=== wb_arbiter ===
[src/rtl/wb_pkg.sv]
// Shared types for the register-file writeback arbiter.
package wb_pkg;

  localparam int WB_RWIDTH = 6;
  localparam int WB_DWIDTH = 32;

  typedef struct packed {
    logic                 live;
    logic [WB_RWIDTH-1:0] wa;
    logic [WB_DWIDTH-1:0] wd;
  } wb_entry_t;

  typedef enum logic [1:0] {
    SRC_NONE = 2'd0,
    SRC_ALU  = 2'd1,
    SRC_BUF  = 2'd2,
    SRC_BYP  = 2'd3
  } wb_src_e;

endpackage

[src/rtl/wb_load_fifo.sv]
// In-order load result buffer with parallel address-compare kill; head is read combinationally.
// Push/pop take effect on the next edge; the caller must not push when full or pop when empty.
module wb_load_fifo
  import wb_pkg::*;
#(
  parameter int RWIDTH = WB_RWIDTH,
  parameter int DWIDTH = WB_DWIDTH,
  parameter int DEPTH  = 4
) (
  input  logic                       clk,
  input  logic                       rst_n,
  input  logic                       push_i,
  input  logic                       push_live_i,
  input  logic [RWIDTH-1:0]          push_wa_i,
  input  logic [DWIDTH-1:0]          push_wd_i,
  input  logic                       pop_i,
  input  logic                       kill_i,
  input  logic [RWIDTH-1:0]          kill_wa_i,
  output logic                       head_live_o,
  output logic [RWIDTH-1:0]          head_wa_o,
  output logic [DWIDTH-1:0]          head_wd_o,
  output logic [$clog2(DEPTH):0]     count_o
);

  localparam int PW = $clog2(DEPTH);
  localparam int CW = PW + 1;

  logic [DEPTH-1:0]  live_q;
  logic [RWIDTH-1:0] wa_q [DEPTH];
  logic [DWIDTH-1:0] wd_q [DEPTH];
  logic [PW-1:0]     wr_ptr_q, rd_ptr_q;
  logic [CW-1:0]     count_q;

  assign head_live_o = live_q[rd_ptr_q];
  assign head_wa_o   = wa_q[rd_ptr_q];
  assign head_wd_o   = wd_q[rd_ptr_q];
  assign count_o     = count_q;

  always_ff @(posedge clk) begin
    if (push_i) begin
      wa_q[wr_ptr_q] <= push_wa_i;
      wd_q[wr_ptr_q] <= push_wd_i;
    end
  end

  // Kill may touch unoccupied slots harmlessly; a same-cycle push overrides its slot.
  always_ff @(posedge clk or negedge rst_n) begin
    if (!rst_n) begin
      live_q   <= '0;
      wr_ptr_q <= '0;
      rd_ptr_q <= '0;
      count_q  <= '0;
    end else begin
      for (int i = 0; i < DEPTH; i++) begin
        if (kill_i && (wa_q[i] == kill_wa_i)) live_q[i] <= 1'b0;
      end
      if (push_i) begin
        live_q[wr_ptr_q] <= push_live_i;
        wr_ptr_q         <= wr_ptr_q + PW'(1);
      end
      if (pop_i) rd_ptr_q <= rd_ptr_q + PW'(1);
      case ({push_i, pop_i})
        2'b10:   count_q <= count_q + CW'(1);
        2'b01:   count_q <= count_q - CW'(1);
        default: count_q <= count_q;
      endcase
    end
  end

endmodule

[src/rtl/wb_arbiter.sv]
// Writeback arbiter: ALU > buffered load > bypassed load, 1-cycle registered rf_we/wa/wd, WAW kill.
// ld_ready low while buffer full or in reset; WB_SCOREBOARD_EN adds the registered pend_mask output.
module wb_arbiter
  import wb_pkg::*;
#(
  parameter int RWIDTH = WB_RWIDTH,
  parameter int DWIDTH = WB_DWIDTH,
  parameter int DEPTH  = 4
) (
  input  logic                   clk,
  input  logic                   rst_n,
  input  logic                   alu_valid,
  input  logic [RWIDTH-1:0]      alu_wa,
  input  logic [DWIDTH-1:0]      alu_wd,
  input  logic                   ld_valid,
  output logic                   ld_ready,
  input  logic [RWIDTH-1:0]      ld_wa,
  input  logic [DWIDTH-1:0]      ld_wd,
  output logic                   rf_we,
  output logic [RWIDTH-1:0]      rf_wa,
  output logic [DWIDTH-1:0]      rf_wd,
  output logic [$clog2(DEPTH):0] buf_count
`ifdef WB_SCOREBOARD_EN
  ,
  output logic [2**RWIDTH-1:0]   pend_mask
`endif
);

  localparam int CW = $clog2(DEPTH) + 1;
  localparam logic [CW-1:0] FULL = CW'(DEPTH);

  logic              head_live;
  logic [RWIDTH-1:0] head_wa;
  logic [DWIDTH-1:0] head_wd;
  logic              ld_hs, kill, push, push_live, pop;
  wb_src_e           src;

  logic              rf_we_q, rf_we_d;
  logic [RWIDTH-1:0] rf_wa_q, rf_wa_d;
  logic [DWIDTH-1:0] rf_wd_q, rf_wd_d;

  assign ld_ready  = rst_n && (buf_count < FULL);
  assign ld_hs     = ld_valid && ld_ready;
  assign kill      = alu_valid && (alu_wa != '0);
  // A load colliding with a same-cycle ALU write is the older value, so it is born dead.
  assign push_live = (ld_wa != '0) && !(kill && (alu_wa == ld_wa));

  always_comb begin
    src = SRC_NONE;
    if (alu_valid)              src = SRC_ALU;
    else if (buf_count != '0)   src = SRC_BUF;
    else if (ld_hs)             src = SRC_BYP;
  end

  assign pop  = (src == SRC_BUF);
  assign push = ld_hs && (src != SRC_BYP);

  always_comb begin
    rf_we_d = 1'b0;
    rf_wa_d = rf_wa_q;
    rf_wd_d = rf_wd_q;
    case (src)
      SRC_ALU: begin
        rf_we_d = (alu_wa != '0);
        rf_wa_d = alu_wa;
        rf_wd_d = alu_wd;
      end
      SRC_BUF: begin
        rf_we_d = head_live && (head_wa != '0);
        rf_wa_d = head_wa;
        rf_wd_d = head_wd;
      end
      SRC_BYP: begin
        rf_we_d = (ld_wa != '0);
        rf_wa_d = ld_wa;
        rf_wd_d = ld_wd;
      end
      default: rf_we_d = 1'b0;
    endcase
  end

  always_ff @(posedge clk or negedge rst_n) begin
    if (!rst_n) begin
      rf_we_q <= 1'b0;
      rf_wa_q <= '0;
      rf_wd_q <= '0;
    end else begin
      rf_we_q <= rf_we_d;
      rf_wa_q <= rf_wa_d;
      rf_wd_q <= rf_wd_d;
    end
  end

  assign rf_we = rf_we_q;
  assign rf_wa = rf_wa_q;
  assign rf_wd = rf_wd_q;

  wb_load_fifo #(
    .RWIDTH (RWIDTH),
    .DWIDTH (DWIDTH),
    .DEPTH  (DEPTH)
  ) u_fifo (
    .clk         (clk),
    .rst_n       (rst_n),
    .push_i      (push),
    .push_live_i (push_live),
    .push_wa_i   (ld_wa),
    .push_wd_i   (ld_wd),
    .pop_i       (pop),
    .kill_i      (kill),
    .kill_wa_i   (alu_wa),
    .head_live_o (head_live),
    .head_wa_o   (head_wa),
    .head_wd_o   (head_wd),
    .count_o     (buf_count)
  );

`ifdef WB_SCOREBOARD_EN
  localparam int NREG = 2**RWIDTH;

  logic [CW-1:0]   pend_cnt_q [NREG];
  logic [CW-1:0]   pend_cnt_d [NREG];
  logic [NREG-1:0] pend_mask_q, pend_mask_d;

  // Pop and kill are mutually exclusive (kill needs the ALU, pop needs it idle), and a kill
  // removes every live entry for that register, so its counter simply returns to zero.
  always_comb begin
    pend_mask_d = '0;
    for (int r = 0; r < NREG; r++) begin
      pend_cnt_d[r] = pend_cnt_q[r];
      if (r != 0) begin
        if (kill && (alu_wa == RWIDTH'(r))) begin
          pend_cnt_d[r] = '0;
        end else begin
          if (push && push_live && (ld_wa == RWIDTH'(r)))
            pend_cnt_d[r] = pend_cnt_d[r] + CW'(1);
          if (pop && head_live && (head_wa == RWIDTH'(r)))
            pend_cnt_d[r] = pend_cnt_d[r] - CW'(1);
        end
      end
      pend_mask_d[r] = (pend_cnt_d[r] != '0);
    end
  end

  always_ff @(posedge clk or negedge rst_n) begin
    if (!rst_n) begin
      for (int r = 0; r < NREG; r++) pend_cnt_q[r] <= '0;
      pend_mask_q <= '0;
    end else begin
      for (int r = 0; r < NREG; r++) pend_cnt_q[r] <= pend_cnt_d[r];
      pend_mask_q <= pend_mask_d;
    end
  end

  assign pend_mask = pend_mask_q;
`endif

endmodule

[config.mk]
export PLATFORM = sky130hd
export DESIGN_NAME = wb_arbiter
export DESIGN_NICKNAME = d
export VERILOG_FILES = /design/src/rtl/wb_pkg.sv /design/src/rtl/wb_load_fifo.sv /design/src/rtl/wb_arbiter.sv
export SDC_FILE = /design/constraint.sdc
export NUM_CORES = 1
export LEC_CHECK = 0
export ABC_CLOCK_PERIOD_IN_PS = 2300
export CORE_ASPECT_RATIO = 1.75
export CORE_MARGIN = 3
export CORE_UTILIZATION = 50
export DETAILED_ROUTE_END_ITERATION = 8
export PLACE_DENSITY = 0.85
export SKIP_LAST_GASP = 1
export SLEW_MARGIN = 30
export SYNTH_ARGS = -nofsm -noshare
export SYNTH_HDL_FRONTEND = slang
export SYNTH_HIERARCHICAL = 1
export SYNTH_SLANG_ARGS = --single-unit
[constraint.sdc]
create_clock -name clk -period 2.3 [get_ports clk]
set_input_delay 0.575 -clock clk [delete_from_list [all_inputs] [get_ports clk]]
set_output_delay 0.575 -clock clk [all_outputs]
set_load 0.005 [all_outputs]
==> wb_arbiter/registers.png <==
Scale: 2 px per um. Other sequential cells in the stronger gray, the rest of the logic in the fainter gray.
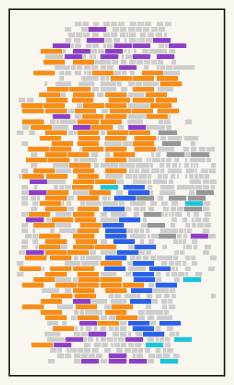
- blue: u_fifo/wa_q (flops 24)
- cyan: rf_wa (flops 6; where bottom right)
- orange: u_fifo/wd_q (flops 128)
- purple: rf_wd (flops 32)

==> wb_arbiter/pins.png <==
Scale: 3 px per um. Pins as bars across the die edge, other pins in gray.
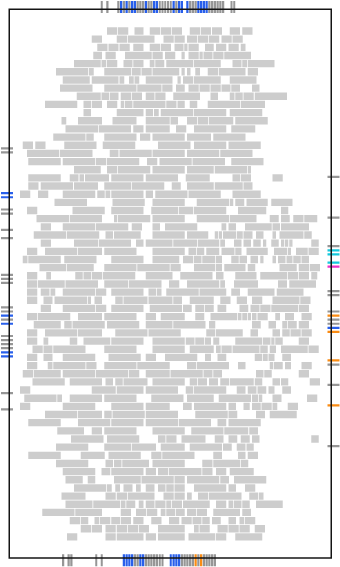
- cyan: buf_count (pins 3; direction output; edge right)
- orange: alu_wa (pins 6; direction input; edge 4 right, 2 bottom)
- blue: alu_wd (pins 32; direction input; edge 15 top, 10 bottom, 6 left, 1 right)
- magenta: ld_ready (pins 1; direction output; edge right)
- all pins by edge: 42 top, 37 bottom, 24 left, 20 right

==> run_results.csv <==
group,metric,value,unit
outcome,status,"completed",
timing,skew,0.01231,ns
logic_synthesis,top_cells_by_count,"edfxtp_1, dfrtp_1, mux2i_1, a21oi_1",
floorplan,floorplan.core_util,51.76,%
floorplan,die_w,106.8,um
layout,largest_reg_flops,128,
grt,gr-usage-met3,2.867,%
logic_synthesis,mux_share,15.09,%
layout,buffer_area_share,14.74,%
grt,track_usage,22.93,%
critical_path,regToRegSetupSlack,0.09,ns
power_and_ir_drop,seqPwrFrac,40.7,%
layout,buffers,168,
power_and_ir_drop,total_power,11850,uW
layout,flop_area,5819,um2
detailed_routing,wl_met2,12280,um
power_and_ir_drop,power_leader,"registers",
critical_path,cp_top_family,"buffers and inverters",
logic_synthesis,topCombFamilyByArea,"multiplexers",
critical_path,cp-startpoint,"u_fifo/count_o[2]",
timing,setup_ws,0.07428,ns
layout,fillers,1229,
==> wb_arbiter/zoom.png <==
Region (41, 42) to (66, 67) um. Cells in gray, sequential cells in the stronger gray; small squares are vias.
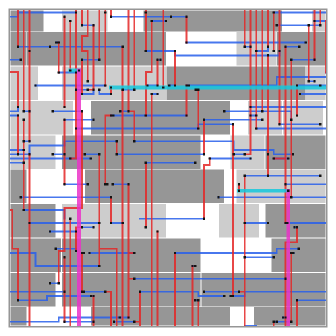
- red: met2
- cyan: met3
- magenta: met4
- blue: met1
- netlist names of flops here include: u_fifo/wd_q (6), u_fifo/wa_q (5)
- most frequent: edfxtp_1 (11), mux4_2 (3)
- cells with their middle in the window: 22
- sequential cells in the window: 11


=== alu_operand_sequencer ===
### src/rtl/alu_seq_pkg.sv
// Shared types and constants for the ALU operand sequencer.
package alu_seq_pkg;

    typedef enum logic [2:0] {
        LOAD_A  = 3'd0,
        LOAD_B  = 3'd1,
        LOAD_OP = 3'd2,
        EXEC    = 3'd3,
        SHOW    = 3'd4
    } state_t;

    localparam logic [3:0] OP_ADD  = 4'd0;
    localparam logic [3:0] OP_SUB  = 4'd1;
    localparam logic [3:0] OP_AND  = 4'd2;
    localparam logic [3:0] OP_OR   = 4'd3;
    localparam logic [3:0] OP_XOR  = 4'd4;
    localparam logic [3:0] OP_LSR  = 4'd5;
    localparam logic [3:0] OP_LSL  = 4'd6;
    localparam logic [3:0] OP_MOD  = 4'd7;
    localparam logic [3:0] OP_PASS = 4'd8;
    localparam logic [3:0] OP_DIV  = 4'd9;
    localparam logic [3:0] OP_MAX  = OP_DIV;

    localparam int FLAG_V = 3;
    localparam int FLAG_C = 2;
    localparam int FLAG_N = 1;
    localparam int FLAG_Z = 0;

    // An operation is illegal when the opcode is unassigned, or when it
    // divides (div or mod) by a zero operand B.
    function automatic logic is_illegal(input logic [3:0] op, input logic b_is_zero);
        return (op > OP_MAX) || (((op == OP_MOD) || (op == OP_DIV)) && b_is_zero);
    endfunction

endpackage

### src/rtl/alu_operand_sequencer_btn_step_sync.sv
// Two-flop synchronizer for the raw step button followed by a rising-edge
// detector that emits a single-cycle step pulse per press.
module btn_step_sync (
    input  logic clk,
    input  logic rst,
    input  logic btn_in,
    output logic step
);

    logic sync1;
    logic sync2;
    logic sync2_d;

    // Synchronize the button, then register a pulse on the first high sample.
    always_ff @(posedge clk) begin
        if (rst) begin
            sync1   <= 1'b0;
            sync2   <= 1'b0;
            sync2_d <= 1'b0;
            step    <= 1'b0;
        end else begin
            sync1   <= btn_in;
            sync2   <= sync1;
            sync2_d <= sync2;
            step    <= sync2 & ~sync2_d;
        end
    end

endmodule

### src/rtl/alu_operand_sequencer.sv
// Collects operands and opcode one button step at a time, drives a
// combinational ALU from stable registers and captures its result and flags.
module alu_operand_sequencer
    import alu_seq_pkg::*;
#(
    parameter int N = 4
) (
    input  logic         clk,
    input  logic         rst,
    input  logic [N-1:0] sw,
    input  logic [3:0]   op_sw,
    input  logic         btn_next,
    output logic [N-1:0] alu_a,
    output logic [N-1:0] alu_b,
    output logic [3:0]   alu_control,
    input  logic [N-1:0] alu_result,
    input  logic         alu_v,
    input  logic         alu_c,
    input  logic         alu_n,
    input  logic         alu_z,
    output logic [N-1:0] result_q,
    output logic [3:0]   flags_q,
    output logic [2:0]   phase,
    output logic         valid,
    output logic         err
);

    state_t       state;
    state_t       next_state;
    logic         step;
    logic [N-1:0] a_reg;
    logic [N-1:0] b_reg;
    logic [3:0]   op_reg;
    logic         illegal;

    btn_step_sync u_step (
        .clk    (clk),
        .rst    (rst),
        .btn_in (btn_next),
        .step   (step)
    );

    assign alu_a       = a_reg;
    assign alu_b       = b_reg;
    assign alu_control = op_reg;
    assign phase       = state;
    assign illegal     = is_illegal(op_reg, b_reg == '0);

    // State register; reset takes priority over any pending step.
    always_ff @(posedge clk) begin
        if (rst) begin
            state <= LOAD_A;
        end else begin
            state <= next_state;
        end
    end

    // Next-state logic: load states advance on step, EXEC always lasts one cycle.
    always_comb begin
        next_state = state;
        case (state)
            LOAD_A:  if (step) next_state = LOAD_B;
            LOAD_B:  if (step) next_state = LOAD_OP;
            LOAD_OP: if (step) next_state = EXEC;
            EXEC:    next_state = SHOW;
            SHOW:    if (step) next_state = LOAD_A;
            default: next_state = LOAD_A;
        endcase
    end

    // Operand, opcode and capture registers, each written only in its own state.
    always_ff @(posedge clk) begin
        if (rst) begin
            a_reg    <= '0;
            b_reg    <= '0;
            op_reg   <= '0;
            result_q <= '0;
            flags_q  <= '0;
            valid    <= 1'b0;
            err      <= 1'b0;
        end else begin
            case (state)
                LOAD_A: begin
                    if (step) begin
                        a_reg <= sw;
                        valid <= 1'b0;
                        err   <= 1'b0;
                    end
                end
                LOAD_B: begin
                    if (step) b_reg <= sw;
                end
                LOAD_OP: begin
                    if (step) op_reg <= op_sw;
                end
                EXEC: begin
                    valid <= 1'b1;
                    if (illegal) begin
                        result_q <= '0;
                        flags_q  <= '0;
                        err      <= 1'b1;
                    end else begin
                        result_q        <= alu_result;
                        flags_q[FLAG_V] <= alu_v;
                        flags_q[FLAG_C] <= alu_c;
                        flags_q[FLAG_N] <= alu_n;
                        flags_q[FLAG_Z] <= alu_z;
                        err             <= 1'b0;
                    end
                end
                SHOW: begin
                    if (step) begin
                        valid <= 1'b0;
                        err   <= 1'b0;
                    end
                end
                default: begin
                end
            endcase
        end
    end

endmodule

### config.mk
export PLATFORM = sky130hd
export DESIGN_NAME = alu_operand_sequencer
export DESIGN_NICKNAME = d
export VERILOG_FILES = /design/src/rtl/alu_seq_pkg.sv /design/src/rtl/alu_operand_sequencer_btn_step_sync.sv /design/src/rtl/alu_operand_sequencer.sv
export SDC_FILE = /design/constraint.sdc
export NUM_CORES = 1
export LEC_CHECK = 0
export ABC_AREA = 1
export CAP_MARGIN = 20
export CORE_MARGIN = 4
export CORE_UTILIZATION = 35
export CTS_BUF_LIST = sky130_fd_sc_hd__clkbuf_4 sky130_fd_sc_hd__clkbuf_8 sky130_fd_sc_hd__clkbuf_16
export DETAILED_ROUTE_END_ITERATION = 8
export GPL_TIMING_DRIVEN = 1
export PLACE_DENSITY = 0.66
export SLEW_MARGIN = 20
export SYNTH_ARGS = -nofsm -noshare
export SYNTH_HDL_FRONTEND = slang
export SYNTH_SLANG_ARGS = --single-unit
### constraint.sdc
create_clock -name clk -period 1.2 [get_ports clk]
set_input_delay 0.24 -clock clk [delete_from_list [all_inputs] [get_ports clk]]
set_output_delay 0.24 -clock clk [all_outputs]
set_load 0.02 [all_outputs]
==> alu_operand_sequencer/cell_classes.png <==
Scale: 6 px per um.
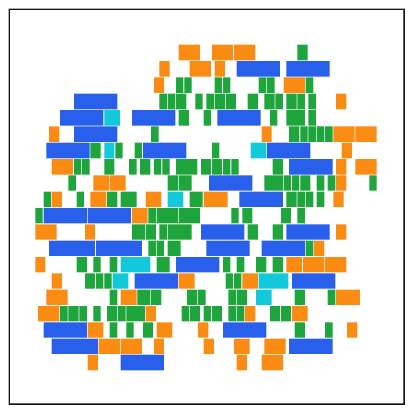
- cyan: clock drivers and dummy loads (cells 8)
- blue: flip-flops (cells 29)
- green: all other logic (cells 128)
- orange: other buffers and delay cells (cells 57)

==> run_results.csv <==
group,metric,value,unit
detailed_routing,met1_length,1260,um
detailed_routing,postRouteWirelength,2818,um
power_and_ir_drop,seqPwrFrac,54.5,%
logic_synthesis,synthDistinctLibCells,17,
grt,gr-total-overflow,0,
critical_path,slowest_stage,"dfxtp_1",
detailed_routing,top_layer,"met4",
power_and_ir_drop,power_density,1044,nW/um2
logic_synthesis,ys_sh_simple,23.19,%
logic_synthesis,synth.net_count,180,
placed_design,dp.cells,258,
floorplan,io_pins,44,
logic_synthesis,syn_inst,161,
logic_synthesis,synthAoiAreaFrac,13.38,%
logic_synthesis,synth-edff-count,0,
logic_synthesis,top_cells_by_count,"nand2_1, inv_1, dfxtp_1, a21oi_1, nand3_1",
timing,fin_crit,1.151,ns
critical_path,cp-startpoint,"alu_a[2]",
floorplan,die-area,4299,um2
floorplan,core_area,3103,um2
logic_synthesis,yosysTopAreaCell,"dfxtp_1",
critical_path,r2r_end,"alu_control[3]",
grt,grt_pass1_vias,1093,
detailed_routing,wl_met3,234,um
power_and_ir_drop,pg_clk,682,uW
clocking,cts_sinks,29,
logic_synthesis,topCombFamilyByArea,"simple AND/OR/NAND/NOR gates",
placed_design,dp_slack,-0.1091,ns
logic_synthesis,yosys_area,1160,um2
outcome,status,"completed",

=== serial_divider_32bit ===
==> serial_divider_32bit/final_congestion.png <==
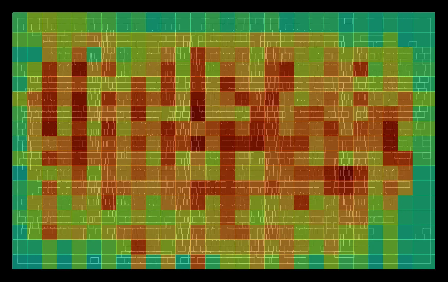
<file path="config.mk">
export PLATFORM = sky130hd
export DESIGN_NAME = serial_divider_32bit
export DESIGN_NICKNAME = d
export VERILOG_FILES = /design/src/rtl/serial_divider_32bit.sv
export SDC_FILE = /design/constraint.sdc
export NUM_CORES = 1
export LEC_CHECK = 0
export CAP_MARGIN = 20
export CORE_ASPECT_RATIO = 0.6
export CORE_MARGIN = 2
export CORE_UTILIZATION = 50
export CTS_CLUSTER_DIAMETER = 30
export DETAILED_ROUTE_END_ITERATION = 6
export HOLD_SLACK_MARGIN = 0.02
export PLACE_DENSITY = 0.78
export SETUP_SLACK_MARGIN = 0.15
export SLEW_MARGIN = 20
export SYNTH_ARGS = -nofsm -noshare
export SYNTH_HDL_FRONTEND = slang
export SYNTH_SLANG_ARGS = --single-unit
</file>
<file path="constraint.sdc">
create_clock -name i_clk -period 3.9 [get_ports i_clk]
set_clock_uncertainty 0.15 [all_clocks]
set_input_delay 0.585 -clock i_clk [delete_from_list [all_inputs] [get_ports i_clk]]
set_output_delay 0.585 -clock i_clk [all_outputs]
set_load 0.05 [all_outputs]
</file>
<file path="src/rtl/serial_divider_32bit.sv">
// Radix-2 restoring divider for RV32M DIV/DIVU/REM/REMU.
// A new divide is accepted in IDLE. It takes 32 CALC iterations and one FIX
// cycle, and the result is presented for a single DONE cycle. Divide-by-zero
// and signed overflow are resolved at accept time, so they skip the iterations.
module serial_divider_32bit #(
  parameter int WIDTH = 32
) (
  input  logic             i_clk,
  input  logic             i_rst_n,
  input  logic             i_flush,
  input  logic             i_start,
  input  logic [1:0]       i_op,
  input  logic [WIDTH-1:0] i_dividend,
  input  logic [WIDTH-1:0] i_divisor,
  output logic             o_ready,
  output logic             o_valid,
  output logic [WIDTH-1:0] o_result
);

  typedef enum logic [1:0] {IDLE, CALC, FIX, DONE} state_t;

  state_t           state_reg;
  logic [1:0]       op_reg;
  logic [WIDTH-1:0] quo_reg;     // dividend magnitude shifting out, quotient shifting in
  logic [WIDTH-1:0] dvs_reg;     // divisor magnitude
  logic [WIDTH:0]   rem_reg;     // partial remainder, one guard bit
  logic [5:0]       cnt_reg;
  logic             q_neg_reg;
  logic             r_neg_reg;
  logic             ready_reg;
  logic             valid_reg;
  logic [WIDTH-1:0] result_reg;

  // Operand conditioning at accept: magnitudes, signs and special cases
  logic             is_signed;
  logic             dvd_neg;
  logic             dvs_neg;
  logic [WIDTH-1:0] dvd_mag;
  logic [WIDTH-1:0] dvs_mag;
  logic             div_zero;
  logic             sign_ovf;

  assign is_signed = ~i_op[0];
  assign dvd_neg   = is_signed & i_dividend[WIDTH-1];
  assign dvs_neg   = is_signed & i_divisor[WIDTH-1];
  assign dvd_mag   = dvd_neg ? (WIDTH'(0) - i_dividend) : i_dividend;
  assign dvs_mag   = dvs_neg ? (WIDTH'(0) - i_divisor) : i_divisor;
  assign div_zero  = (i_divisor == '0);
  assign sign_ovf  = is_signed && (i_dividend == {1'b1, {(WIDTH-1){1'b0}}}) &&
                     (i_divisor == '1);

  // One iteration: shift in the next dividend bit, then trial subtract as A + ~B + 1
  logic [WIDTH:0]   shifted;
  logic [WIDTH+1:0] trial;
  logic             no_borrow;

  assign shifted   = {rem_reg[WIDTH-1:0], quo_reg[WIDTH-1]};
  assign trial     = {1'b0, shifted} + {1'b0, ~{1'b0, dvs_reg}} + {{(WIDTH+1){1'b0}}, 1'b1};
  assign no_borrow = trial[WIDTH+1];

  // Sign fix-up of the final quotient and remainder
  logic [WIDTH-1:0] q_fix;
  logic [WIDTH-1:0] r_fix;

  assign q_fix = q_neg_reg ? (WIDTH'(0) - quo_reg) : quo_reg;
  assign r_fix = r_neg_reg ? (WIDTH'(0) - rem_reg[WIDTH-1:0]) : rem_reg[WIDTH-1:0];

  // Control FSM and datapath registers. Flush returns to IDLE from any state.
  always_ff @(posedge i_clk or negedge i_rst_n) begin
    if (!i_rst_n) begin
      state_reg  <= IDLE;
      op_reg     <= '0;
      quo_reg    <= '0;
      dvs_reg    <= '0;
      rem_reg    <= '0;
      cnt_reg    <= '0;
      q_neg_reg  <= 1'b0;
      r_neg_reg  <= 1'b0;
      ready_reg  <= 1'b1;
      valid_reg  <= 1'b0;
      result_reg <= '0;
    end else if (i_flush) begin
      state_reg <= IDLE;
      ready_reg <= 1'b1;
      valid_reg <= 1'b0;
    end else begin
      valid_reg <= 1'b0;
      case (state_reg)
        IDLE: begin
          if (i_start) begin
            op_reg    <= i_op;
            cnt_reg   <= '0;
            ready_reg <= 1'b0;
            dvs_reg   <= dvs_mag;
            if (div_zero) begin
              // The final values are loaded directly and the FIX slot only
              // selects between them, so the result appears one cycle after accept
              quo_reg   <= '1;
              rem_reg   <= {1'b0, i_dividend};
              q_neg_reg <= 1'b0;
              r_neg_reg <= 1'b0;
              state_reg <= FIX;
            end else if (sign_ovf) begin
              quo_reg   <= {1'b1, {(WIDTH-1){1'b0}}};
              rem_reg   <= '0;
              q_neg_reg <= 1'b0;
              r_neg_reg <= 1'b0;
              state_reg <= FIX;
            end else begin
              quo_reg   <= dvd_mag;
              rem_reg   <= '0;
              q_neg_reg <= dvd_neg ^ dvs_neg;
              r_neg_reg <= dvd_neg;
              state_reg <= CALC;
            end
          end
        end
        CALC: begin
          quo_reg <= {quo_reg[WIDTH-2:0], no_borrow};
          rem_reg <= no_borrow ? trial[WIDTH:0] : shifted;
          cnt_reg <= cnt_reg + 6'd1;
          if (cnt_reg == 6'(WIDTH-1)) begin
            state_reg <= FIX;
          end
        end
        FIX: begin
          result_reg <= op_reg[1] ? r_fix : q_fix;
          valid_reg  <= 1'b1;
          state_reg  <= DONE;
        end
        default: begin
          ready_reg <= 1'b1;
          state_reg <= IDLE;
        end
      endcase
    end
  end

  assign o_ready  = ready_reg;
  assign o_valid  = valid_reg;
  assign o_result = result_reg;

endmodule

</file>
==> run_results.csv <==
group,metric,value,unit
logic_synthesis,syn_area,11140,um2
placed_design,dpl_cell_area,12630,um2
timing,max_freq,282.2,MHz
power_and_ir_drop,switchingPower,6459,uW
layout,clockNetworkAreaShare,5.118,%
grt,antenna_found_initial,0,
layout,fin_util,60.65,%
logic_synthesis,yosys.stat.seqShare,31.70,%
layout,final-instance-count-excl-fill,1809,
logic_synthesis,yosys_area,11140,um2
timing,setup_tns,0,ns
timing,fin_crit,3.544,ns
grt,grt_max_degree,82,
placed_design,portBuffers,103,
power_and_ir_drop,power_density,980.8,nW/um2
power_and_ir_drop,max-vdd-ir-drop,0.0004818,V
clocking,cts_setup_buffers,0,
clocking,cts_hold_buf,1,
layout,fillers,2009,
floorplan,fp.dieH,119.6,um
critical_path,cp.arrival,3.75,ns
timing,worst_slew_pin_slew,0.9462,ns
power_and_ir_drop,power_leader,"combinational cells",
critical_path,cp_max_fo,11,
outcome,status,"completed",
timing,hold_ws,0.3285,ns
layout,largest_class,"combinational gates",
critical_path,required,4.11,ns
critical_path,endpoint,"rem_reg[21]",
flow_run,tool_warnings,30,
logic_synthesis,synth_warnings,0,
placed_design,dp_hpwl,26510,um
worst_hold_path,whs_path_depth,2,
logic_synthesis,syn_inst,1416,
timing,finalMaxSlewViolations,0,
logic_synthesis,syn_avg_cell_area,7.864,um2
critical_path,cp-end-kind,"flop",
floorplan,floorplan.core_util,50.69,%
layout,area_growth,19.64,%
logic_synthesis,ys_sh_simple,21.71,%
logic_synthesis,top_cell_area_share,31.46,%
About serial_divider_32bit/final_congestion.png:
met3 Use GR: 6.773%
grt met1 use: 47.19%


=== ddr3_rdcap_ring ===
==> ddr3_rdcap_ring/pins.png <==
Scale: 1.5 px per um. Pins as bars across the die edge, other pins in gray.
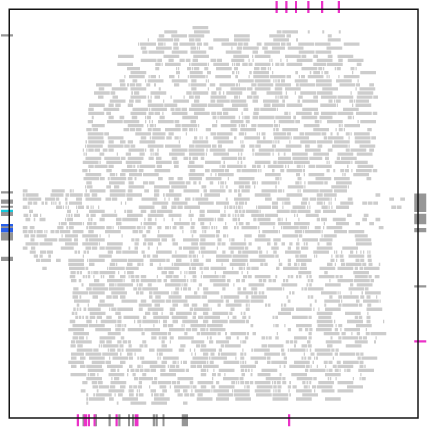
==> ddr3_rdcap_ring/registers.png <==
Scale: 1 px per um. Other sequential cells in the stronger gray, the rest of the logic in the fainter gray.
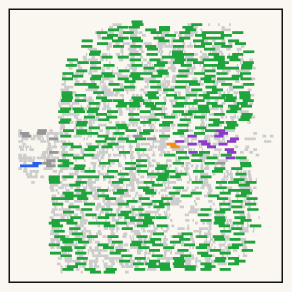
$ cat src/rtl/ddr3_rdcap_ring.sv
// Burst ring between the DDR3 PHY capture stage and the read-return path.
// Latency: a burst's first beat is valid the cycle after the edge that captured its final pair.
// Backpressure: rd_ready low holds rd_data/rd_last; capture is never stalled, and listens that would overflow are dropped.
//
// Ports: clk, reset_n (async active-low); listen arms one burst; cap_valid/cap_rise/cap_fall
// carry one rise/fall pair per cycle; rd_valid/rd_ready/rd_data/rd_last stream committed
// beats; pending/stored report ring occupancy; listen_err/strobe_err are sticky, cleared by err_clr.
// Optional: define DDR3_RDCAP_BC4_EN to add listen_bc4 (burst-chop 4 per armed burst).
module ddr3_rdcap_ring #(
    parameter int DW     = 16,
    parameter int BL     = 8,
    parameter int NBURST = 4
) (
    input  logic                      clk,
    input  logic                      reset_n,
    input  logic                      listen,
`ifdef DDR3_RDCAP_BC4_EN
    input  logic                      listen_bc4,
`endif
    input  logic                      cap_valid,
    input  logic [DW-1:0]             cap_rise,
    input  logic [DW-1:0]             cap_fall,
    input  logic                      rd_ready,
    output logic                      rd_valid,
    output logic [DW-1:0]             rd_data,
    output logic                      rd_last,
    output logic [$clog2(NBURST):0]   pending,
    output logic [$clog2(NBURST):0]   stored,
    output logic                      listen_err,
    output logic                      strobe_err,
    input  logic                      err_clr
);

    localparam int SW  = $clog2(NBURST);
    localparam int BW  = $clog2(BL);
    localparam int CW  = SW + 1;
    localparam int CW1 = CW + 1;
    localparam int AW  = SW + BW;

    localparam logic [BW-1:0] BEAT_LAST = BW'(BL - 1);
    localparam logic [BW-1:0] PAIR_LAST = BW'(BL - 2);
`ifdef DDR3_RDCAP_BC4_EN
    localparam logic [BW-1:0] BC4_BEAT_LAST = BW'(3);
    localparam logic [BW-1:0] BC4_PAIR_LAST = BW'(2);
`endif

    // Beat storage: slot-major, index = {slot, beat}. Not reset.
    logic [DW-1:0] mem [NBURST*BL];

    logic [SW-1:0] wslot, rslot, rslot_n;
    logic [BW-1:0] wbeat, rbeat, rbeat_n;
    logic [CW-1:0] stored_n;
    logic [CW:0]   occ, limit;
    logic          cap_en, cap_drop, wr_done, rd_fire, rd_done, arm_ok, listen_drop;
    logic [AW-1:0] widx_rise, widx_fall, rd_idx;

`ifdef DDR3_RDCAP_BC4_EN
    // One chop flag per slot; armed bursts occupy slots wslot, wslot+1, ... in arm order.
    logic [NBURST-1:0] chop;
    logic [SW-1:0]     arm_slot;
    assign arm_slot = wslot + pending[SW-1:0];
    assign wr_done  = cap_en && (wbeat == (chop[wslot] ? BC4_PAIR_LAST : PAIR_LAST));
    assign rd_last  = (rbeat == (chop[rslot] ? BC4_BEAT_LAST : BEAT_LAST));
`else
    assign wr_done  = cap_en && (wbeat == PAIR_LAST);
    assign rd_last  = (rbeat == BEAT_LAST);
`endif

    assign cap_en   = cap_valid && (pending != '0);
    assign cap_drop = cap_valid && (pending == '0);

    assign rd_valid = (stored != '0);
    assign rd_fire  = rd_valid && rd_ready;
    assign rd_done  = rd_fire && rd_last;

    // Full check on pre-edge counts; a last beat leaving this cycle frees its slot in time.
    assign occ         = {1'b0, pending} + {1'b0, stored};
    assign limit       = CW1'(NBURST) + CW1'(rd_done);
    assign arm_ok      = listen && (occ < limit);
    assign listen_drop = listen && !arm_ok;

    assign widx_rise = {wslot, wbeat};
    assign widx_fall = {wslot, wbeat | BW'(1)};

    assign rbeat_n  = rd_done ? '0 : (rd_fire ? rbeat + BW'(1) : rbeat);
    assign rslot_n  = rd_done ? rslot + SW'(1) : rslot;
    assign stored_n = stored + CW'(wr_done) - CW'(rd_done);
    assign rd_idx   = {rslot_n, rbeat_n};

    // Storage write. The registered read below looks ahead one edge; it never needs a
    // bypass because the reader can only point into bursts whose beats were written at
    // an earlier edge (a burst committing now is entered at beat 0, written pairs ago).
    always_ff @(posedge clk) begin
        if (cap_en) begin
            mem[widx_rise] <= cap_rise;
            mem[widx_fall] <= cap_fall;
        end
    end

    always_ff @(posedge clk or negedge reset_n) begin
        if (!reset_n) begin
            wslot      <= '0;
            wbeat      <= '0;
            rslot      <= '0;
            rbeat      <= '0;
            pending    <= '0;
            stored     <= '0;
            rd_data    <= '0;
            listen_err <= 1'b0;
            strobe_err <= 1'b0;
        end else begin
            if (cap_en) begin
                if (wr_done) begin
                    wbeat <= '0;
                    wslot <= wslot + SW'(1);
                end else begin
                    wbeat <= wbeat + BW'(2);
                end
            end
            rbeat   <= rbeat_n;
            rslot   <= rslot_n;
            pending <= pending + CW'(arm_ok) - CW'(wr_done);
            stored  <= stored_n;
            // Hold while nothing is committed so uncommitted data is never shown.
            if (stored_n != '0) begin
                rd_data <= mem[rd_idx];
            end
            // A fresh error beats err_clr in the same cycle.
            listen_err <= listen_drop | (listen_err & ~err_clr);
            strobe_err <= cap_drop | (strobe_err & ~err_clr);
        end
    end

`ifdef DDR3_RDCAP_BC4_EN
    always_ff @(posedge clk or negedge reset_n) begin
        if (!reset_n) begin
            chop <= '0;
        end else if (arm_ok) begin
            chop[arm_slot] <= listen_bc4;
        end
    end
`endif

endmodule

$ cat config.mk
export PLATFORM = sky130hd
export DESIGN_NAME = ddr3_rdcap_ring
export DESIGN_NICKNAME = d
export VERILOG_FILES = /design/src/rtl/ddr3_rdcap_ring.sv
export SDC_FILE = /design/constraint.sdc
export NUM_CORES = 1
export LEC_CHECK = 0
export CAP_MARGIN = 20
export CORE_MARGIN = 8
export CORE_UTILIZATION = 40
export CTS_CLUSTER_DIAMETER = 60
export DETAILED_ROUTE_END_ITERATION = 8
export GPL_TIMING_DRIVEN = 0
export SLEW_MARGIN = 15
export SYNTH_ARGS = -nofsm -noshare
export SYNTH_HDL_FRONTEND = slang
export SYNTH_SLANG_ARGS = --single-unit
$ cat constraint.sdc
create_clock -name clk -period 4.5 [get_ports clk]
set_clock_uncertainty 0.2 [all_clocks]
set_input_delay 0.675 -clock clk [delete_from_list [all_inputs] [get_ports clk]]
set_output_delay 0.675 -clock clk [all_outputs]
set_load 0.03 [all_outputs]
==> run_results.csv <==
group,metric,value,unit
outcome,status,"completed",
logic_synthesis,synthDistinctLibCells,48,
detailed_routing,drtIter0Drc,2240,
logic_synthesis,async_flop_share,6.055,%
clocking,clockBufferDepth,3,
logic_synthesis,syn_avg_cell_area,13.78,um2
layout,top_register,"mem",
layout,clockNetworkAreaShare,6.305,%
power_and_ir_drop,p_comb_share,41.9,%
logic_synthesis,yosys_area,26130,um2
critical_path,regToRegSetupSlack,0.21,ns
logic_synthesis,top_cells_by_count,"edfxtp_1, mux2_2, nand2_1, inv_1, a211oi_1",
logic_synthesis,syn_area,26130,um2
placed_design,dp.cells,2818,
layout,final-instance-count-excl-fill,2931,
floorplan,io_pins,64,
About ddr3_rdcap_ring/pins.png:
- magenta: cap_rise (pins 16; direction input; edge 9 bottom, 6 top, 1 right)
- cyan: listen_err (pins 1; direction output; edge left)
- blue: pending (pins 3; direction output; edge left)

About ddr3_rdcap_ring/registers.png:
- blue: pending (flops 3)
- purple: rd_data (flops 16; where right middle)
- green: mem (flops 512)
- orange: rslot (flops 2)
- not colored: 12


=== cam_capture_rgb332 ===
==> cam_capture_rgb332/final_congestion.png <==
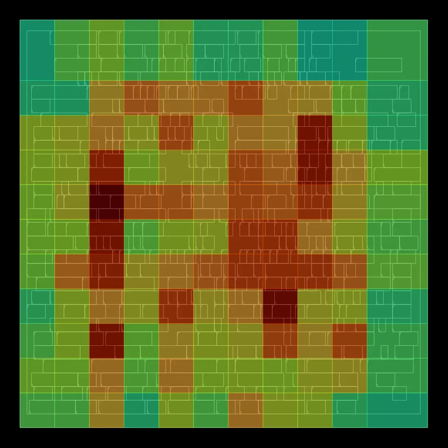
==> cam_capture_rgb332/zoom.png <==
Region (28, 12) to (53, 37) um. Cells in gray, sequential cells in the stronger gray; small squares are vias.
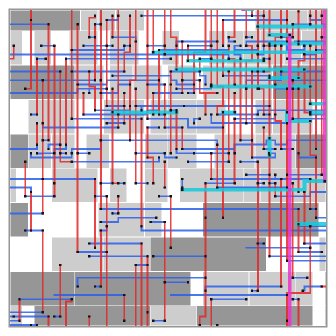
`src/rtl/cam_capture_rgb332.sv`:
```
// OV7670-style RGB565 capture: registers the camera bus, packs byte pairs to RGB332
// and streams them into the frame buffer, one frame per start request.
module cam_capture_rgb332 #(
  parameter int H_PIX   = 640,
  parameter int V_LINES = 480,
  parameter int ADDR_W  = 19
) (
  input  logic              clk_i,
  input  logic              rst,
  input  logic              start_i,
  input  logic              vsync_i,
  input  logic              href_i,
  input  logic [7:0]        px_data_i,
  output logic              we_o,
  output logic [ADDR_W-1:0] adr_o,
  output logic [7:0]        dat_o,
  output logic              busy_o,
  output logic              done_o,
  output logic              err_o,
  output logic [ADDR_W:0]   pix_cnt_o
);
  localparam int              N_PIX   = H_PIX * V_LINES;
  localparam logic [ADDR_W:0] N_PIX_C = (ADDR_W+1)'(N_PIX);
  localparam logic [ADDR_W:0] CNT_MAX = '1;

  typedef enum logic [2:0] {IDLE, ARM, SYNC, CAPTURE, DONE} state_t;
  state_t state, state_nxt;

  logic            vs_q, vs_qq, hr_q;
  logic [7:0]      d_q;
  logic            ph;
  logic [5:0]      a_q;
  logic            vs_rise, vs_fall, pix_ev;
  logic [ADDR_W:0] pix_nxt;

  assign vs_rise = vs_q & ~vs_qq;
  assign vs_fall = ~vs_q & vs_qq;
  assign pix_ev  = (state == CAPTURE) && hr_q && ph;
  // pixel count saturates instead of wrapping so oversize frames still flag err_o
  assign pix_nxt = (pix_ev && pix_cnt_o != CNT_MAX) ? pix_cnt_o + (ADDR_W+1)'(1) : pix_cnt_o;
  assign busy_o  = (state == ARM) || (state == SYNC) || (state == CAPTURE);
  assign done_o  = (state == DONE);

  always_ff @(posedge clk_i or negedge rst) begin
    if (!rst) begin
      vs_q  <= 1'b0;
      vs_qq <= 1'b0;
      hr_q  <= 1'b0;
      d_q   <= '0;
    end else begin
      vs_q  <= vsync_i;
      vs_qq <= vs_q;
      hr_q  <= href_i;
      d_q   <= px_data_i;
    end
  end

  always_ff @(posedge clk_i or negedge rst) begin
    if (!rst) state <= IDLE;
    else      state <= state_nxt;
  end

  always_comb begin
    state_nxt = state;
    case (state)
      IDLE:    if (start_i) state_nxt = ARM;
      ARM:     if (vs_q)    state_nxt = SYNC;
      SYNC:    if (vs_fall) state_nxt = CAPTURE;
      CAPTURE: if (vs_rise) state_nxt = DONE;
      DONE:    state_nxt = IDLE;
      default: state_nxt = IDLE;
    endcase
  end

  always_ff @(posedge clk_i or negedge rst) begin
    if (!rst) begin
      we_o      <= 1'b0;
      adr_o     <= '0;
      dat_o     <= '0;
      err_o     <= 1'b0;
      pix_cnt_o <= '0;
      ph        <= 1'b0;
      a_q       <= '0;
    end else begin
      we_o <= 1'b0;
      ph   <= 1'b0;
      case (state)
        IDLE: if (start_i) begin
          err_o     <= 1'b0;
          pix_cnt_o <= '0;
        end
        SYNC: if (vs_fall) adr_o <= '0;
        CAPTURE: begin
          if (hr_q) begin
            if (!ph) begin
              a_q <= {d_q[7:5], d_q[2:0]};
              ph  <= 1'b1;
            end else begin
              pix_cnt_o <= pix_nxt;
              // addresses past the last frame-buffer word are dropped, adr_o holds
              if (pix_cnt_o < N_PIX_C) begin
                we_o  <= 1'b1;
                adr_o <= pix_cnt_o[ADDR_W-1:0];
                dat_o <= {a_q, d_q[4:3]};
              end
            end
          end
          if (vs_rise) err_o <= (pix_nxt != N_PIX_C);
        end
        default: ;
      endcase
    end
  end
endmodule

```
`config.mk`:
```
export PLATFORM = sky130hd
export DESIGN_NAME = cam_capture_rgb332
export DESIGN_NICKNAME = d
export VERILOG_FILES = /design/src/rtl/cam_capture_rgb332.sv
export SDC_FILE = /design/constraint.sdc
export NUM_CORES = 1
export LEC_CHECK = 0
export CAP_MARGIN = 20
export CORE_MARGIN = 1
export CORE_UTILIZATION = 56
export DETAILED_ROUTE_END_ITERATION = 10
export GPL_TIMING_DRIVEN = 0
export PLACE_DENSITY = 0.85
export SYNTH_ARGS = -nofsm -noshare
export SYNTH_HDL_FRONTEND = slang
export SYNTH_SLANG_ARGS = --single-unit
```
`constraint.sdc`:
```
create_clock -name clk_i -period 3.2 [get_ports clk_i]
set_clock_uncertainty 0.05 [all_clocks]
set_input_delay 0.64 -clock clk_i [delete_from_list [all_inputs] [get_ports clk_i]]
set_output_delay 0.64 -clock clk_i [all_outputs]
set_load 0.005 [all_outputs]
```
==> run_results.csv <==
group,metric,value,unit
placed_design,dp_hpwl,5609,um
logic_synthesis,ys_ff,70,
timing,fin_crit,2.558,ns
power_and_ir_drop,seq-power,1190,uW
critical_path,slowest_delay,0.73,ns
critical_path,r2r_start,"pix_cnt_o[13]",
clocking,cts-root-buf,"clkbuf_8",
placed_design,gp_congestion,0.9499,
clocking,ctsResizeCount,0,
outcome,status,"completed",
detailed_routing,top_layer,"met4",
logic_synthesis,synth_xor_xnor_area_share,1.002,%
floorplan,die_w,81.03,um
logic_synthesis,synth_adder_area_share,0.3578,%
timing,finalSetupViolCount,0,
logic_synthesis,synth_warnings,0,
critical_path,cp_max_fo,8,
layout,top_regs,"pix_cnt_o (20), adr_o (19)",
placed_design,dp.cells,474,
critical_path,crit_type,"input pin to flop",
## Picture notes: cam_capture_rgb332/final_congestion.png
gr usage total: 27.82%
grt met1 use: 36.75%
final core occ: 75.06%
grt met2 use: 44.45%
met3 Use GR: 5.281%

## Picture notes: cam_capture_rgb332/zoom.png
- blue: met1
- red: met2
- cyan: met3
- magenta: met4
- most frequent: dfrtp_1 (8), nand2_1 (6), clkdlybuf4s50_1 (5)
- sequential cells in the window: 8
- cells with their middle in the window: 58
- netlist names of flops here include: pix_cnt_o (3)


=== compress_sequencer ===
==> compress_sequencer/gate_families.png <==
Scale: 2 px per um.
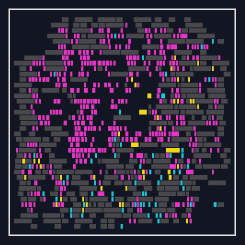
==> compress_sequencer/final_congestion.png <==
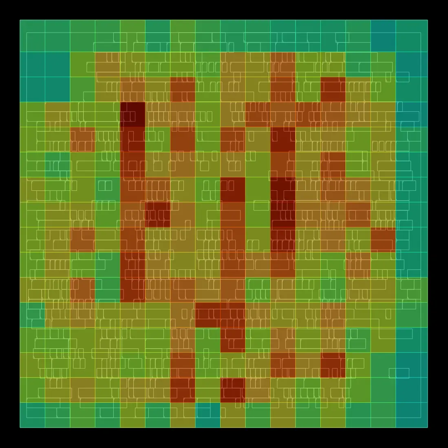
==> config.mk <==
export PLATFORM = sky130hd
export DESIGN_NAME = compress_sequencer
export DESIGN_NICKNAME = d
export VERILOG_FILES = /design/src/rtl/compress_sequencer.sv
export SDC_FILE = /design/constraint.sdc
export NUM_CORES = 1
export LEC_CHECK = 0
export ABC_AREA = 1
export CAP_MARGIN = 20
export CORE_MARGIN = 1.5
export CORE_UTILIZATION = 50
export CTS_CLUSTER_DIAMETER = 40
export CTS_CLUSTER_SIZE = 30
export DETAILED_ROUTE_END_ITERATION = 10
export GPL_TIMING_DRIVEN = 1
export MAX_ROUTING_LAYER = met4
export PLACE_DENSITY = 0.75
export SYNTH_ARGS = -nofsm -noshare
export SYNTH_HDL_FRONTEND = slang
export SYNTH_SLANG_ARGS = --single-unit
==> constraint.sdc <==
create_clock -name clk -period 5.7 [get_ports clk]
set_clock_uncertainty 0.15 [all_clocks]
set_input_delay 0.57 -clock clk [delete_from_list [all_inputs] [get_ports clk]]
set_output_delay 0.57 -clock clk [all_outputs]
set_load 0.01 [all_outputs]
==> src/rtl/compress_sequencer.sv <==
// -----------------------------------------------------------------------------
// compress_sequencer
//   Walks one N-coefficient polynomial through an external clocked compress
//   unit for a selected compression width D (10, 4 or 1). Coefficients are read
//   from RAM by address, the D-bit results are packed LSB-first into a 64-bit
//   accumulator, and 32-bit words are streamed out over valid/ready.
//
// Ports
//   clk, rst          rising-edge clock, asynchronous active-high reset
//   start, mode       one-cycle request (sampled in IDLE); mode 0/1/2 -> D=10/4/1
//   busy, done, err   status: running, end-of-polynomial pulse, illegal-mode pulse
//   coef_rd_en/addr   coefficient RAM read strobe and index
//   coef_rdata        coefficient from RAM (MEM_LAT cycles after the strobe)
//   comp_in, comp_d   to the compress unit: coefficient pass-through and active D
//   comp_out          compressed value (COMP_LAT cycles after comp_in)
//   out_data/valid    packed word stream, held stable under backpressure
//   out_ready         downstream accept
// -----------------------------------------------------------------------------
module compress_sequencer #(
  parameter int N        = 256,
  parameter int MEM_LAT  = 1,
  parameter int COMP_LAT = 1,
  parameter int W        = 32
) (
  input  logic                 clk,
  input  logic                 rst,
  input  logic                 start,
  input  logic [1:0]           mode,
  output logic                 busy,
  output logic                 done,
  output logic                 err,
  output logic                 coef_rd_en,
  output logic [$clog2(N)-1:0] coef_addr,
  input  logic [11:0]          coef_rdata,
  output logic [11:0]          comp_in,
  output logic [3:0]           comp_d,
  input  logic [9:0]           comp_out,
  output logic [W-1:0]         out_data,
  output logic                 out_valid,
  input  logic                 out_ready
);

  localparam int AW    = $clog2(N);
  localparam int LAT   = MEM_LAT + COMP_LAT;
  localparam int ACC_W = 2 * W;
  localparam int FW    = $clog2(ACC_W + 1);
  localparam int IFW   = $clog2(LAT + 2);

  typedef enum logic [1:0] {
    S_IDLE  = 2'd0,
    S_RUN   = 2'd1,
    S_DRAIN = 2'd2,
    S_DONE  = 2'd3
  } state_t;

  state_t           state_q, state_d;
  logic [3:0]       d_q, d_d;
  logic [AW-1:0]    addr_q, addr_d;
  logic [LAT-1:0]   tag_q, tag_d;
  logic [IFW-1:0]   inflight_q, inflight_d;
  logic [ACC_W-1:0] acc_q, acc_d;
  logic [FW-1:0]    fill_q, fill_d;
  logic             err_q, err_d;

  logic             pop_s;
  logic             ret_s;
  logic             issue_s;
  logic [FW-1:0]    fill_pop_s;
  logic [ACC_W-1:0] acc_pop_s;
  logic [15:0]      need_s;

  function automatic logic [3:0] mode_to_d(input logic [1:0] m);
    case (m)
      2'd0:    mode_to_d = 4'd10;
      2'd1:    mode_to_d = 4'd4;
      2'd2:    mode_to_d = 4'd1;
      default: mode_to_d = 4'd10;
    endcase
  endfunction

  // Keep only the low D bits; the compress unit may leave junk above them.
  function automatic logic [9:0] mask_res(input logic [9:0] v, input logic [3:0] d);
    case (d)
      4'd4:    mask_res = {6'b0, v[3:0]};
      4'd1:    mask_res = {9'b0, v[0]};
      default: mask_res = v;
    endcase
  endfunction

  // Next-state, read issue and packer update.
  always_comb begin
    state_d  = state_q;
    d_d      = d_q;
    addr_d   = addr_q;
    err_d    = 1'b0;
    issue_s  = 1'b0;

    pop_s      = (fill_q >= FW'(W)) && out_ready;
    ret_s      = tag_q[LAT-1];
    fill_pop_s = pop_s ? (fill_q - FW'(W)) : fill_q;
    acc_pop_s  = pop_s ? (acc_q >> W) : acc_q;
    // Reserve room for every outstanding result plus the one about to issue,
    // so a returning result always fits and nothing stalls in the pipeline.
    need_s     = 16'(fill_pop_s) + 16'(d_q) * (16'(inflight_q) + 16'd1);

    case (state_q)
      S_IDLE: begin
        if (start) begin
          if (mode == 2'd3) begin
            err_d = 1'b1;
          end else begin
            d_d     = mode_to_d(mode);
            addr_d  = '0;
            state_d = S_RUN;
          end
        end else begin
          state_d = S_IDLE;
        end
      end
      S_RUN: begin
        if (need_s <= 16'(ACC_W)) begin
          issue_s = 1'b1;
          addr_d  = addr_q + AW'(1);
          if (addr_q == AW'(N - 1)) begin
            state_d = S_DRAIN;
          end else begin
            state_d = S_RUN;
          end
        end else begin
          issue_s = 1'b0;
        end
      end
      S_DRAIN: begin
        if ((inflight_q == '0) && (fill_q == '0)) begin
          state_d = S_DONE;
        end else begin
          state_d = S_DRAIN;
        end
      end
      S_DONE:  state_d = S_IDLE;
      default: state_d = S_IDLE;
    endcase

    // Tag bit i set means a read issued i+1 cycles ago; the top bit marks the
    // cycle its compressed result is on comp_out.
    tag_d      = LAT'({tag_q, issue_s});
    inflight_d = inflight_q + IFW'(issue_s) - IFW'(ret_s);

    if (ret_s) begin
      acc_d  = acc_pop_s | (ACC_W'(mask_res(comp_out, d_q)) << fill_pop_s);
      fill_d = fill_pop_s + FW'(d_q);
    end else begin
      acc_d  = acc_pop_s;
      fill_d = fill_pop_s;
    end
  end

  // State and datapath registers.
  always_ff @(posedge clk or posedge rst) begin
    if (rst) begin
      state_q    <= S_IDLE;
      d_q        <= 4'd10;
      addr_q     <= '0;
      tag_q      <= '0;
      inflight_q <= '0;
      acc_q      <= '0;
      fill_q     <= '0;
      err_q      <= 1'b0;
    end else begin
      state_q    <= state_d;
      d_q        <= d_d;
      addr_q     <= addr_d;
      tag_q      <= tag_d;
      inflight_q <= inflight_d;
      acc_q      <= acc_d;
      fill_q     <= fill_d;
      err_q      <= err_d;
    end
  end

  assign busy       = (state_q == S_RUN) || (state_q == S_DRAIN);
  assign done       = (state_q == S_DONE);
  assign err        = err_q;
  assign coef_rd_en = issue_s;
  assign coef_addr  = addr_q;
  assign comp_in    = coef_rdata;
  assign comp_d     = d_q;
  assign out_data   = acc_q[W-1:0];
  assign out_valid  = (fill_q >= FW'(W));

endmodule

==> run_results.csv <==
group,metric,value,unit
logic_synthesis,syn_inst,795,
critical_path,cp_top_family,"adder cells",
grt,gr-total-overflow,0,
logic_synthesis,ys_ff,89,
critical_path,critPathMostFrequentCell,"nand2_1",
worst_hold_path,holdCritPathClass,"flop to flop",
layout,final-instance-count-excl-fill,944,
clocking,cts-root-buf,"clkbuf_16",
power_and_ir_drop,seq-power,1130,uW
outcome,status,"completed",
detailed_routing,routedWlPerCell,15.86,um
critical_path,cp_max_fo,5,
power_and_ir_drop,leakage,0.003393,uW
layout,design.seq.count,89,
detailed_routing,wl_met2,6642,um
floorplan,floorplan.core_util,51.85,%
placed_design,dpl_cell_area,6329,um2
logic_synthesis,synth.net_count,858,
grt,grt_max_degree,67,
layout,inverters_excl_clock,57,
logic_synthesis,mux_share,0.3353,%
layout,sh_seq_area,33.72,%
clocking,cts_hold_buf,0,
clocking,ctsResizeCount,0,
timing,setup_tns,0,ns
critical_path,cp-end-kind,"output pin",
placed_design,dp_hpwl,10900,um
placed_design,dp.cells,928,
timing,grt_setup_unrepaired,"no",
timing,slew_headroom,32.19,%
power_and_ir_drop,pg_clk,576,uW
logic_synthesis,synth_warnings,0,
detailed_routing,drtIter0Drc,466,
About compress_sequencer/gate_families.png:
- magenta: NAND gates (cells 413)
- cyan: inverters (cells 57)
- yellow: NOR gates (cells 42)

About compress_sequencer/final_congestion.png:
final core occ: 57.39%
met3 Use GR: 4.860%
GR peak layer: met2
grt met2 use: 38.20%
grt met1 use: 36.73%


=== sprite_move_scheduler ===
File: src/rtl/sprite_move_scheduler.sv
// Sprite move scheduler: shares one position-update unit across the five sprites
// on every game tick and owns the authoritative sprite position registers.
module sprite_move_scheduler #(
  parameter int unsigned NUM_SPRITES  = 5,
  parameter int unsigned WAIT_TIMEOUT = 16,
  parameter logic [54:0] RESET_POS_X  = {11'd190, 11'd175, 11'd160, 11'd145, 11'd10},
  parameter logic [49:0] RESET_POS_Y  = {10'd100, 10'd100, 10'd100, 10'd100, 10'd10}
) (
  input  logic        clk,
  input  logic        rst,
  input  logic        tick,
  input  logic [19:0] dir_all,
  output logic        upd_start,
  output logic [2:0]  upd_sprite,
  output logic [10:0] upd_pos_x,
  output logic [9:0]  upd_pos_y,
  output logic [3:0]  upd_dir,
  input  logic        upd_done,
  input  logic [10:0] upd_new_x,
  input  logic [9:0]  upd_new_y,
  output logic [54:0] pos_x_all,
  output logic [49:0] pos_y_all,
  output logic        busy,
  output logic        frame_done,
  output logic        overrun,
  output logic        timeout_err
);

  localparam int unsigned X_W   = 11;
  localparam int unsigned Y_W   = 10;
  localparam int unsigned DIR_W = 4;
  localparam int unsigned ID_W  = 3;
  localparam int unsigned CNT_W = $clog2(WAIT_TIMEOUT + 1);

  localparam logic [ID_W-1:0]  LAST_IDX  = ID_W'(NUM_SPRITES - 1);
  localparam logic [CNT_W-1:0] WAIT_LAST = CNT_W'(WAIT_TIMEOUT - 1);

  typedef enum logic [2:0] {
    S_IDLE   = 3'd0,
    S_ISSUE  = 3'd1,
    S_WAIT   = 3'd2,
    S_NEXT   = 3'd3,
    S_FINISH = 3'd4
  } state_t;

  state_t            state_q;
  logic [ID_W-1:0]   idx_q;
  logic [CNT_W-1:0]  wait_cnt_q;
  logic [DIR_W-1:0]  dir_lat_q [NUM_SPRITES];
  logic [X_W-1:0]    pos_x_q   [NUM_SPRITES];
  logic [Y_W-1:0]    pos_y_q   [NUM_SPRITES];

  logic [ID_W-1:0]   nxt_idx_c;
  logic [DIR_W-1:0]  nxt_dir_raw_c;
  logic [DIR_W-1:0]  nxt_dir_c;

  // A direction that is not exactly one-hot means "do not move".
  function automatic logic [DIR_W-1:0] sanitize_dir(input logic [DIR_W-1:0] d);
    return $onehot(d) ? d : '0;
  endfunction

  // Sprite about to be issued: 0 when leaving IDLE, else the one after idx.
  // Sprite 0 reads dir_all directly since the latch loads on the same edge.
  always_comb begin
    nxt_idx_c     = (state_q == S_IDLE) ? '0 : idx_q + ID_W'(1);
    nxt_dir_raw_c = (state_q == S_IDLE) ? dir_all[DIR_W-1:0] : dir_lat_q[nxt_idx_c];
    nxt_dir_c     = sanitize_dir(nxt_dir_raw_c);
  end

  always_ff @(posedge clk) begin
    if (rst) begin
      state_q     <= S_IDLE;
      idx_q       <= '0;
      wait_cnt_q  <= '0;
      upd_start   <= 1'b0;
      upd_sprite  <= '0;
      upd_pos_x   <= '0;
      upd_pos_y   <= '0;
      upd_dir     <= '0;
      busy        <= 1'b0;
      frame_done  <= 1'b0;
      overrun     <= 1'b0;
      timeout_err <= 1'b0;
      for (int i = 0; i < int'(NUM_SPRITES); i++) begin
        dir_lat_q[i] <= '0;
        pos_x_q[i]   <= RESET_POS_X[i*X_W +: X_W];
        pos_y_q[i]   <= RESET_POS_Y[i*Y_W +: Y_W];
      end
    end else begin
      upd_start  <= 1'b0;
      frame_done <= 1'b0;

      // Ticks are only accepted in IDLE; anything else (FINISH included) is dropped.
      if (tick && (state_q != S_IDLE)) begin
        overrun <= 1'b1;
      end

      unique case (state_q)
        S_IDLE: begin
          if (tick) begin
            for (int i = 0; i < int'(NUM_SPRITES); i++) begin
              dir_lat_q[i] <= dir_all[i*DIR_W +: DIR_W];
            end
            busy       <= 1'b1;
            idx_q      <= nxt_idx_c;
            upd_start  <= 1'b1;
            upd_sprite <= nxt_idx_c;
            upd_pos_x  <= pos_x_q[nxt_idx_c];
            upd_pos_y  <= pos_y_q[nxt_idx_c];
            upd_dir    <= nxt_dir_c;
            state_q    <= S_ISSUE;
          end
        end

        S_ISSUE: begin
          wait_cnt_q <= '0;
          state_q    <= S_WAIT;
        end

        S_WAIT: begin
          if (upd_done) begin
            pos_x_q[idx_q] <= upd_new_x;
            pos_y_q[idx_q] <= upd_new_y;
            state_q        <= S_NEXT;
          end else if (wait_cnt_q == WAIT_LAST) begin
            timeout_err <= 1'b1;
            state_q     <= S_NEXT;
          end else begin
            wait_cnt_q <= wait_cnt_q + CNT_W'(1);
          end
        end

        S_NEXT: begin
          if (idx_q == LAST_IDX) begin
            frame_done <= 1'b1;
            state_q    <= S_FINISH;
          end else begin
            idx_q      <= nxt_idx_c;
            upd_start  <= 1'b1;
            upd_sprite <= nxt_idx_c;
            upd_pos_x  <= pos_x_q[nxt_idx_c];
            upd_pos_y  <= pos_y_q[nxt_idx_c];
            upd_dir    <= nxt_dir_c;
            state_q    <= S_ISSUE;
          end
        end

        S_FINISH: begin
          busy    <= 1'b0;
          state_q <= S_IDLE;
        end

        default: begin
          busy    <= 1'b0;
          state_q <= S_IDLE;
        end
      endcase
    end
  end

  // Flatten the position registers onto the renderer/collision buses.
  for (genvar g = 0; g < NUM_SPRITES; g++) begin : g_pack
    assign pos_x_all[g*X_W +: X_W] = pos_x_q[g];
    assign pos_y_all[g*Y_W +: Y_W] = pos_y_q[g];
  end

endmodule

File: config.mk
export PLATFORM = sky130hd
export DESIGN_NAME = sprite_move_scheduler
export DESIGN_NICKNAME = d
export VERILOG_FILES = /design/src/rtl/sprite_move_scheduler.sv
export SDC_FILE = /design/constraint.sdc
export NUM_CORES = 1
export LEC_CHECK = 0
export CAP_MARGIN = 10
export CORE_ASPECT_RATIO = 0.9
export CORE_MARGIN = 3
export CORE_UTILIZATION = 40
export CTS_CLUSTER_DIAMETER = 100
export DETAILED_ROUTE_END_ITERATION = 6
export GPL_ROUTABILITY_DRIVEN = 0
export PLACE_DENSITY = 0.65
export RECOVER_POWER = 50
export SYNTH_ARGS = -nofsm -noshare
export SYNTH_HDL_FRONTEND = slang
export SYNTH_SLANG_ARGS = --single-unit
export TNS_END_PERCENT = 100
File: constraint.sdc
create_clock -name clk -period 4.8 [get_ports clk]
set_input_delay 0.72 -clock clk [delete_from_list [all_inputs] [get_ports clk]]
set_output_delay 0.72 -clock clk [all_outputs]
set_load 0.02 [all_outputs]
==> sprite_move_scheduler/zoom.png <==
Region (74, 34) to (99, 59) um. Cells in gray, sequential cells in the stronger gray; small squares are vias.
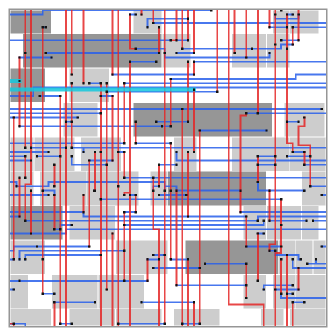
- red: met2
- cyan: met3
- blue: met1
- cells with their middle in the window: 44
- most frequent: dlygate4sd3_1 (6), buf_4 (4), o221ai_1 (3)
- sequential cells in the window: 5
- netlist names of flops here include: idx_q (2), pos_y_q (2)

==> run_results.csv <==
group,metric,value,unit
critical_path,crit_type,"flop to flop",
floorplan,die_w,172.9,um
clocking,cts_hold_buf,0,
outcome,violations,"capacitance limit, slew limit",
placed_design,dpl_cell_area,12210,um2
power_and_ir_drop,internal_power,3660,uW
critical_path,cp-end-kind,"flop",
placed_design,dp.cells,1265,
clocking,cts_inserted_buffers,25,
critical_path,cp-start-kind,"flop",
power_and_ir_drop,sw_frac_of_total,26.37,%
critical_path,endpoint,"upd_pos_x[10]",
layout,final_cell_mix,"edfxtp_1, dlygate4sd3_1, and2_1",
logic_synthesis,top_cells_by_count,"edfxtp_1, and2_1, nor2_1, dfxtp_1, or3_1",
grt,antenna_found_initial,1,
timing,slew_headroom,-7.193,%
layout,sh_seq_area,49.87,%
timing,finalMaxSlewViolations,68,
floorplan,fp.dieH,156.2,um
power_and_ir_drop,power_leader,"registers",
power_and_ir_drop,power_frac_clock,37.7,%
timing,hold_ws,0.4571,ns
logic_synthesis,ys_sh_simple,14.99,%
layout,area.combinational,3276,um2
clocking,worstSkewPairLatency,0.52,ns
detailed_routing,drtIter0Drc,647,
logic_synthesis,yosysTopAreaCell,"edfxtp_1",
worst_hold_path,min-delay-start,"busy",
timing,hold_viol_final,0,
outcome,status,"finished with violations",
logic_synthesis,synth_xor_xnor_area_share,0.4370,%
critical_path,slowest_delay,1.19,ns
floorplan,fp-row-count,54,
flow_run,maxCapViolations,1,
==> sprite_move_scheduler/pins.png <==
Scale: 3 px per um. Pins as bars across the die edge, other pins in gray.
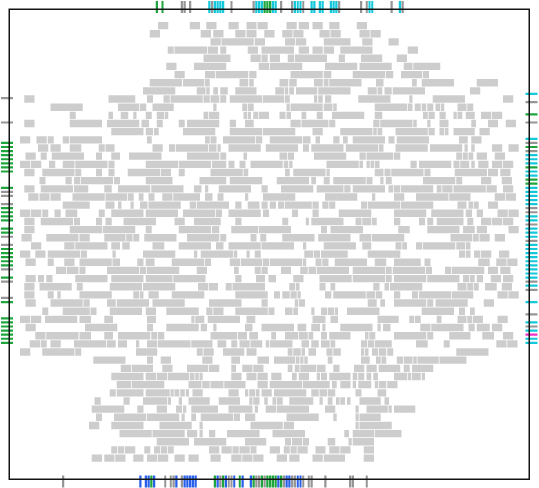
- magenta: timeout_err (pins 1; direction output; edge right)
- green: pos_y_all (pins 50; direction output; edge 29 left, 11 bottom, 5 top, 5 right)
- cyan: pos_x_all (pins 55; direction output; edge 32 right, 23 top)
- blue: dir_all (pins 20; direction input; edge bottom)
- all pins by edge: 52 bottom, 50 right, 42 top, 39 left


=== uart_tx_buffer ===
==> uart_tx_buffer/final_congestion.png <==
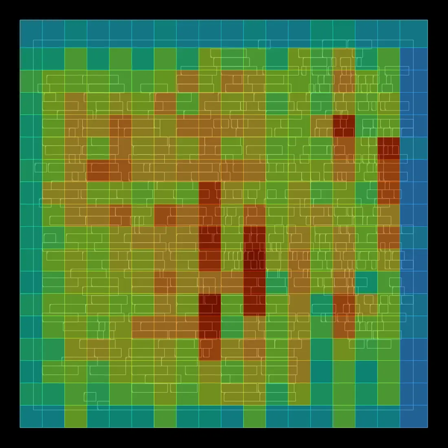
==> uart_tx_buffer/zoom.png <==
Region (50, 25) to (75, 50) um. Cells in gray, sequential cells in the stronger gray; small squares are vias.
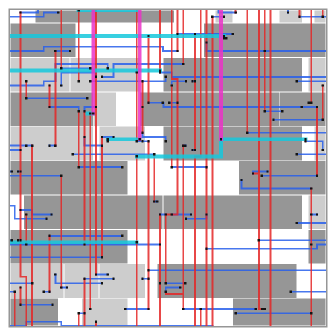
### src/rtl/uart_tx_buffer.sv
// uart_tx_buffer: byte FIFO in front of an 8N1 serial transmitter.
// Each cycle with uart_we high queues one byte unless the FIFO is full.
// A dropped byte sets the sticky overflow flag.
// The FSM pops the head byte only from IDLE and shifts it out LSB first.
module uart_tx_buffer #(
  parameter int CLKS_PER_BIT = 868,
  parameter int FIFO_DEPTH   = 16
) (
  input  logic                          clk,
  input  logic                          rst,
  input  logic [7:0]                    uart,
  input  logic                          uart_we,
  output logic                          txd,
  output logic                          busy,
  output logic                          full,
  output logic                          overflow,
  output logic [$clog2(FIFO_DEPTH):0]   count
);

  localparam int PTR_W = $clog2(FIFO_DEPTH);
  localparam int TMR_W = $clog2(CLKS_PER_BIT);

  localparam logic [PTR_W-1:0] PTR_ONE  = PTR_W'(1);
  localparam logic [PTR_W:0]   CNT_ONE  = (PTR_W+1)'(1);
  localparam logic [PTR_W:0]   CNT_FULL = (PTR_W+1)'(FIFO_DEPTH);
  localparam logic [TMR_W-1:0] TMR_ONE  = TMR_W'(1);
  localparam logic [TMR_W-1:0] TMR_LAST = TMR_W'(CLKS_PER_BIT - 1);

  localparam logic [1:0] IDLE  = 2'd0;
  localparam logic [1:0] START = 2'd1;
  localparam logic [1:0] DATA  = 2'd2;
  localparam logic [1:0] STOP  = 2'd3;

  logic [7:0]       mem [FIFO_DEPTH];
  logic [PTR_W-1:0] wr_ptr;
  logic [PTR_W-1:0] rd_ptr;
  logic [1:0]       state;
  logic [TMR_W-1:0] timer;
  logic [2:0]       idx;
  logic [7:0]       shift;
  logic             push;
  logic             pop;
  logic             tmr_done;

  // full comes from registered count, so a same-edge pop never frees space for a push
  assign full     = (count == CNT_FULL);
  assign push     = uart_we & ~full;
  assign pop      = (state == IDLE) & (count != '0);
  assign tmr_done = (timer == TMR_LAST);
  assign busy     = (count != '0) | (state != IDLE);

  // FIFO storage: data only, never reset
  always_ff @(posedge clk) begin
    if (push) begin
      mem[wr_ptr] <= uart;
    end
  end

  // FIFO pointers, occupancy and sticky overflow flag
  always_ff @(posedge clk) begin
    if (rst) begin
      wr_ptr   <= '0;
      rd_ptr   <= '0;
      count    <= '0;
      overflow <= 1'b0;
    end else begin
      if (push) begin
        wr_ptr <= wr_ptr + PTR_ONE;
      end
      if (pop) begin
        rd_ptr <= rd_ptr + PTR_ONE;
      end
      if (push && !pop) begin
        count <= count + CNT_ONE;
      end else if (!push && pop) begin
        count <= count - CNT_ONE;
      end
      if (uart_we && full) begin
        overflow <= 1'b1;
      end
    end
  end

  // Shift register: loaded on pop, shifted right at the end of each data bit
  always_ff @(posedge clk) begin
    if (pop) begin
      shift <= mem[rd_ptr];
    end else if (state == DATA && tmr_done) begin
      shift <= {1'b0, shift[7:1]};
    end
  end

  // Frame FSM with bit timer; txd is registered and tracks the next state's level
  always_ff @(posedge clk) begin
    if (rst) begin
      state <= IDLE;
      txd   <= 1'b1;
      timer <= '0;
      idx   <= '0;
    end else begin
      case (state)
        IDLE: begin
          timer <= '0;
          if (pop) begin
            state <= START;
            txd   <= 1'b0;
          end else begin
            txd   <= 1'b1;
          end
        end
        START: begin
          if (tmr_done) begin
            timer <= '0;
            state <= DATA;
            idx   <= '0;
            txd   <= shift[0];
          end else begin
            timer <= timer + TMR_ONE;
          end
        end
        DATA: begin
          if (tmr_done) begin
            timer <= '0;
            if (idx == 3'd7) begin
              state <= STOP;
              txd   <= 1'b1;
            end else begin
              idx   <= idx + 3'd1;
              txd   <= shift[1];
            end
          end else begin
            timer <= timer + TMR_ONE;
          end
        end
        STOP: begin
          txd <= 1'b1;
          if (tmr_done) begin
            timer <= '0;
            state <= IDLE;
          end else begin
            timer <= timer + TMR_ONE;
          end
        end
        default: begin
          state <= IDLE;
          txd   <= 1'b1;
          timer <= '0;
        end
      endcase
    end
  end

endmodule

### config.mk
export PLATFORM = sky130hd
export DESIGN_NAME = uart_tx_buffer
export DESIGN_NICKNAME = d
export VERILOG_FILES = /design/src/rtl/uart_tx_buffer.sv
export SDC_FILE = /design/constraint.sdc
export NUM_CORES = 1
export LEC_CHECK = 0
export CORE_MARGIN = 4
export CORE_UTILIZATION = 50
export CTS_BUF_LIST = sky130_fd_sc_hd__clkbuf_2
export CTS_CLUSTER_SIZE = 24
export DETAILED_ROUTE_END_ITERATION = 6
export PLACE_DENSITY = 0.72
export SLEW_MARGIN = 0
export SYNTH_ARGS = -nofsm -noshare
export SYNTH_HDL_FRONTEND = slang
export SYNTH_SLANG_ARGS = --single-unit
### constraint.sdc
create_clock -name clk -period 8.8 [get_ports clk]
set_input_delay 1.76 -clock clk [delete_from_list [all_inputs] [get_ports clk]]
set_output_delay 1.76 -clock clk [all_outputs]
set_load 0.05 [all_outputs]
==> run_results.csv <==
group,metric,value,unit
outcome,status,"completed",
logic_synthesis,async_flop_share,0,%
layout,flop_area,4766,um2
logic_synthesis,topCombFamilyByArea,"multiplexers",
clocking,worstSkewPairLatency,0.71,ns
worst_hold_path,whs_path_depth,1,
floorplan,die_w,125.9,um
grt,grt_pass1_vias,3535,
logic_synthesis,syn_avg_cell_area,16.53,um2
floorplan,io_pins,20,
timing,finalMaxSlewViolations,0,
logic_synthesis,mux_share,12.41,%
clocking,clockBufferDepth,2,
floorplan,fp.dieH,125.9,um
layout,buffer_area_share,2.956,%
clocking,cts-root-buf,"clkbuf_2",
critical_path,r2r_end,"count[4]",
layout,antennaDiodeCount,0,
timing,skew,0.02889,ns
timing,hold_viol_final,0,
grt,gr-usage-met3,4.615,%
worst_hold_path,min-delay-start,"timer[0]",
power_and_ir_drop,p_comb_share,29.2,%
clocking,cts_hold_buf,0,
logic_synthesis,syn_inst,420,
detailed_routing,postRouteWirelength,12090,um
detailed_routing,ant_nets,0,
detailed_routing,first_pass_iters,5,
layout,fillers,1069,
timing,hold_ws,0.4924,ns
detailed_routing,num_vias,3491,
layout,top_register,"mem",
timing,worst_slew_pin_slew,1.218,ns
layout,final-instance-count-excl-fill,629,
clocking,cts_inserted_buffers,17,
layout,fin_nets,469,
floorplan,die-area,15840,um2
## Picture notes: uart_tx_buffer/final_congestion.png
grt met1 use: 22.06%
GR peak layer: met2
final core occ: 55.59%
grt met2 use: 24.73%

## Picture notes: uart_tx_buffer/zoom.png
- magenta: met4
- cyan: met3
- blue: met1
- red: met2
- netlist names of flops here include: mem (12)
- most frequent: edfxtp_1 (12), mux2i_1 (4), mux4_2 (3)
- sequential cells in the window: 12
- cells with their middle in the window: 23


=== multi_cycle_ctrl ===
==> multi_cycle_ctrl/gate_families.png <==
Scale: 4 px per um.
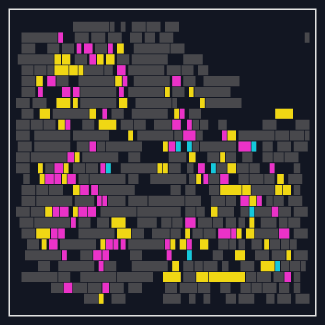
==> multi_cycle_ctrl/pins.png <==
Scale: 6 px per um. Pins as bars across the die edge, other pins in gray.
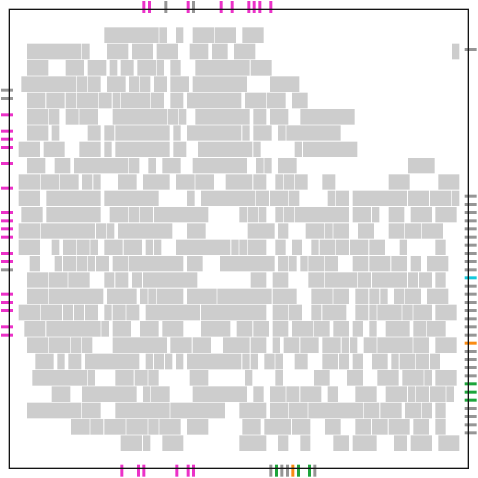
--- config.mk ---
export PLATFORM = sky130hd
export DESIGN_NAME = multi_cycle_ctrl
export DESIGN_NICKNAME = d
export VERILOG_FILES = /design/src/rtl/multi_cycle_ctrl_pkg.sv /design/src/rtl/multi_cycle_ctrl_instr_decode.sv /design/src/rtl/multi_cycle_ctrl.sv
export SDC_FILE = /design/constraint.sdc
export NUM_CORES = 1
export LEC_CHECK = 0
export CAP_MARGIN = 20
export CORE_UTILIZATION = 46
export DETAILED_ROUTE_END_ITERATION = 8
export PLACE_DENSITY = 0.87
export SLEW_MARGIN = 15
export SYNTH_ARGS = -nofsm -noshare
export SYNTH_HDL_FRONTEND = slang
export SYNTH_SLANG_ARGS = --single-unit
--- constraint.sdc ---
create_clock -name clk -period 3.05 [get_ports clk]
set_input_delay 0.61 -clock clk [delete_from_list [all_inputs] [get_ports clk]]
set_output_delay 0.61 -clock clk [all_outputs]
set_load 0.01 [all_outputs]
--- src/rtl/multi_cycle_ctrl_pkg.sv ---
// ---------------------------------------------------------------------------
// multi_cycle_ctrl_pkg
//
// Purpose:
//    Shared definitions for the multi-cycle MIPS sequencer: FSM state
//    encodings, opcode/func constants, the control-select codes the
//    datapath understands, and the decoded-instruction record passed from
//    instr_decode to the FSM.
//
// Contents:
//    ctrlState_e   FETCH=0, DECODE=1, EXEC=2, MEM=3, WB=4
//    instrClass_e  sequencing class of the instruction held in the IR
//    decodeInfo_t  class plus all static datapath selects
//    isMemClass()  true for classes that visit the MEM state
// ---------------------------------------------------------------------------
package multi_cycle_ctrl_pkg;

   typedef enum logic [2:0] {
      FETCH  = 3'd0,
      DECODE = 3'd1,
      EXEC   = 3'd2,
      MEM    = 3'd3,
      WB     = 3'd4
   } ctrlState_e;

   // Opcode field values (IR[31:26])
   localparam logic [5:0] OP_RTYPE = 6'h00;
   localparam logic [5:0] OP_JAL   = 6'h03;
   localparam logic [5:0] OP_BEQ   = 6'h04;
   localparam logic [5:0] OP_ORI   = 6'h0d;
   localparam logic [5:0] OP_LUI   = 6'h0f;
   localparam logic [5:0] OP_LW    = 6'h23;
   localparam logic [5:0] OP_SW    = 6'h2b;

   // Function field values for R-type (IR[5:0]); nop is sll $0,$0,0
   localparam logic [5:0] FUNC_SLL  = 6'h00;
   localparam logic [5:0] FUNC_JR   = 6'h08;
   localparam logic [5:0] FUNC_ADDU = 6'h21;
   localparam logic [5:0] FUNC_SUBU = 6'h23;

   // Next-PC source
   localparam logic [1:0] CU_NPC_PC4    = 2'd0;
   localparam logic [1:0] CU_NPC_BRANCH = 2'd1;
   localparam logic [1:0] CU_NPC_J26    = 2'd2;
   localparam logic [1:0] CU_NPC_JR     = 2'd3;

   // GRF write-address (A3) source
   localparam logic [1:0] CU_GRF_A3_RT = 2'd0;
   localparam logic [1:0] CU_GRF_A3_RD = 2'd1;
   localparam logic [1:0] CU_GRF_A3_RA = 2'd2;

   // GRF write-data (WD) source
   localparam logic [1:0] CU_GRF_WD_ALURESULT = 2'd0;
   localparam logic [1:0] CU_GRF_WD_MEMRD     = 2'd1;
   localparam logic [1:0] CU_GRF_WD_PC_4      = 2'd2;

   // ALU operand-B and shift-amount sources
   localparam logic CU_ALU_GRFRD2 = 1'b0;
   localparam logic CU_ALU_IMM32  = 1'b1;
   localparam logic CU_SHAMT_16   = 1'b0;
   localparam logic CU_SHAMT_SA   = 1'b1;

   // ALU function codes
   localparam logic [3:0] ALU_ADD = 4'd0;
   localparam logic [3:0] ALU_SUB = 4'd1;
   localparam logic [3:0] ALU_OR  = 4'd2;
   localparam logic [3:0] ALU_SLL = 4'd3;
   localparam logic [3:0] ALU_LUI = 4'd4;

   // CMP function codes
   localparam logic [2:0] CMP_NONE = 3'd0;
   localparam logic [2:0] CMP_EQ   = 3'd1;

   // DM access width
   localparam logic [1:0] DM_WORD = 2'd0;
   localparam logic [1:0] DM_HALF = 2'd1;
   localparam logic [1:0] DM_BYTE = 2'd2;

   typedef enum logic [2:0] {
      CLS_ALU     = 3'd0,
      CLS_LOAD    = 3'd1,
      CLS_STORE   = 3'd2,
      CLS_BRANCH  = 3'd3,
      CLS_JAL     = 3'd4,
      CLS_JR      = 3'd5,
      CLS_ILLEGAL = 3'd6
   } instrClass_e;

   typedef struct packed {
      instrClass_e cls;
      logic [3:0]  aluOp;
      logic        aluSrcSel;
      logic        extUnsignedSel;
      logic        shamtSel;
      logic [2:0]  branchOp;
      logic [1:0]  writeRegSel;
      logic [1:0]  writeRegDataSel;
      logic [1:0]  dmOp;
   } decodeInfo_t;

   function automatic logic isMemClass(input instrClass_e cls);
      return (cls == CLS_LOAD) || (cls == CLS_STORE);
   endfunction

endpackage

--- src/rtl/multi_cycle_ctrl_instr_decode.sv ---
// ---------------------------------------------------------------------------
// instr_decode
//
// Purpose:
//    Purely combinational decoder. Maps the IR opcode/func fields onto an
//    instruction class and the static datapath selects for that class.
//    It never produces enables or strobes; the sequencer FSM decides when
//    those fire.
//
// Ports:
//    opcode_i  in   6   IR[31:26]
//    func_i    in   6   IR[5:0], only meaningful for R-type
//    info_o    out      decodeInfo_t: class + static selects
// ---------------------------------------------------------------------------
module instr_decode
   import multi_cycle_ctrl_pkg::*;
(
   input  logic [5:0]  opcode_i,
   input  logic [5:0]  func_i,
   output decodeInfo_t info_o
);

   // Start from an all-zero, illegal record so any encoding we do not
   // recognise falls through as a nop that only advances the PC.
   always_comb begin
      info_o     = '0;
      info_o.cls = CLS_ILLEGAL;
      case (opcode_i)
         OP_RTYPE: begin
            case (func_i)
               FUNC_ADDU: begin
                  info_o.cls         = CLS_ALU;
                  info_o.aluOp       = ALU_ADD;
                  info_o.aluSrcSel   = CU_ALU_GRFRD2;
                  info_o.writeRegSel = CU_GRF_A3_RD;
               end
               FUNC_SUBU: begin
                  info_o.cls         = CLS_ALU;
                  info_o.aluOp       = ALU_SUB;
                  info_o.aluSrcSel   = CU_ALU_GRFRD2;
                  info_o.writeRegSel = CU_GRF_A3_RD;
               end
               FUNC_SLL: begin
                  info_o.cls         = CLS_ALU;
                  info_o.aluOp       = ALU_SLL;
                  info_o.shamtSel    = CU_SHAMT_SA;
                  info_o.writeRegSel = CU_GRF_A3_RD;
               end
               FUNC_JR: begin
                  info_o.cls = CLS_JR;
               end
               default: info_o.cls = CLS_ILLEGAL;
            endcase
         end
         OP_ORI: begin
            info_o.cls            = CLS_ALU;
            info_o.aluOp          = ALU_OR;
            info_o.aluSrcSel      = CU_ALU_IMM32;
            info_o.extUnsignedSel = 1'b1;
            info_o.writeRegSel    = CU_GRF_A3_RT;
         end
         OP_LUI: begin
            info_o.cls            = CLS_ALU;
            info_o.aluOp          = ALU_LUI;
            info_o.aluSrcSel      = CU_ALU_IMM32;
            info_o.extUnsignedSel = 1'b1;
            info_o.shamtSel       = CU_SHAMT_16;
            info_o.writeRegSel    = CU_GRF_A3_RT;
         end
         OP_LW: begin
            info_o.cls             = CLS_LOAD;
            info_o.aluOp           = ALU_ADD;
            info_o.aluSrcSel       = CU_ALU_IMM32;
            info_o.writeRegSel     = CU_GRF_A3_RT;
            info_o.writeRegDataSel = CU_GRF_WD_MEMRD;
            info_o.dmOp            = DM_WORD;
         end
         OP_SW: begin
            info_o.cls       = CLS_STORE;
            info_o.aluOp     = ALU_ADD;
            info_o.aluSrcSel = CU_ALU_IMM32;
            info_o.dmOp      = DM_WORD;
         end
         OP_BEQ: begin
            info_o.cls      = CLS_BRANCH;
            info_o.branchOp = CMP_EQ;
         end
         OP_JAL: begin
            info_o.cls             = CLS_JAL;
            info_o.writeRegSel     = CU_GRF_A3_RA;
            info_o.writeRegDataSel = CU_GRF_WD_PC_4;
         end
         default: info_o.cls = CLS_ILLEGAL;
      endcase
   end

endmodule

--- src/rtl/multi_cycle_ctrl.sv ---
// ---------------------------------------------------------------------------
// multi_cycle_ctrl
//
// Purpose:
//    Multi-cycle sequencer for the MIPS datapath. Walks each instruction
//    through FETCH / DECODE / EXEC / MEM / WB, drives the datapath selects,
//    PC/IR write enables and a req/ready handshake to a variable-latency
//    data memory, and counts retired instructions.
//
// Parameters:
//    DM_TIMEOUT  cycles MEM waits for dmReady before a bus error (1..255)
//    CNT_W       width of the retired-instruction counter
//
// Ports:
//    clk, reset (async, active-low)
//    opcode, func, jumpEn, dmReady            inputs from IR / CMP / DM
//    pcWriteEn, irWriteEn, grfWriteEn         write enables
//    npcOp, writeRegSel, writeRegDataSel      PC / GRF source selects
//    extUnsignedSel, aluSrcSel, shamtSel,
//    aluOp, branchOp                          EXT / ALU / CMP controls
//    dmReq, dmWriteEn, dmOp                   DM handshake
//    busErr, illegal                          one-cycle event pulses
//    instret, state                           counter and debug state
// ---------------------------------------------------------------------------
module multi_cycle_ctrl
   import multi_cycle_ctrl_pkg::*;
#(
   parameter int unsigned DM_TIMEOUT = 15,
   parameter int unsigned CNT_W      = 32
)
(
   input  logic             clk,
   input  logic             reset,
   input  logic [5:0]       opcode,
   input  logic [5:0]       func,
   input  logic             jumpEn,
   input  logic             dmReady,
   output logic             pcWriteEn,
   output logic             irWriteEn,
   output logic [1:0]       npcOp,
   output logic [1:0]       writeRegSel,
   output logic             grfWriteEn,
   output logic [1:0]       writeRegDataSel,
   output logic             extUnsignedSel,
   output logic             aluSrcSel,
   output logic             shamtSel,
   output logic [3:0]       aluOp,
   output logic [2:0]       branchOp,
   output logic             dmReq,
   output logic             dmWriteEn,
   output logic [1:0]       dmOp,
   output logic             busErr,
   output logic             illegal,
   output logic [CNT_W-1:0] instret,
   output logic [2:0]       state
);

   // The wait counter holds (cycles already spent in MEM); the last
   // allowed MEM cycle is therefore the one where it equals DM_TIMEOUT-1.
   localparam logic [7:0] WAIT_LAST = 8'(DM_TIMEOUT - 1);

   ctrlState_e       state_q, state_d;
   logic [7:0]       waitCnt_q, waitCnt_d;
   logic [CNT_W-1:0] instret_q;
   decodeInfo_t      dec;
   logic             waitExpired;

   instr_decode uDecode (
      .opcode_i (opcode),
      .func_i   (func),
      .info_o   (dec)
   );

   assign waitExpired = (waitCnt_q == WAIT_LAST);

   // State register and MEM wait counter. Reset parks the FSM in FETCH
   // immediately, even in the middle of a memory access.
   always_ff @(posedge clk or negedge reset) begin
      if (!reset) begin
         state_q   <= FETCH;
         waitCnt_q <= '0;
      end else begin
         state_q   <= state_d;
         waitCnt_q <= waitCnt_d;
      end
   end

   // Next-state logic. The wait counter is cleared everywhere except while
   // MEM keeps waiting, so every memory access starts counting from zero.
   // A ready arriving in the final allowed cycle wins over the timeout.
   always_comb begin
      state_d   = state_q;
      waitCnt_d = '0;
      case (state_q)
         FETCH:  state_d = DECODE;
         DECODE: state_d = EXEC;
         EXEC: begin
            if (isMemClass(dec.cls)) begin
               state_d = MEM;
            end else if ((dec.cls == CLS_BRANCH) || (dec.cls == CLS_JAL) ||
                         (dec.cls == CLS_JR)) begin
               state_d = FETCH;
            end else begin
               state_d = WB;
            end
         end
         MEM: begin
            if (dmReady) begin
               state_d = (dec.cls == CLS_LOAD) ? WB : FETCH;
            end else if (waitExpired) begin
               state_d = FETCH;
            end else begin
               state_d   = MEM;
               waitCnt_d = waitCnt_q + 8'd1;
            end
         end
         WB:      state_d = FETCH;
         default: state_d = FETCH;
      endcase
   end

   // Output decode. Static selects follow the decoded IR once it is valid
   // (everything after FETCH); enables and pulses are gated per state.
   // While reset is held low every output is forced to zero so nothing in
   // the datapath is written during reset.
   always_comb begin
      pcWriteEn       = 1'b0;
      irWriteEn       = 1'b0;
      npcOp           = CU_NPC_PC4;
      writeRegSel     = CU_GRF_A3_RT;
      grfWriteEn      = 1'b0;
      writeRegDataSel = CU_GRF_WD_ALURESULT;
      extUnsignedSel  = 1'b0;
      aluSrcSel       = CU_ALU_GRFRD2;
      shamtSel        = CU_SHAMT_16;
      aluOp           = ALU_ADD;
      branchOp        = CMP_NONE;
      dmReq           = 1'b0;
      dmWriteEn       = 1'b0;
      dmOp            = DM_WORD;
      busErr          = 1'b0;
      illegal         = 1'b0;

      if (state_q != FETCH) begin
         writeRegSel     = dec.writeRegSel;
         writeRegDataSel = dec.writeRegDataSel;
         extUnsignedSel  = dec.extUnsignedSel;
         aluSrcSel       = dec.aluSrcSel;
         shamtSel        = dec.shamtSel;
         aluOp           = dec.aluOp;
         branchOp        = dec.branchOp;
         dmOp            = dec.dmOp;
      end

      case (state_q)
         FETCH: irWriteEn = 1'b1;
         DECODE: illegal = (dec.cls == CLS_ILLEGAL);
         EXEC: begin
            case (dec.cls)
               CLS_BRANCH: begin
                  pcWriteEn = 1'b1;
                  npcOp     = jumpEn ? CU_NPC_BRANCH : CU_NPC_PC4;
               end
               CLS_JAL: begin
                  pcWriteEn  = 1'b1;
                  npcOp      = CU_NPC_J26;
                  grfWriteEn = 1'b1;
               end
               CLS_JR: begin
                  pcWriteEn = 1'b1;
                  npcOp     = CU_NPC_JR;
               end
               default: ;
            endcase
         end
         MEM: begin
            dmReq     = 1'b1;
            dmWriteEn = (dec.cls == CLS_STORE);
            if (dmReady) begin
               pcWriteEn = (dec.cls == CLS_STORE);
            end else if (waitExpired) begin
               busErr    = 1'b1;
               pcWriteEn = 1'b1;
            end
         end
         WB: begin
            pcWriteEn  = 1'b1;
            grfWriteEn = (dec.cls == CLS_ALU) || (dec.cls == CLS_LOAD);
         end
         default: ;
      endcase

      if (!reset) begin
         pcWriteEn       = 1'b0;
         irWriteEn       = 1'b0;
         npcOp           = CU_NPC_PC4;
         writeRegSel     = CU_GRF_A3_RT;
         grfWriteEn      = 1'b0;
         writeRegDataSel = CU_GRF_WD_ALURESULT;
         extUnsignedSel  = 1'b0;
         aluSrcSel       = CU_ALU_GRFRD2;
         shamtSel        = CU_SHAMT_16;
         aluOp           = ALU_ADD;
         branchOp        = CMP_NONE;
         dmReq           = 1'b0;
         dmWriteEn       = 1'b0;
         dmOp            = DM_WORD;
         busErr          = 1'b0;
         illegal         = 1'b0;
      end
   end

   // Retired-instruction counter: every instruction issues exactly one PC
   // write, so counting PC writes counts instructions, including ones that
   // ended in a bus error or were undecoded. Wraps naturally.
   always_ff @(posedge clk or negedge reset) begin
      if (!reset) begin
         instret_q <= '0;
      end else if (pcWriteEn) begin
         instret_q <= instret_q + CNT_W'(1);
      end
   end

   assign instret = instret_q;
   assign state   = state_q;

endmodule

==> run_results.csv <==
group,metric,value,unit
clocking,cts_sinks,43,
layout,inverters_excl_clock,8,
logic_synthesis,ys_ff,43,
logic_synthesis,yosysTopAreaCell,"dfrtp_1",
power_and_ir_drop,max-vdd-ir-drop,0.0003935,V
timing,setup_ws,0.03531,ns
grt,track_usage,24.19,%
power_and_ir_drop,total_power,1519,uW
power_and_ir_drop,pg_clk,424,uW
layout,fillers,410,
logic_synthesis,topCombFamilyByArea,"simple AND/OR/NAND/NOR gates",
critical_path,slowest_delay,0.54,ns
critical_path,cp_top_family,"simple AND/OR/NAND/NOR gates",
logic_synthesis,top_cells_by_count,"dfrtp_1, xor2_1, nor2_1, nand2_1, nor3_1",
layout,area.combinational,1416,um2
clocking,tritoncts,"done",
grt,antenna_found_initial,0,
layout,final_common_cell,"clkdlybuf4s50_1",
critical_path,r2r_end,"instret[31]",
power_and_ir_drop,leakage,0.001666,uW
flow_run,maxCapViolations,0,
outcome,status,"completed",
logic_synthesis,syn_inst,279,
Notes on multi_cycle_ctrl/gate_families.png above:
- cyan: inverters (cells 8)
- yellow: NOR gates (cells 67; where all over the die)
- magenta: NAND gates (cells 65)

Notes on multi_cycle_ctrl/pins.png above:
- green: opcode (pins 6; direction input; edge 3 bottom, 3 right)
- cyan: grfWriteEn (pins 1; direction output; edge right)
- magenta: instret (pins 32; direction output; edge 17 left, 9 top, 6 bottom)
- orange: npcOp (pins 2; direction output; edge 1 right, 1 bottom)
- all pins by edge: 31 right, 20 left, 14 bottom, 11 top


=== tc_pl_cap_gain_seq ===
==> src/rtl/tc_pl_cap_pkg.sv <==
// Shared widths, address stride and FSM state encoding for the per-gain capture sequencer.
package tc_pl_cap_pkg;

    localparam int DEF_CAP0_6    = 14;
    localparam int DEF_CAP0_7    = 32;
    localparam int DEF_CAP0_10   = 18;
    localparam int DEF_CAP0_11   = 32;
    localparam int DEF_ADDR_STEP = 16;

    localparam logic [2:0] ST_IDLE  = 3'd0;
    localparam logic [2:0] ST_DELAY = 3'd1;
    localparam logic [2:0] ST_CAPT  = 3'd2;
    localparam logic [2:0] ST_DRAIN = 3'd3;
    localparam logic [2:0] ST_DONE  = 3'd4;

    typedef enum logic [2:0] {
        IDLE  = ST_IDLE,
        DELAY = ST_DELAY,
        CAPT  = ST_CAPT,
        DRAIN = ST_DRAIN,
        DONE  = ST_DONE
    } cap_seq_state_t;

endpackage

==> src/rtl/tc_pl_cap_tick.sv <==
// Reloadable down-counter producing the sample strobe: fires on the first enabled clock
// after load, then once every eff_cycle clocks.
module tc_pl_cap_tick #(
    parameter int CW = tc_pl_cap_pkg::DEF_CAP0_10
) (
    input  logic          clk,
    input  logic          rst,
    input  logic          load,
    input  logic [CW-1:0] eff_cycle,
    output logic          tick
);

    logic [CW-1:0] cnt;

    assign tick = !load && (cnt == '0);

    always_ff @(posedge clk or posedge rst) begin
        if (rst) begin
            cnt <= '0;
        end else if (load) begin
            cnt <= '0;
        end else if (cnt == '0) begin
            cnt <= eff_cycle - CW'(1);
        end else begin
            cnt <= cnt - CW'(1);
        end
    end

endmodule

==> src/rtl/tc_pl_cap_gain_seq.sv <==
// Per-gain capture sequencer: delay, strobed ADC sampling and valid/ready write beats.
// Optional abort input enabled by defining CAP_GAIN_SEQ_ABORT_EN.
module tc_pl_cap_gain_seq
    import tc_pl_cap_pkg::*;
#(
    parameter int CAP0_6    = DEF_CAP0_6,
    parameter int CAP0_7    = DEF_CAP0_7,
    parameter int CAP0_10   = DEF_CAP0_10,
    parameter int CAP0_11   = DEF_CAP0_11,
    parameter int DATA_W    = 16,
    parameter int ADDR_STEP = DEF_ADDR_STEP
) (
    input  logic               clk,
    input  logic               rst,
    input  logic               cap_trig,
    input  logic [CAP0_6-1:0]  cap_points,
    input  logic [CAP0_7-1:0]  cap_gain_addr,
    input  logic [CAP0_10-1:0] cap_gain_cycle,
    input  logic [CAP0_11-1:0] cap_gain_Lddel,
    input  logic [DATA_W-1:0]  adc_data,
`ifdef CAP_GAIN_SEQ_ABORT_EN
    input  logic               cap_abort,
`endif
    output logic               wr_valid,
    input  logic               wr_ready,
    output logic [CAP0_7-1:0]  wr_addr,
    output logic [DATA_W-1:0]  wr_data,
    output logic               cap_busy,
    output logic               cap_done,
    output logic               cap_ovf
);

    cap_seq_state_t     state;
    logic [CAP0_6-1:0]  pts_q;
    logic [CAP0_7-1:0]  addr_q;
    logic [CAP0_10-1:0] cycle_q;
    logic [CAP0_11-1:0] dly_cnt;
    logic [CAP0_10-1:0] eff_cycle;
    logic               strobe_raw;
    logic               strobe;
    logic               abort;
    logic               xfer;
    logic               last_pt;

`ifdef CAP_GAIN_SEQ_ABORT_EN
    assign abort = cap_abort && ((state == DELAY) || (state == CAPT));
`else
    assign abort = 1'b0;
`endif

    assign eff_cycle = (cycle_q == '0) ? CAP0_10'(1) : cycle_q;
    assign strobe    = strobe_raw && !abort;
    assign xfer      = wr_valid && wr_ready;
    assign last_pt   = (pts_q == CAP0_6'(1));
    assign cap_busy  = (state == DELAY) || (state == CAPT) || (state == DRAIN);

    tc_pl_cap_tick #(.CW(CAP0_10)) u_tick (
        .clk       (clk),
        .rst       (rst),
        .load      (state != CAPT),
        .eff_cycle (eff_cycle),
        .tick      (strobe_raw)
    );

    always_ff @(posedge clk or posedge rst) begin
        if (rst) begin
            state    <= IDLE;
            pts_q    <= '0;
            addr_q   <= '0;
            cycle_q  <= '0;
            dly_cnt  <= '0;
            wr_valid <= 1'b0;
            wr_addr  <= '0;
            wr_data  <= '0;
            cap_done <= 1'b0;
            cap_ovf  <= 1'b0;
        end else begin
            cap_done <= (state == DONE);

            // A strobe landing on a stalled beat drops its sample but still consumes the point.
            if (strobe) begin
                if (wr_valid && !wr_ready) begin
                    cap_ovf <= 1'b1;
                end else begin
                    wr_valid <= 1'b1;
                    wr_addr  <= addr_q;
                    wr_data  <= adc_data;
                end
                addr_q <= addr_q + CAP0_7'(ADDR_STEP);
                pts_q  <= pts_q - CAP0_6'(1);
            end else if (xfer) begin
                wr_valid <= 1'b0;
            end

            case (state)
                IDLE: begin
                    if (cap_trig) begin
                        pts_q   <= cap_points;
                        addr_q  <= cap_gain_addr;
                        cycle_q <= cap_gain_cycle;
                        dly_cnt <= cap_gain_Lddel;
                        cap_ovf <= 1'b0;
                        if (cap_points == '0) begin
                            state <= DONE;
                        end else if (cap_gain_Lddel <= CAP0_11'(1)) begin
                            state <= CAPT;
                        end else begin
                            state <= DELAY;
                        end
                    end
                end
                // Leaving one clock early lets the first strobe land exactly Lddel clocks after the trigger.
                DELAY: begin
                    dly_cnt <= dly_cnt - CAP0_11'(1);
                    if (abort) begin
                        state <= DONE;
                    end else if (dly_cnt == CAP0_11'(2)) begin
                        state <= CAPT;
                    end
                end
                CAPT: begin
                    if (abort) begin
                        state <= (wr_valid && !wr_ready) ? DRAIN : DONE;
                    end else if (strobe && last_pt) begin
                        state <= DRAIN;
                    end
                end
                DRAIN: begin
                    if (xfer) begin
                        state <= DONE;
                    end
                end
                DONE: begin
                    state <= IDLE;
                end
                default: begin
                    state <= IDLE;
                end
            endcase
        end
    end

endmodule

==> config.mk <==
export PLATFORM = sky130hd
export DESIGN_NAME = tc_pl_cap_gain_seq
export DESIGN_NICKNAME = d
export VERILOG_FILES = /design/src/rtl/tc_pl_cap_pkg.sv /design/src/rtl/tc_pl_cap_tick.sv /design/src/rtl/tc_pl_cap_gain_seq.sv
export SDC_FILE = /design/constraint.sdc
export NUM_CORES = 1
export LEC_CHECK = 0
export CAP_MARGIN = 40
export CORE_UTILIZATION = 35
export CTS_CLUSTER_DIAMETER = 80
export CTS_CLUSTER_SIZE = 8
export DETAILED_ROUTE_END_ITERATION = 6
export SLEW_MARGIN = 20
export SYNTH_ARGS = -nofsm -noshare
export SYNTH_HDL_FRONTEND = slang
export SYNTH_SLANG_ARGS = --single-unit
==> constraint.sdc <==
create_clock -name clk -period 10.75 [get_ports clk]
set_input_delay 3.225 -clock clk [delete_from_list [all_inputs] [get_ports clk]]
set_output_delay 3.225 -clock clk [all_outputs]
set_load 0.005 [all_outputs]
==> tc_pl_cap_gain_seq/zoom.png <==
Region (66, 35) to (91, 60) um. Cells in gray, sequential cells in the stronger gray; small squares are vias.
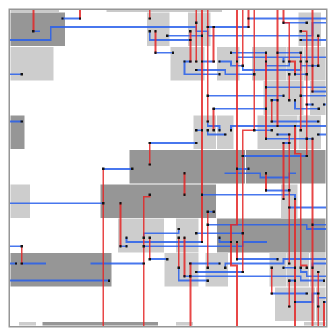
- blue: met1
- red: met2
- cells with their middle in the window: 28
- netlist names of flops here include: u_tick.cnt (4), dly_cnt (1)
- most frequent: dfrtp_1 (5), nor3_1 (4), a21oi_1 (4)
- sequential cells in the window: 5

==> tc_pl_cap_gain_seq/gate_families.png <==
Scale: 2 px per um.
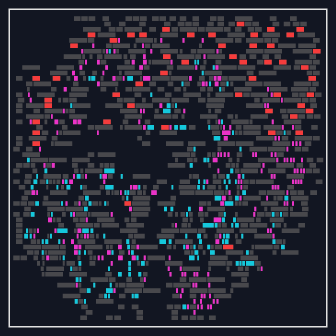
- cyan: NOR gates (cells 155)
- magenta: NAND gates (cells 206; where all over the die)
- red: multiplexers (cells 50)

==> run_results.csv <==
group,metric,value,unit
outcome,status,"completed",
placed_design,dp.cells,1339,
power_and_ir_drop,power_frac_clock,36.2,%
power_and_ir_drop,seq-power,778,uW
layout,sh_comb_area,36.60,%
grt,use_met1,27.00,%
clocking,ctsResizeCount,0,
logic_synthesis,synthAoiAreaFrac,12.32,%
detailed_routing,route.detailed.drc,0,
power_and_ir_drop,p_comb_share,18.0,%
clocking,cts-root-buf,"clkbuf_16",
logic_synthesis,synth_xor_xnor_area_share,4.630,%
critical_path,cp_max_fo,10,
critical_path,endpoint,"cap_busy",
grt,antenna_found_initial,0,
power_and_ir_drop,power_leader,"registers",
timing,finalSetupViolCount,0,
grt,gr-total-overflow,0,
layout,clockNetworkAreaShare,5.356,%

=== bk_serial_subtractor ===
==> bk_serial_subtractor/final_congestion.png <==
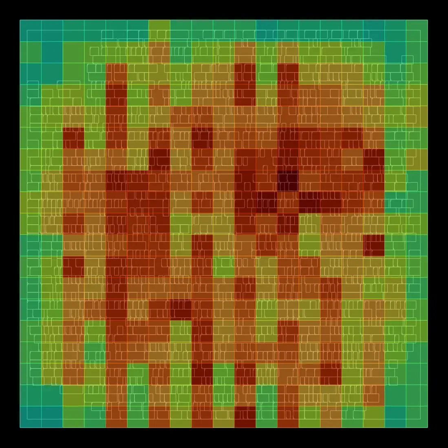
$ cat src/rtl/bk_arith_pkg.sv
// Shared constants, FSM encoding and prefix-combine helper for the Brent-Kung arithmetic blocks.
package bk_arith_pkg;

  localparam int unsigned SLICE_W = 16;

  localparam logic [1:0] IDLE = 2'd0;
  localparam logic [1:0] CALC = 2'd1;
  localparam logic [1:0] DONE = 2'd2;

  typedef struct packed {
    logic g;
    logic p;
  } gp_t;

  // Associative prefix operator: hi covers the more significant span.
  function automatic gp_t gp_merge(input gp_t hi, input gp_t lo);
    gp_t r;
    r.g = hi.g | (hi.p & lo.g);
    r.p = hi.p & lo.p;
    return r;
  endfunction

endpackage

$ cat src/rtl/bk_add16.sv
// Combinational 16-bit Brent-Kung prefix adder: up-sweep to 2/4/8/16-bit groups, then back-fill.
module bk_add16
  import bk_arith_pkg::*;
(
  input  logic [15:0] x,
  input  logic [15:0] y,
  input  logic        cin,
  output logic [15:0] s,
  output logic        cout
);

  logic [15:0] p0;
  gp_t  [15:0] l0, l1, l2, l3, l4, l5, l6, l7;
  logic [16:0] c;

  assign p0 = x ^ y;

  // cin is folded into bit 0 so every prefix term already spans from the carry-in.
  for (genvar i = 0; i < 16; i++) begin : g_init
    if (i == 0) begin : g_b0
      assign l0[i].g = (x[i] & y[i]) | (p0[i] & cin);
    end else begin : g_bn
      assign l0[i].g = x[i] & y[i];
    end
    assign l0[i].p = p0[i];
  end

  for (genvar i = 0; i < 16; i++) begin : g_up1
    if ((i % 2) == 1) begin : g_m
      assign l1[i] = gp_merge(l0[i], l0[i-1]);
    end else begin : g_t
      assign l1[i] = l0[i];
    end
  end

  for (genvar i = 0; i < 16; i++) begin : g_up2
    if ((i % 4) == 3) begin : g_m
      assign l2[i] = gp_merge(l1[i], l1[i-2]);
    end else begin : g_t
      assign l2[i] = l1[i];
    end
  end

  for (genvar i = 0; i < 16; i++) begin : g_up3
    if ((i % 8) == 7) begin : g_m
      assign l3[i] = gp_merge(l2[i], l2[i-4]);
    end else begin : g_t
      assign l3[i] = l2[i];
    end
  end

  for (genvar i = 0; i < 16; i++) begin : g_up4
    if (i == 15) begin : g_m
      assign l4[i] = gp_merge(l3[i], l3[i-8]);
    end else begin : g_t
      assign l4[i] = l3[i];
    end
  end

  for (genvar i = 0; i < 16; i++) begin : g_dn1
    if (i == 11) begin : g_m
      assign l5[i] = gp_merge(l4[i], l4[i-4]);
    end else begin : g_t
      assign l5[i] = l4[i];
    end
  end

  for (genvar i = 0; i < 16; i++) begin : g_dn2
    if (((i % 4) == 1) && (i >= 4)) begin : g_m
      assign l6[i] = gp_merge(l5[i], l5[i-2]);
    end else begin : g_t
      assign l6[i] = l5[i];
    end
  end

  for (genvar i = 0; i < 16; i++) begin : g_dn3
    if (((i % 2) == 0) && (i >= 2)) begin : g_m
      assign l7[i] = gp_merge(l6[i], l6[i-1]);
    end else begin : g_t
      assign l7[i] = l6[i];
    end
  end

  assign c[0] = cin;
  for (genvar i = 0; i < 16; i++) begin : g_sum
    assign c[i+1] = l7[i].g;
    assign s[i]   = p0[i] ^ c[i];
  end

  assign cout = c[16];

endmodule

$ cat src/rtl/bk_serial_subtractor.sv
// Multi-cycle wide subtractor: one 16-bit slice per clock through a shared Brent-Kung core.
module bk_serial_subtractor
  import bk_arith_pkg::*;
#(
  parameter int unsigned WORDS = 4
)
(
  input  logic                     clk,
  input  logic                     rst,
  input  logic                     in_valid,
  output logic                     in_ready,
  input  logic [SLICE_W*WORDS-1:0] a,
  input  logic [SLICE_W*WORDS-1:0] b,
  input  logic                     bin,
  output logic                     out_valid,
  input  logic                     out_ready,
  output logic [SLICE_W*WORDS-1:0] diff,
  output logic                     bout,
  output logic                     ovf,
  output logic                     zero
);

  localparam int unsigned W        = SLICE_W * WORDS;
  localparam int unsigned CNT_W    = (WORDS > 1) ? $clog2(WORDS) : 1;
  localparam logic [CNT_W-1:0] LAST_CNT = CNT_W'(WORDS - 1);

  logic [1:0]         state;
  logic [CNT_W-1:0]   cnt;
  logic               carry;
  logic [W-1:0]       a_q, b_q, diff_q;
  logic               bout_q, ovf_q, zero_q, out_valid_q;

  logic [SLICE_W-1:0] a_s, b_s, s;
  logic               cout;
  logic [W-1:0]       diff_next;

  always_comb begin
    a_s = '0;
    b_s = '0;
    for (int unsigned i = 0; i < WORDS; i++) begin
      if (cnt == CNT_W'(i)) begin
        a_s = a_q[i*SLICE_W +: SLICE_W];
        b_s = b_q[i*SLICE_W +: SLICE_W];
      end
    end
  end

  // Subtraction as a + ~b + carry, with the carry register holding the inverted borrow.
  bk_add16 u_add (
    .x    (a_s),
    .y    (~b_s),
    .cin  (carry),
    .s    (s),
    .cout (cout)
  );

  always_comb begin
    diff_next = diff_q;
    for (int unsigned i = 0; i < WORDS; i++) begin
      if (cnt == CNT_W'(i)) begin
        diff_next[i*SLICE_W +: SLICE_W] = s;
      end
    end
  end

  always_ff @(posedge clk) begin
    if (rst) begin
      state       <= IDLE;
      cnt         <= '0;
      carry       <= 1'b0;
      a_q         <= '0;
      b_q         <= '0;
      diff_q      <= '0;
      bout_q      <= 1'b0;
      ovf_q       <= 1'b0;
      zero_q      <= 1'b0;
      out_valid_q <= 1'b0;
    end else begin
      case (state)
        IDLE: begin
          if (in_valid) begin
            a_q   <= a;
            b_q   <= b;
            carry <= ~bin;
            cnt   <= '0;
            state <= CALC;
          end
        end
        CALC: begin
          diff_q <= diff_next;
          carry  <= cout;
          if (cnt == LAST_CNT) begin
            cnt         <= '0;
            bout_q      <= ~cout;
            ovf_q       <= (a_q[W-1] != b_q[W-1]) && (diff_next[W-1] != a_q[W-1]);
            zero_q      <= (diff_next == '0);
            out_valid_q <= 1'b1;
            state       <= DONE;
          end else begin
            cnt <= cnt + 1'b1;
          end
        end
        DONE: begin
          if (out_ready) begin
            out_valid_q <= 1'b0;
            state       <= IDLE;
          end
        end
        default: begin
          state       <= IDLE;
          out_valid_q <= 1'b0;
        end
      endcase
    end
  end

  assign in_ready  = (state == IDLE);
  assign out_valid = out_valid_q;
  assign diff      = diff_q;
  assign bout      = bout_q;
  assign ovf       = ovf_q;
  assign zero      = zero_q;

endmodule

$ cat config.mk
export PLATFORM = sky130hd
export DESIGN_NAME = bk_serial_subtractor
export DESIGN_NICKNAME = d
export VERILOG_FILES = /design/src/rtl/bk_arith_pkg.sv /design/src/rtl/bk_add16.sv /design/src/rtl/bk_serial_subtractor.sv
export SDC_FILE = /design/constraint.sdc
export NUM_CORES = 1
export LEC_CHECK = 0
export CAP_MARGIN = 10
export CORE_MARGIN = 2
export CORE_UTILIZATION = 56
export CTS_BUF_LIST = sky130_fd_sc_hd__clkbuf_4
export DETAILED_ROUTE_END_ITERATION = 12
export GPL_TIMING_DRIVEN = 0
export PLACE_DENSITY = 0.87
export SLEW_MARGIN = 20
export SYNTH_ARGS = -nofsm -noshare
export SYNTH_HDL_FRONTEND = slang
export SYNTH_SLANG_ARGS = --single-unit
$ cat constraint.sdc
create_clock -name clk -period 11.1 [get_ports clk]
set_clock_uncertainty 0.05 [all_clocks]
set_input_delay 2.775 -clock clk [delete_from_list [all_inputs] [get_ports clk]]
set_output_delay 2.775 -clock clk [all_outputs]
set_load 0.01 [all_outputs]
==> run_results.csv <==
group,metric,value,unit
outcome,status,"completed",
logic_synthesis,syn_avg_cell_area,7.412,um2
power_and_ir_drop,power_leader,"registers",
detailed_routing,top_layer,"met4",
power_and_ir_drop,pg_comb,444,uW
logic_synthesis,yosys.stat.seqShare,44.46,%
worst_hold_path,holdCritPathClass,"flop to flop",
floorplan,fp.dieH,131.1,um
critical_path,cp_top_family,"AND-OR/OR-AND gates",
critical_path,slowest_delay,0.87,ns
logic_synthesis,synth-edff-count,0,
clocking,clk_pin_slew_worst_paths,0.07,ns
logic_synthesis,ys_sh_simple,24.42,%
power_and_ir_drop,power_density,153.2,nW/um2
clocking,h-tree-depth,2,
logic_synthesis,topCombFamilyByArea,"simple AND/OR/NAND/NOR gates",
layout,largest_class,"combinational gates",
logic_synthesis,synth_adder_area_share,4.479,%
grt,use_met2,56.26,%
flow_run,tool_warnings,29,
clocking,cts_sinks,201,
floorplan,die-area,17190,um2
floorplan,core_area,15830,um2
timing,finalSetupViolCount,0,
logic_synthesis,yosysMostFrequentCell,"nand2_1",
clocking,cts_hold_buf,0,
grt,track_usage,33.88,%
detailed_routing,postRouteWirelength,29990,um
timing,setup_ws,4.578,ns
power_and_ir_drop,seqPwrFrac,43.3,%
power_and_ir_drop,pg_clk,591,uW
grt,use_met1,41.04,%
power_and_ir_drop,switchingPower,584.2,uW
detailed_routing,vias_per_cell,5.730,
critical_path,endpoint,"zero",
floorplan,die_w,131.1,um
layout,fillers,1249,
logic_synthesis,syn_inst,1221,
logic_synthesis,synth_warnings,0,
grt,grt_pass1_vias,9333,
logic_synthesis,top_cell_area_share,44.46,%
About bk_serial_subtractor/final_congestion.png:
met3 Use GR: 8.372%
DR WL/cell: 17.50 um
final core occ: 75.22%
GR peak layer: met2


=== program_loader ===
==> program_loader/registers.png <==
Scale: 4 px per um. Other sequential cells in the stronger gray, the rest of the logic in the fainter gray.
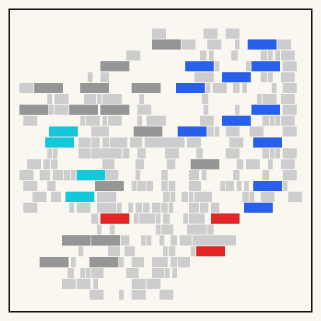
File: config.mk
export PLATFORM = sky130hd
export DESIGN_NAME = program_loader
export DESIGN_NICKNAME = d
export VERILOG_FILES = /design/src/rtl/cpu_pkg.sv /design/src/rtl/program_loader_exec_gate.sv /design/src/rtl/program_loader.sv
export SDC_FILE = /design/constraint.sdc
export NUM_CORES = 1
export LEC_CHECK = 0
export CAP_MARGIN = 20
export CORE_MARGIN = 2
export CORE_UTILIZATION = 30
export CTS_CLUSTER_SIZE = 12
export DETAILED_ROUTE_END_ITERATION = 8
export GPL_TIMING_DRIVEN = 0
export SLEW_MARGIN = 10
export SYNTH_ARGS = -nofsm -noshare
export SYNTH_HDL_FRONTEND = slang
export SYNTH_SLANG_ARGS = --single-unit
File: constraint.sdc
create_clock -name clk -period 5.6 [get_ports clk]
set_clock_uncertainty 0.15 [all_clocks]
set_input_delay 0.56 -clock clk [delete_from_list [all_inputs] [get_ports clk]]
set_output_delay 0.56 -clock clk [all_outputs]
set_load 0.01 [all_outputs]
File: src/rtl/cpu_pkg.sv
// Shared definitions for the 4-bit CPU and its program loader.
// State encoding, default widths and fill word.
package cpu_pkg;

  localparam int CPU_ADDR_W = 3;
  localparam int CPU_DEPTH  = 8;
  localparam int CPU_DATA_W = 11;

  localparam logic [CPU_DATA_W-1:0] CPU_FILL_WORD = 11'h000;

  typedef enum logic [2:0] {
    ST_IDLE = 3'd0,
    ST_LOAD = 3'd1,
    ST_FILL = 3'd2,
    ST_DONE = 3'd3,
    ST_HALT = 3'd4,
    ST_RUN  = 3'd5,
    ST_STEP = 3'd6
  } state_t;

endpackage

File: src/rtl/program_loader_exec_gate.sv
// Execution gate: HALT/RUN/STEP control of the CPU PC enable.
// Inactive (ST_IDLE) until a load completes; load_abort wins.
module exec_gate
  import cpu_pkg::*;
(
  input  logic   clk,
  input  logic   reset,
  input  logic   start,
  input  logic   load_abort,
  input  logic   run_req,
  input  logic   step_req,
  output logic   pc_enable,
  output state_t gate_state
);

  always_ff @(posedge clk) begin
    if (!reset) begin
      gate_state <= ST_IDLE;
      pc_enable  <= 1'b0;
    end else if (load_abort) begin
      gate_state <= ST_IDLE;
      pc_enable  <= 1'b0;
    end else begin
      unique case (gate_state)
        ST_IDLE: begin
          pc_enable <= 1'b0;
          if (start) gate_state <= ST_HALT;
        end
        ST_HALT: begin
          if (run_req) begin
            gate_state <= ST_RUN;
            pc_enable  <= 1'b1;
          end else if (step_req) begin
            gate_state <= ST_STEP;
            pc_enable  <= 1'b1;
          end else begin
            pc_enable  <= 1'b0;
          end
        end
        ST_RUN: begin
          if (!run_req) begin
            gate_state <= ST_HALT;
            pc_enable  <= 1'b0;
          end
        end
        ST_STEP: begin
          // a step always returns to HALT, spacing enables by 2
          gate_state <= ST_HALT;
          pc_enable  <= 1'b0;
        end
        default: begin
          gate_state <= ST_IDLE;
          pc_enable  <= 1'b0;
        end
      endcase
    end
  end

endmodule

File: src/rtl/program_loader.sv
// Program loader: streams instruction words into CPU RAM,
// fills unused rows, then gates execution via exec_gate.
module program_loader
  import cpu_pkg::*;
#(
  parameter int ADDR_W = CPU_ADDR_W,
  parameter int DEPTH  = CPU_DEPTH,
  parameter int DATA_W = CPU_DATA_W,
  parameter logic [DATA_W-1:0] FILL_WORD = CPU_FILL_WORD
) (
  input  logic              clk,
  input  logic              reset,
  input  logic              load_start,
  input  logic [ADDR_W:0]   load_len,
  input  logic [DATA_W-1:0] in_data,
  input  logic              in_valid,
  output logic              in_ready,
  input  logic              run_req,
  input  logic              step_req,
  output logic [DATA_W-1:0] RAM_Write_Data,
  output logic [ADDR_W-1:0] RAM_Write_Address,
  output logic              RAM_Write_Enable,
  output logic              PC_Enable,
  output logic              cpu_clear,
  output logic              loaded,
  output logic              busy,
  output logic [2:0]        state
);

  localparam int LW = ADDR_W + 1;

  state_t            st_q;
  state_t            gate_st;
  logic [ADDR_W-1:0] addr_q;
  logic [LW-1:0]     len_q;
  logic [LW-1:0]     len_sat;
  logic [LW-1:0]     cnt_nx;
  logic              loading;
  logic              load_abort;

  assign len_sat = (load_len > LW'(DEPTH)) ? LW'(DEPTH) : load_len;
  assign cnt_nx  = {1'b0, addr_q} + LW'(1);
  assign loading = (st_q == ST_LOAD) || (st_q == ST_FILL);
  assign load_abort = load_start && !loading;

  // ST_HALT in st_q means "executing"; exec_gate owns the detail
  assign state = (st_q == ST_HALT) ? gate_st : st_q;

  always_ff @(posedge clk) begin
    if (!reset) begin
      st_q              <= ST_IDLE;
      addr_q            <= '0;
      len_q             <= '0;
      in_ready          <= 1'b0;
      RAM_Write_Data    <= '0;
      RAM_Write_Address <= '0;
      RAM_Write_Enable  <= 1'b0;
      cpu_clear         <= 1'b0;
      loaded            <= 1'b0;
      busy              <= 1'b0;
    end else begin
      RAM_Write_Enable <= 1'b0;
      cpu_clear        <= 1'b0;
      if (load_abort) begin
        len_q  <= len_sat;
        addr_q <= '0;
        loaded <= 1'b0;
        busy   <= 1'b1;
        if (len_sat == '0) begin
          st_q     <= ST_FILL;
          in_ready <= 1'b0;
        end else begin
          st_q     <= ST_LOAD;
          in_ready <= 1'b1;
        end
      end else begin
        unique case (st_q)
          ST_LOAD: begin
            if (in_valid && in_ready) begin
              RAM_Write_Enable  <= 1'b1;
              RAM_Write_Address <= addr_q;
              RAM_Write_Data    <= in_data;
              if (cnt_nx == len_q) begin
                in_ready <= 1'b0;
                if (len_q < LW'(DEPTH)) begin
                  st_q   <= ST_FILL;
                  addr_q <= addr_q + 1'b1;
                end else begin
                  st_q      <= ST_DONE;
                  busy      <= 1'b0;
                  cpu_clear <= 1'b1;
                  loaded    <= 1'b1;
                end
              end else begin
                addr_q <= addr_q + 1'b1;
              end
            end
          end
          ST_FILL: begin
            RAM_Write_Enable  <= 1'b1;
            RAM_Write_Address <= addr_q;
            RAM_Write_Data    <= FILL_WORD;
            if (addr_q == ADDR_W'(DEPTH - 1)) begin
              st_q      <= ST_DONE;
              busy      <= 1'b0;
              cpu_clear <= 1'b1;
              loaded    <= 1'b1;
            end else begin
              addr_q <= addr_q + 1'b1;
            end
          end
          ST_DONE: st_q <= ST_HALT;
          default: ;
        endcase
      end
    end
  end

  exec_gate u_exec_gate (
    .clk        (clk),
    .reset      (reset),
    .start      (st_q == ST_DONE),
    .load_abort (load_abort),
    .run_req    (run_req),
    .step_req   (step_req),
    .pc_enable  (PC_Enable),
    .gate_state (gate_st)
  );

endmodule

==> run_results.csv <==
group,metric,value,unit
outcome,status,"completed",
worst_hold_path,holdCritPathClass,"flop to flop",
logic_synthesis,synth_adder_area_share,1.642,%
logic_synthesis,ys_ff,33,
timing,max_freq,356.6,MHz
layout,drive_gt1_share,7.391,%
timing,min_period_over_period,50.08,%
placed_design,dp_slack,3.055,ns
grt,grt_pass1_wl,5692,um
floorplan,floorplan.core_util,31.64,%
layout,inverters_excl_clock,6,
timing,fin_crit,2.804,ns
layout,fin_nets,252,
worst_hold_path,min-delay-start,"RAM_Write_Data[0]",
logic_synthesis,synth.net_count,203,
floorplan,io_pins,44,
floorplan,die_w,75.28,um
floorplan,die-area,5666,um2
clocking,clk_pin_slew_worst_paths,0.07,ns
layout,flop_area,660.6,um2
critical_path,cp.arrival,2.09,ns
Notes on program_loader/registers.png above:
- cyan: len_q (flops 4; where left middle)
- blue: RAM_Write_Data (flops 11)
- red: st_q (flops 3)


=== config_multiplier_8bit ===
File: src/rtl/config_multiplier_8bit_pkg.sv
// Shared types for the configurable 8x8 / dual 4x4 signed multiplier.
package config_multiplier_8bit_pkg;

  typedef enum logic {
    MODE_FULL   = 1'b0,
    MODE_HALVED = 1'b1
  } mode_e;

endpackage

File: src/rtl/config_multiplier_8bit_mult_4x4_cfg.sv
// 4x4 multiplier whose operands are each individually treated as signed or unsigned.
module mult_4x4_cfg (
  input  logic              [3:0] a,
  input  logic              [3:0] b,
  input  logic                    a_signed,
  input  logic                    b_signed,
  output logic signed       [9:0] p
);

  localparam int LANE_W = 4;

  logic signed [LANE_W:0] a_ext;
  logic signed [LANE_W:0] b_ext;

  // A fifth bit makes both interpretations fit one signed 5x5 multiply.
  assign a_ext = {a_signed & a[LANE_W-1], a};
  assign b_ext = {b_signed & b[LANE_W-1], b};
  assign p     = a_ext * b_ext;

endmodule

File: src/rtl/config_multiplier_8bit.sv
// Registered signed 8x8 multiplier, or two independent signed 4x4 lanes when halvedPrecision=1.
module config_multiplier_8bit
  import config_multiplier_8bit_pkg::*;
(
  input  logic               clk,
  input  logic               rst_n,
  input  logic signed  [7:0] multiplier,
  input  logic signed  [7:0] multiplicand,
  input  logic               halvedPrecision,
  output logic signed [15:0] product
);

  localparam int LANE_W = 4;
  localparam int OP_W   = 8;

  mode_e mode;
  assign mode = mode_e'(halvedPrecision);

  logic [LANE_W-1:0] a_hi, a_lo, b_hi, b_lo;
  assign a_hi = multiplier[OP_W-1:LANE_W];
  assign a_lo = multiplier[LANE_W-1:0];
  assign b_hi = multiplicand[OP_W-1:LANE_W];
  assign b_lo = multiplicand[LANE_W-1:0];

  logic full;
  assign full = (mode == MODE_FULL);

  // Cross terms see zero operands in halved mode so they contribute nothing.
  logic [LANE_W-1:0] hl_a, hl_b, lh_a, lh_b;
  assign hl_a = full ? a_hi : '0;
  assign hl_b = full ? b_lo : '0;
  assign lh_a = full ? a_lo : '0;
  assign lh_b = full ? b_hi : '0;

  logic signed [9:0] pp_hh, pp_hl, pp_lh, pp_ll;

  mult_4x4_cfg u_hh (
    .a        (a_hi),
    .b        (b_hi),
    .a_signed (1'b1),
    .b_signed (1'b1),
    .p        (pp_hh)
  );

  mult_4x4_cfg u_hl (
    .a        (hl_a),
    .b        (hl_b),
    .a_signed (1'b1),
    .b_signed (1'b0),
    .p        (pp_hl)
  );

  mult_4x4_cfg u_lh (
    .a        (lh_a),
    .b        (lh_b),
    .a_signed (1'b0),
    .b_signed (1'b1),
    .p        (pp_lh)
  );

  // Low nibbles are magnitude bits of a full operand but signed lanes in halved mode.
  mult_4x4_cfg u_ll (
    .a        (a_lo),
    .b        (b_lo),
    .a_signed (~full),
    .b_signed (~full),
    .p        (pp_ll)
  );

  logic signed [15:0] hh_ext, hl_ext, lh_ext, ll_ext;
  assign hh_ext = {{6{pp_hh[9]}}, pp_hh};
  assign hl_ext = {{6{pp_hl[9]}}, pp_hl};
  assign lh_ext = {{6{pp_lh[9]}}, pp_lh};
  assign ll_ext = {{6{pp_ll[9]}}, pp_ll};

  logic signed [15:0] full_sum;
  logic signed [15:0] halved_cat;
  logic signed [15:0] product_d;

  assign full_sum   = (hh_ext <<< 8) + ((hl_ext + lh_ext) <<< 4) + ll_ext;
  assign halved_cat = {pp_hh[7:0], pp_ll[7:0]};
  assign product_d  = full ? full_sum : halved_cat;

  always_ff @(posedge clk or negedge rst_n) begin
    if (!rst_n) begin
      product <= '0;
    end else begin
      product <= product_d;
    end
  end

endmodule

File: config.mk
export PLATFORM = sky130hd
export DESIGN_NAME = config_multiplier_8bit
export DESIGN_NICKNAME = d
export VERILOG_FILES = /design/src/rtl/config_multiplier_8bit_pkg.sv /design/src/rtl/config_multiplier_8bit_mult_4x4_cfg.sv /design/src/rtl/config_multiplier_8bit.sv
export SDC_FILE = /design/constraint.sdc
export NUM_CORES = 1
export LEC_CHECK = 0
export CAP_MARGIN = 20
export CORE_MARGIN = 4
export CORE_UTILIZATION = 49
export DETAILED_ROUTE_END_ITERATION = 6
export PLACE_DENSITY_LB_ADDON = 0.12
export SETUP_SLACK_MARGIN = 0.4
export SKIP_LAST_GASP = 1
export SYNTH_ARGS = -nofsm -noshare
export SYNTH_HDL_FRONTEND = slang
export SYNTH_SLANG_ARGS = --single-unit
File: constraint.sdc
create_clock -name clk -period 0.8 [get_ports clk]
set_clock_uncertainty 0.1 [all_clocks]
set_input_delay 0.12 -clock clk [delete_from_list [all_inputs] [get_ports clk]]
set_output_delay 0.12 -clock clk [all_outputs]
set_load 0.02 [all_outputs]
==> run_results.csv <==
group,metric,value,unit
clocking,clockBufferDepth,2,
placed_design,dp_slack,-5.396,ns
grt,grt_max_degree,21,
timing,hold_ws,-0.1454,ns
logic_synthesis,syn_inst,451,
layout,drive_gt1_share,46.46,%
layout,sh_comb_area,63.49,%
layout,clockNetworkAreaShare,0.8432,%
timing,finalSetupViolCount,31,
critical_path,cp-start-kind,"input pin",
clocking,tritoncts,"done",
layout,design.seq.count,16,
critical_path,required,0.83,ns
timing,setup_ws,-4.626,ns
critical_path,cp_max_fo,4,
grt,antenna_found_initial,1,
layout,flop_area,400.4,um2
layout,buffers,158,
logic_synthesis,synthAoiAreaFrac,9.703,%
critical_path,crit_type,"input pin to flop",
outcome,status,"finished with violations",
timing,hold_viol_final,16,
grt,use_met1,29.74,%
layout,finalInstanceArea,6529,um2
logic_synthesis,async_flop_share,100.0,%
power_and_ir_drop,internal_power,12900,uW
flow_run,maxCapViolations,0,
grt,grt_pass1_vias,4165,
power_and_ir_drop,power_leader,"combinational cells",
timing,setup_tns,-50.67,ns
detailed_routing,first_pass_iters,4,
detailed_routing,num_vias,3695,
clocking,ctsResizeCount,245,
detailed_routing,drtIter0Drc,117,
floorplan,fp-row-count,33,
critical_path,critPathMostFrequentCell,"fa_1",
logic_synthesis,ys_cells,451,
timing,fin_crit,5.426,ns
flow_run,tool_warnings,32,
detailed_routing,vias_per_cell,5.190,
floorplan,die_w,99.34,um
outcome,violations,"hold timing, setup timing",
logic_synthesis,yosys.stat.seqShare,9.795,%
==> config_multiplier_8bit/zoom.png <==
Region (37, 17) to (62, 42) um. Cells in gray, sequential cells in the stronger gray; small squares are vias.
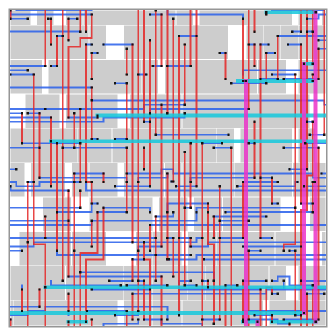
- magenta: met4
- cyan: met3
- blue: met1
- red: met2
- most frequent: inv_1 (8), buf_4 (6), and2_1 (5)
- sequential cells in the window: 0
- cells with their middle in the window: 58

==> config_multiplier_8bit/cell_classes.png <==
Scale: 4 px per um.
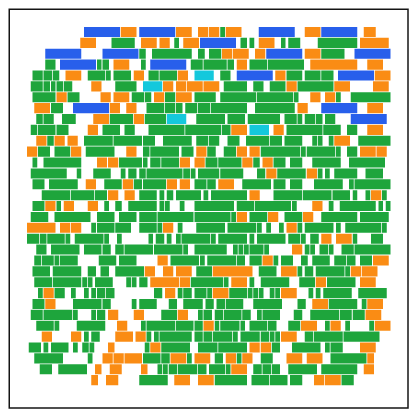
- green: all other logic (cells 429)
- blue: flip-flops (cells 16)
- orange: other buffers and delay cells (cells 158)
- cyan: clock drivers and dummy loads (cells 4)

==> config_multiplier_8bit/pins.png <==
Scale: 4 px per um. Pins as bars across the die edge, other pins in gray.
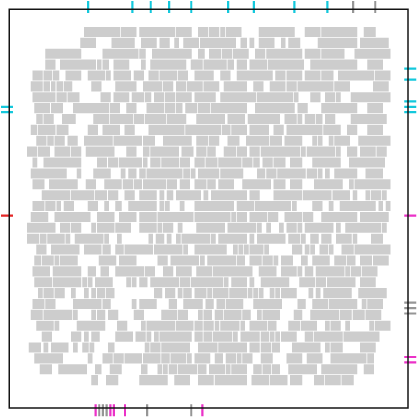
- magenta: multiplier (pins 8; direction input; edge 5 bottom, 3 right)
- red: halvedPrecision (pins 1; direction input; edge left)
- cyan: product (pins 16; direction output; edge 9 top, 5 right, 2 left)
- all pins by edge: 11 top, 11 right, 10 bottom, 3 left



## Gallery

Routing congestion.
image #1
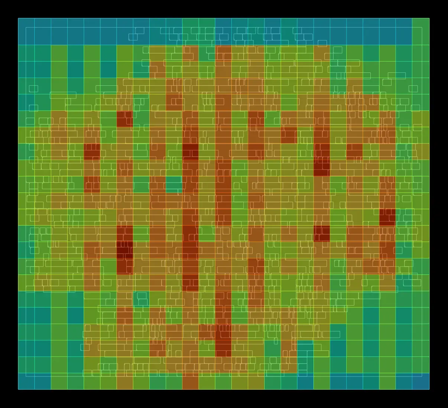
image #2
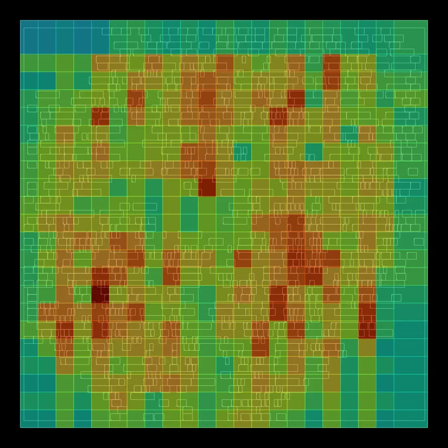
image #3
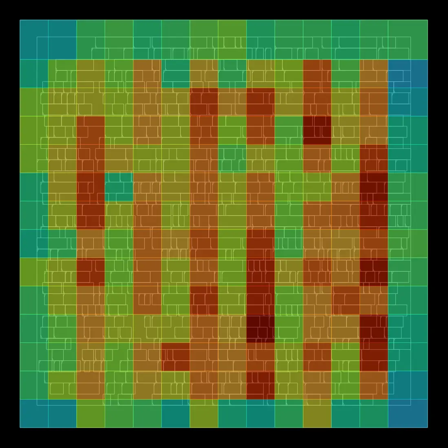
image #4
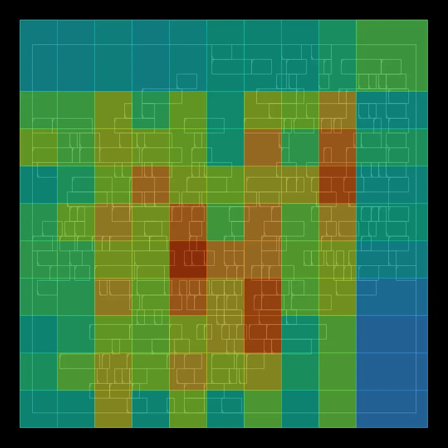
image #5
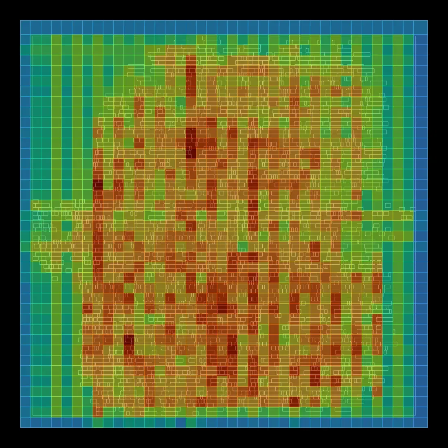
image #6
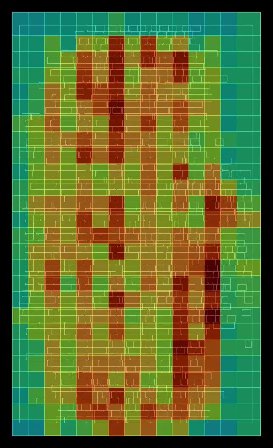
tc_pl_cap_gain_seq: image #2
config_multiplier_8bit: image #3
ddr3_rdcap_ring: image #5
wb_arbiter: image #6
sprite_move_scheduler: image #1
program_loader: image #4
Of these, most wire per cell: image #5


==> screenshots <==
Gate families picked out.
shot_01.png
Scale: 2 px per um.
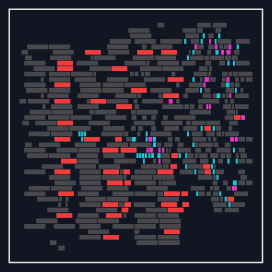
shot_02.png
Scale: 3 px per um.
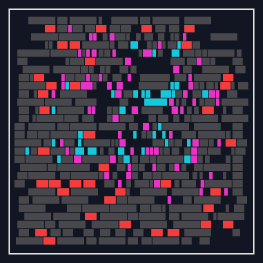
shot_03.png
Scale: 2 px per um.
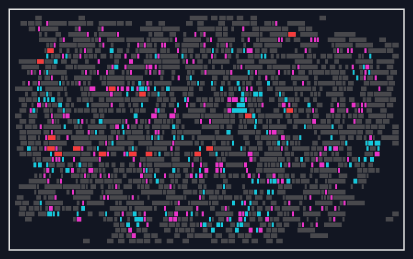
shot_04.png
Scale: 2 px per um.
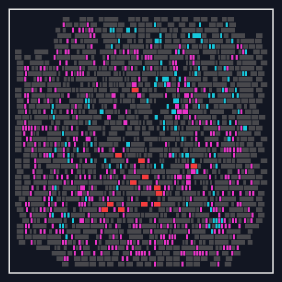
shot_05.png
Scale: 3 px per um.
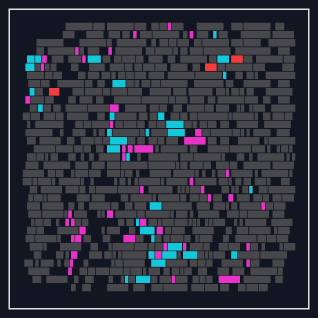
shot_06.png
Scale: 4 px per um.
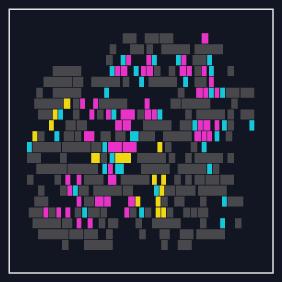
alu_operand_sequencer is shot_06.png.
bk_serial_subtractor is shot_04.png.
cam_capture_rgb332 is shot_02.png.
config_multiplier_8bit is shot_05.png.
uart_tx_buffer is shot_01.png.
serial_divider_32bit is shot_03.png.
- smallest die: shot_06.png
- largest die: shot_03.png

Key to shot_01.png:
- magenta: NAND gates (cells 23)
- red: multiplexers (cells 46)
- cyan: NOR gates (cells 53)

Power and IR drop assume default switching activity.
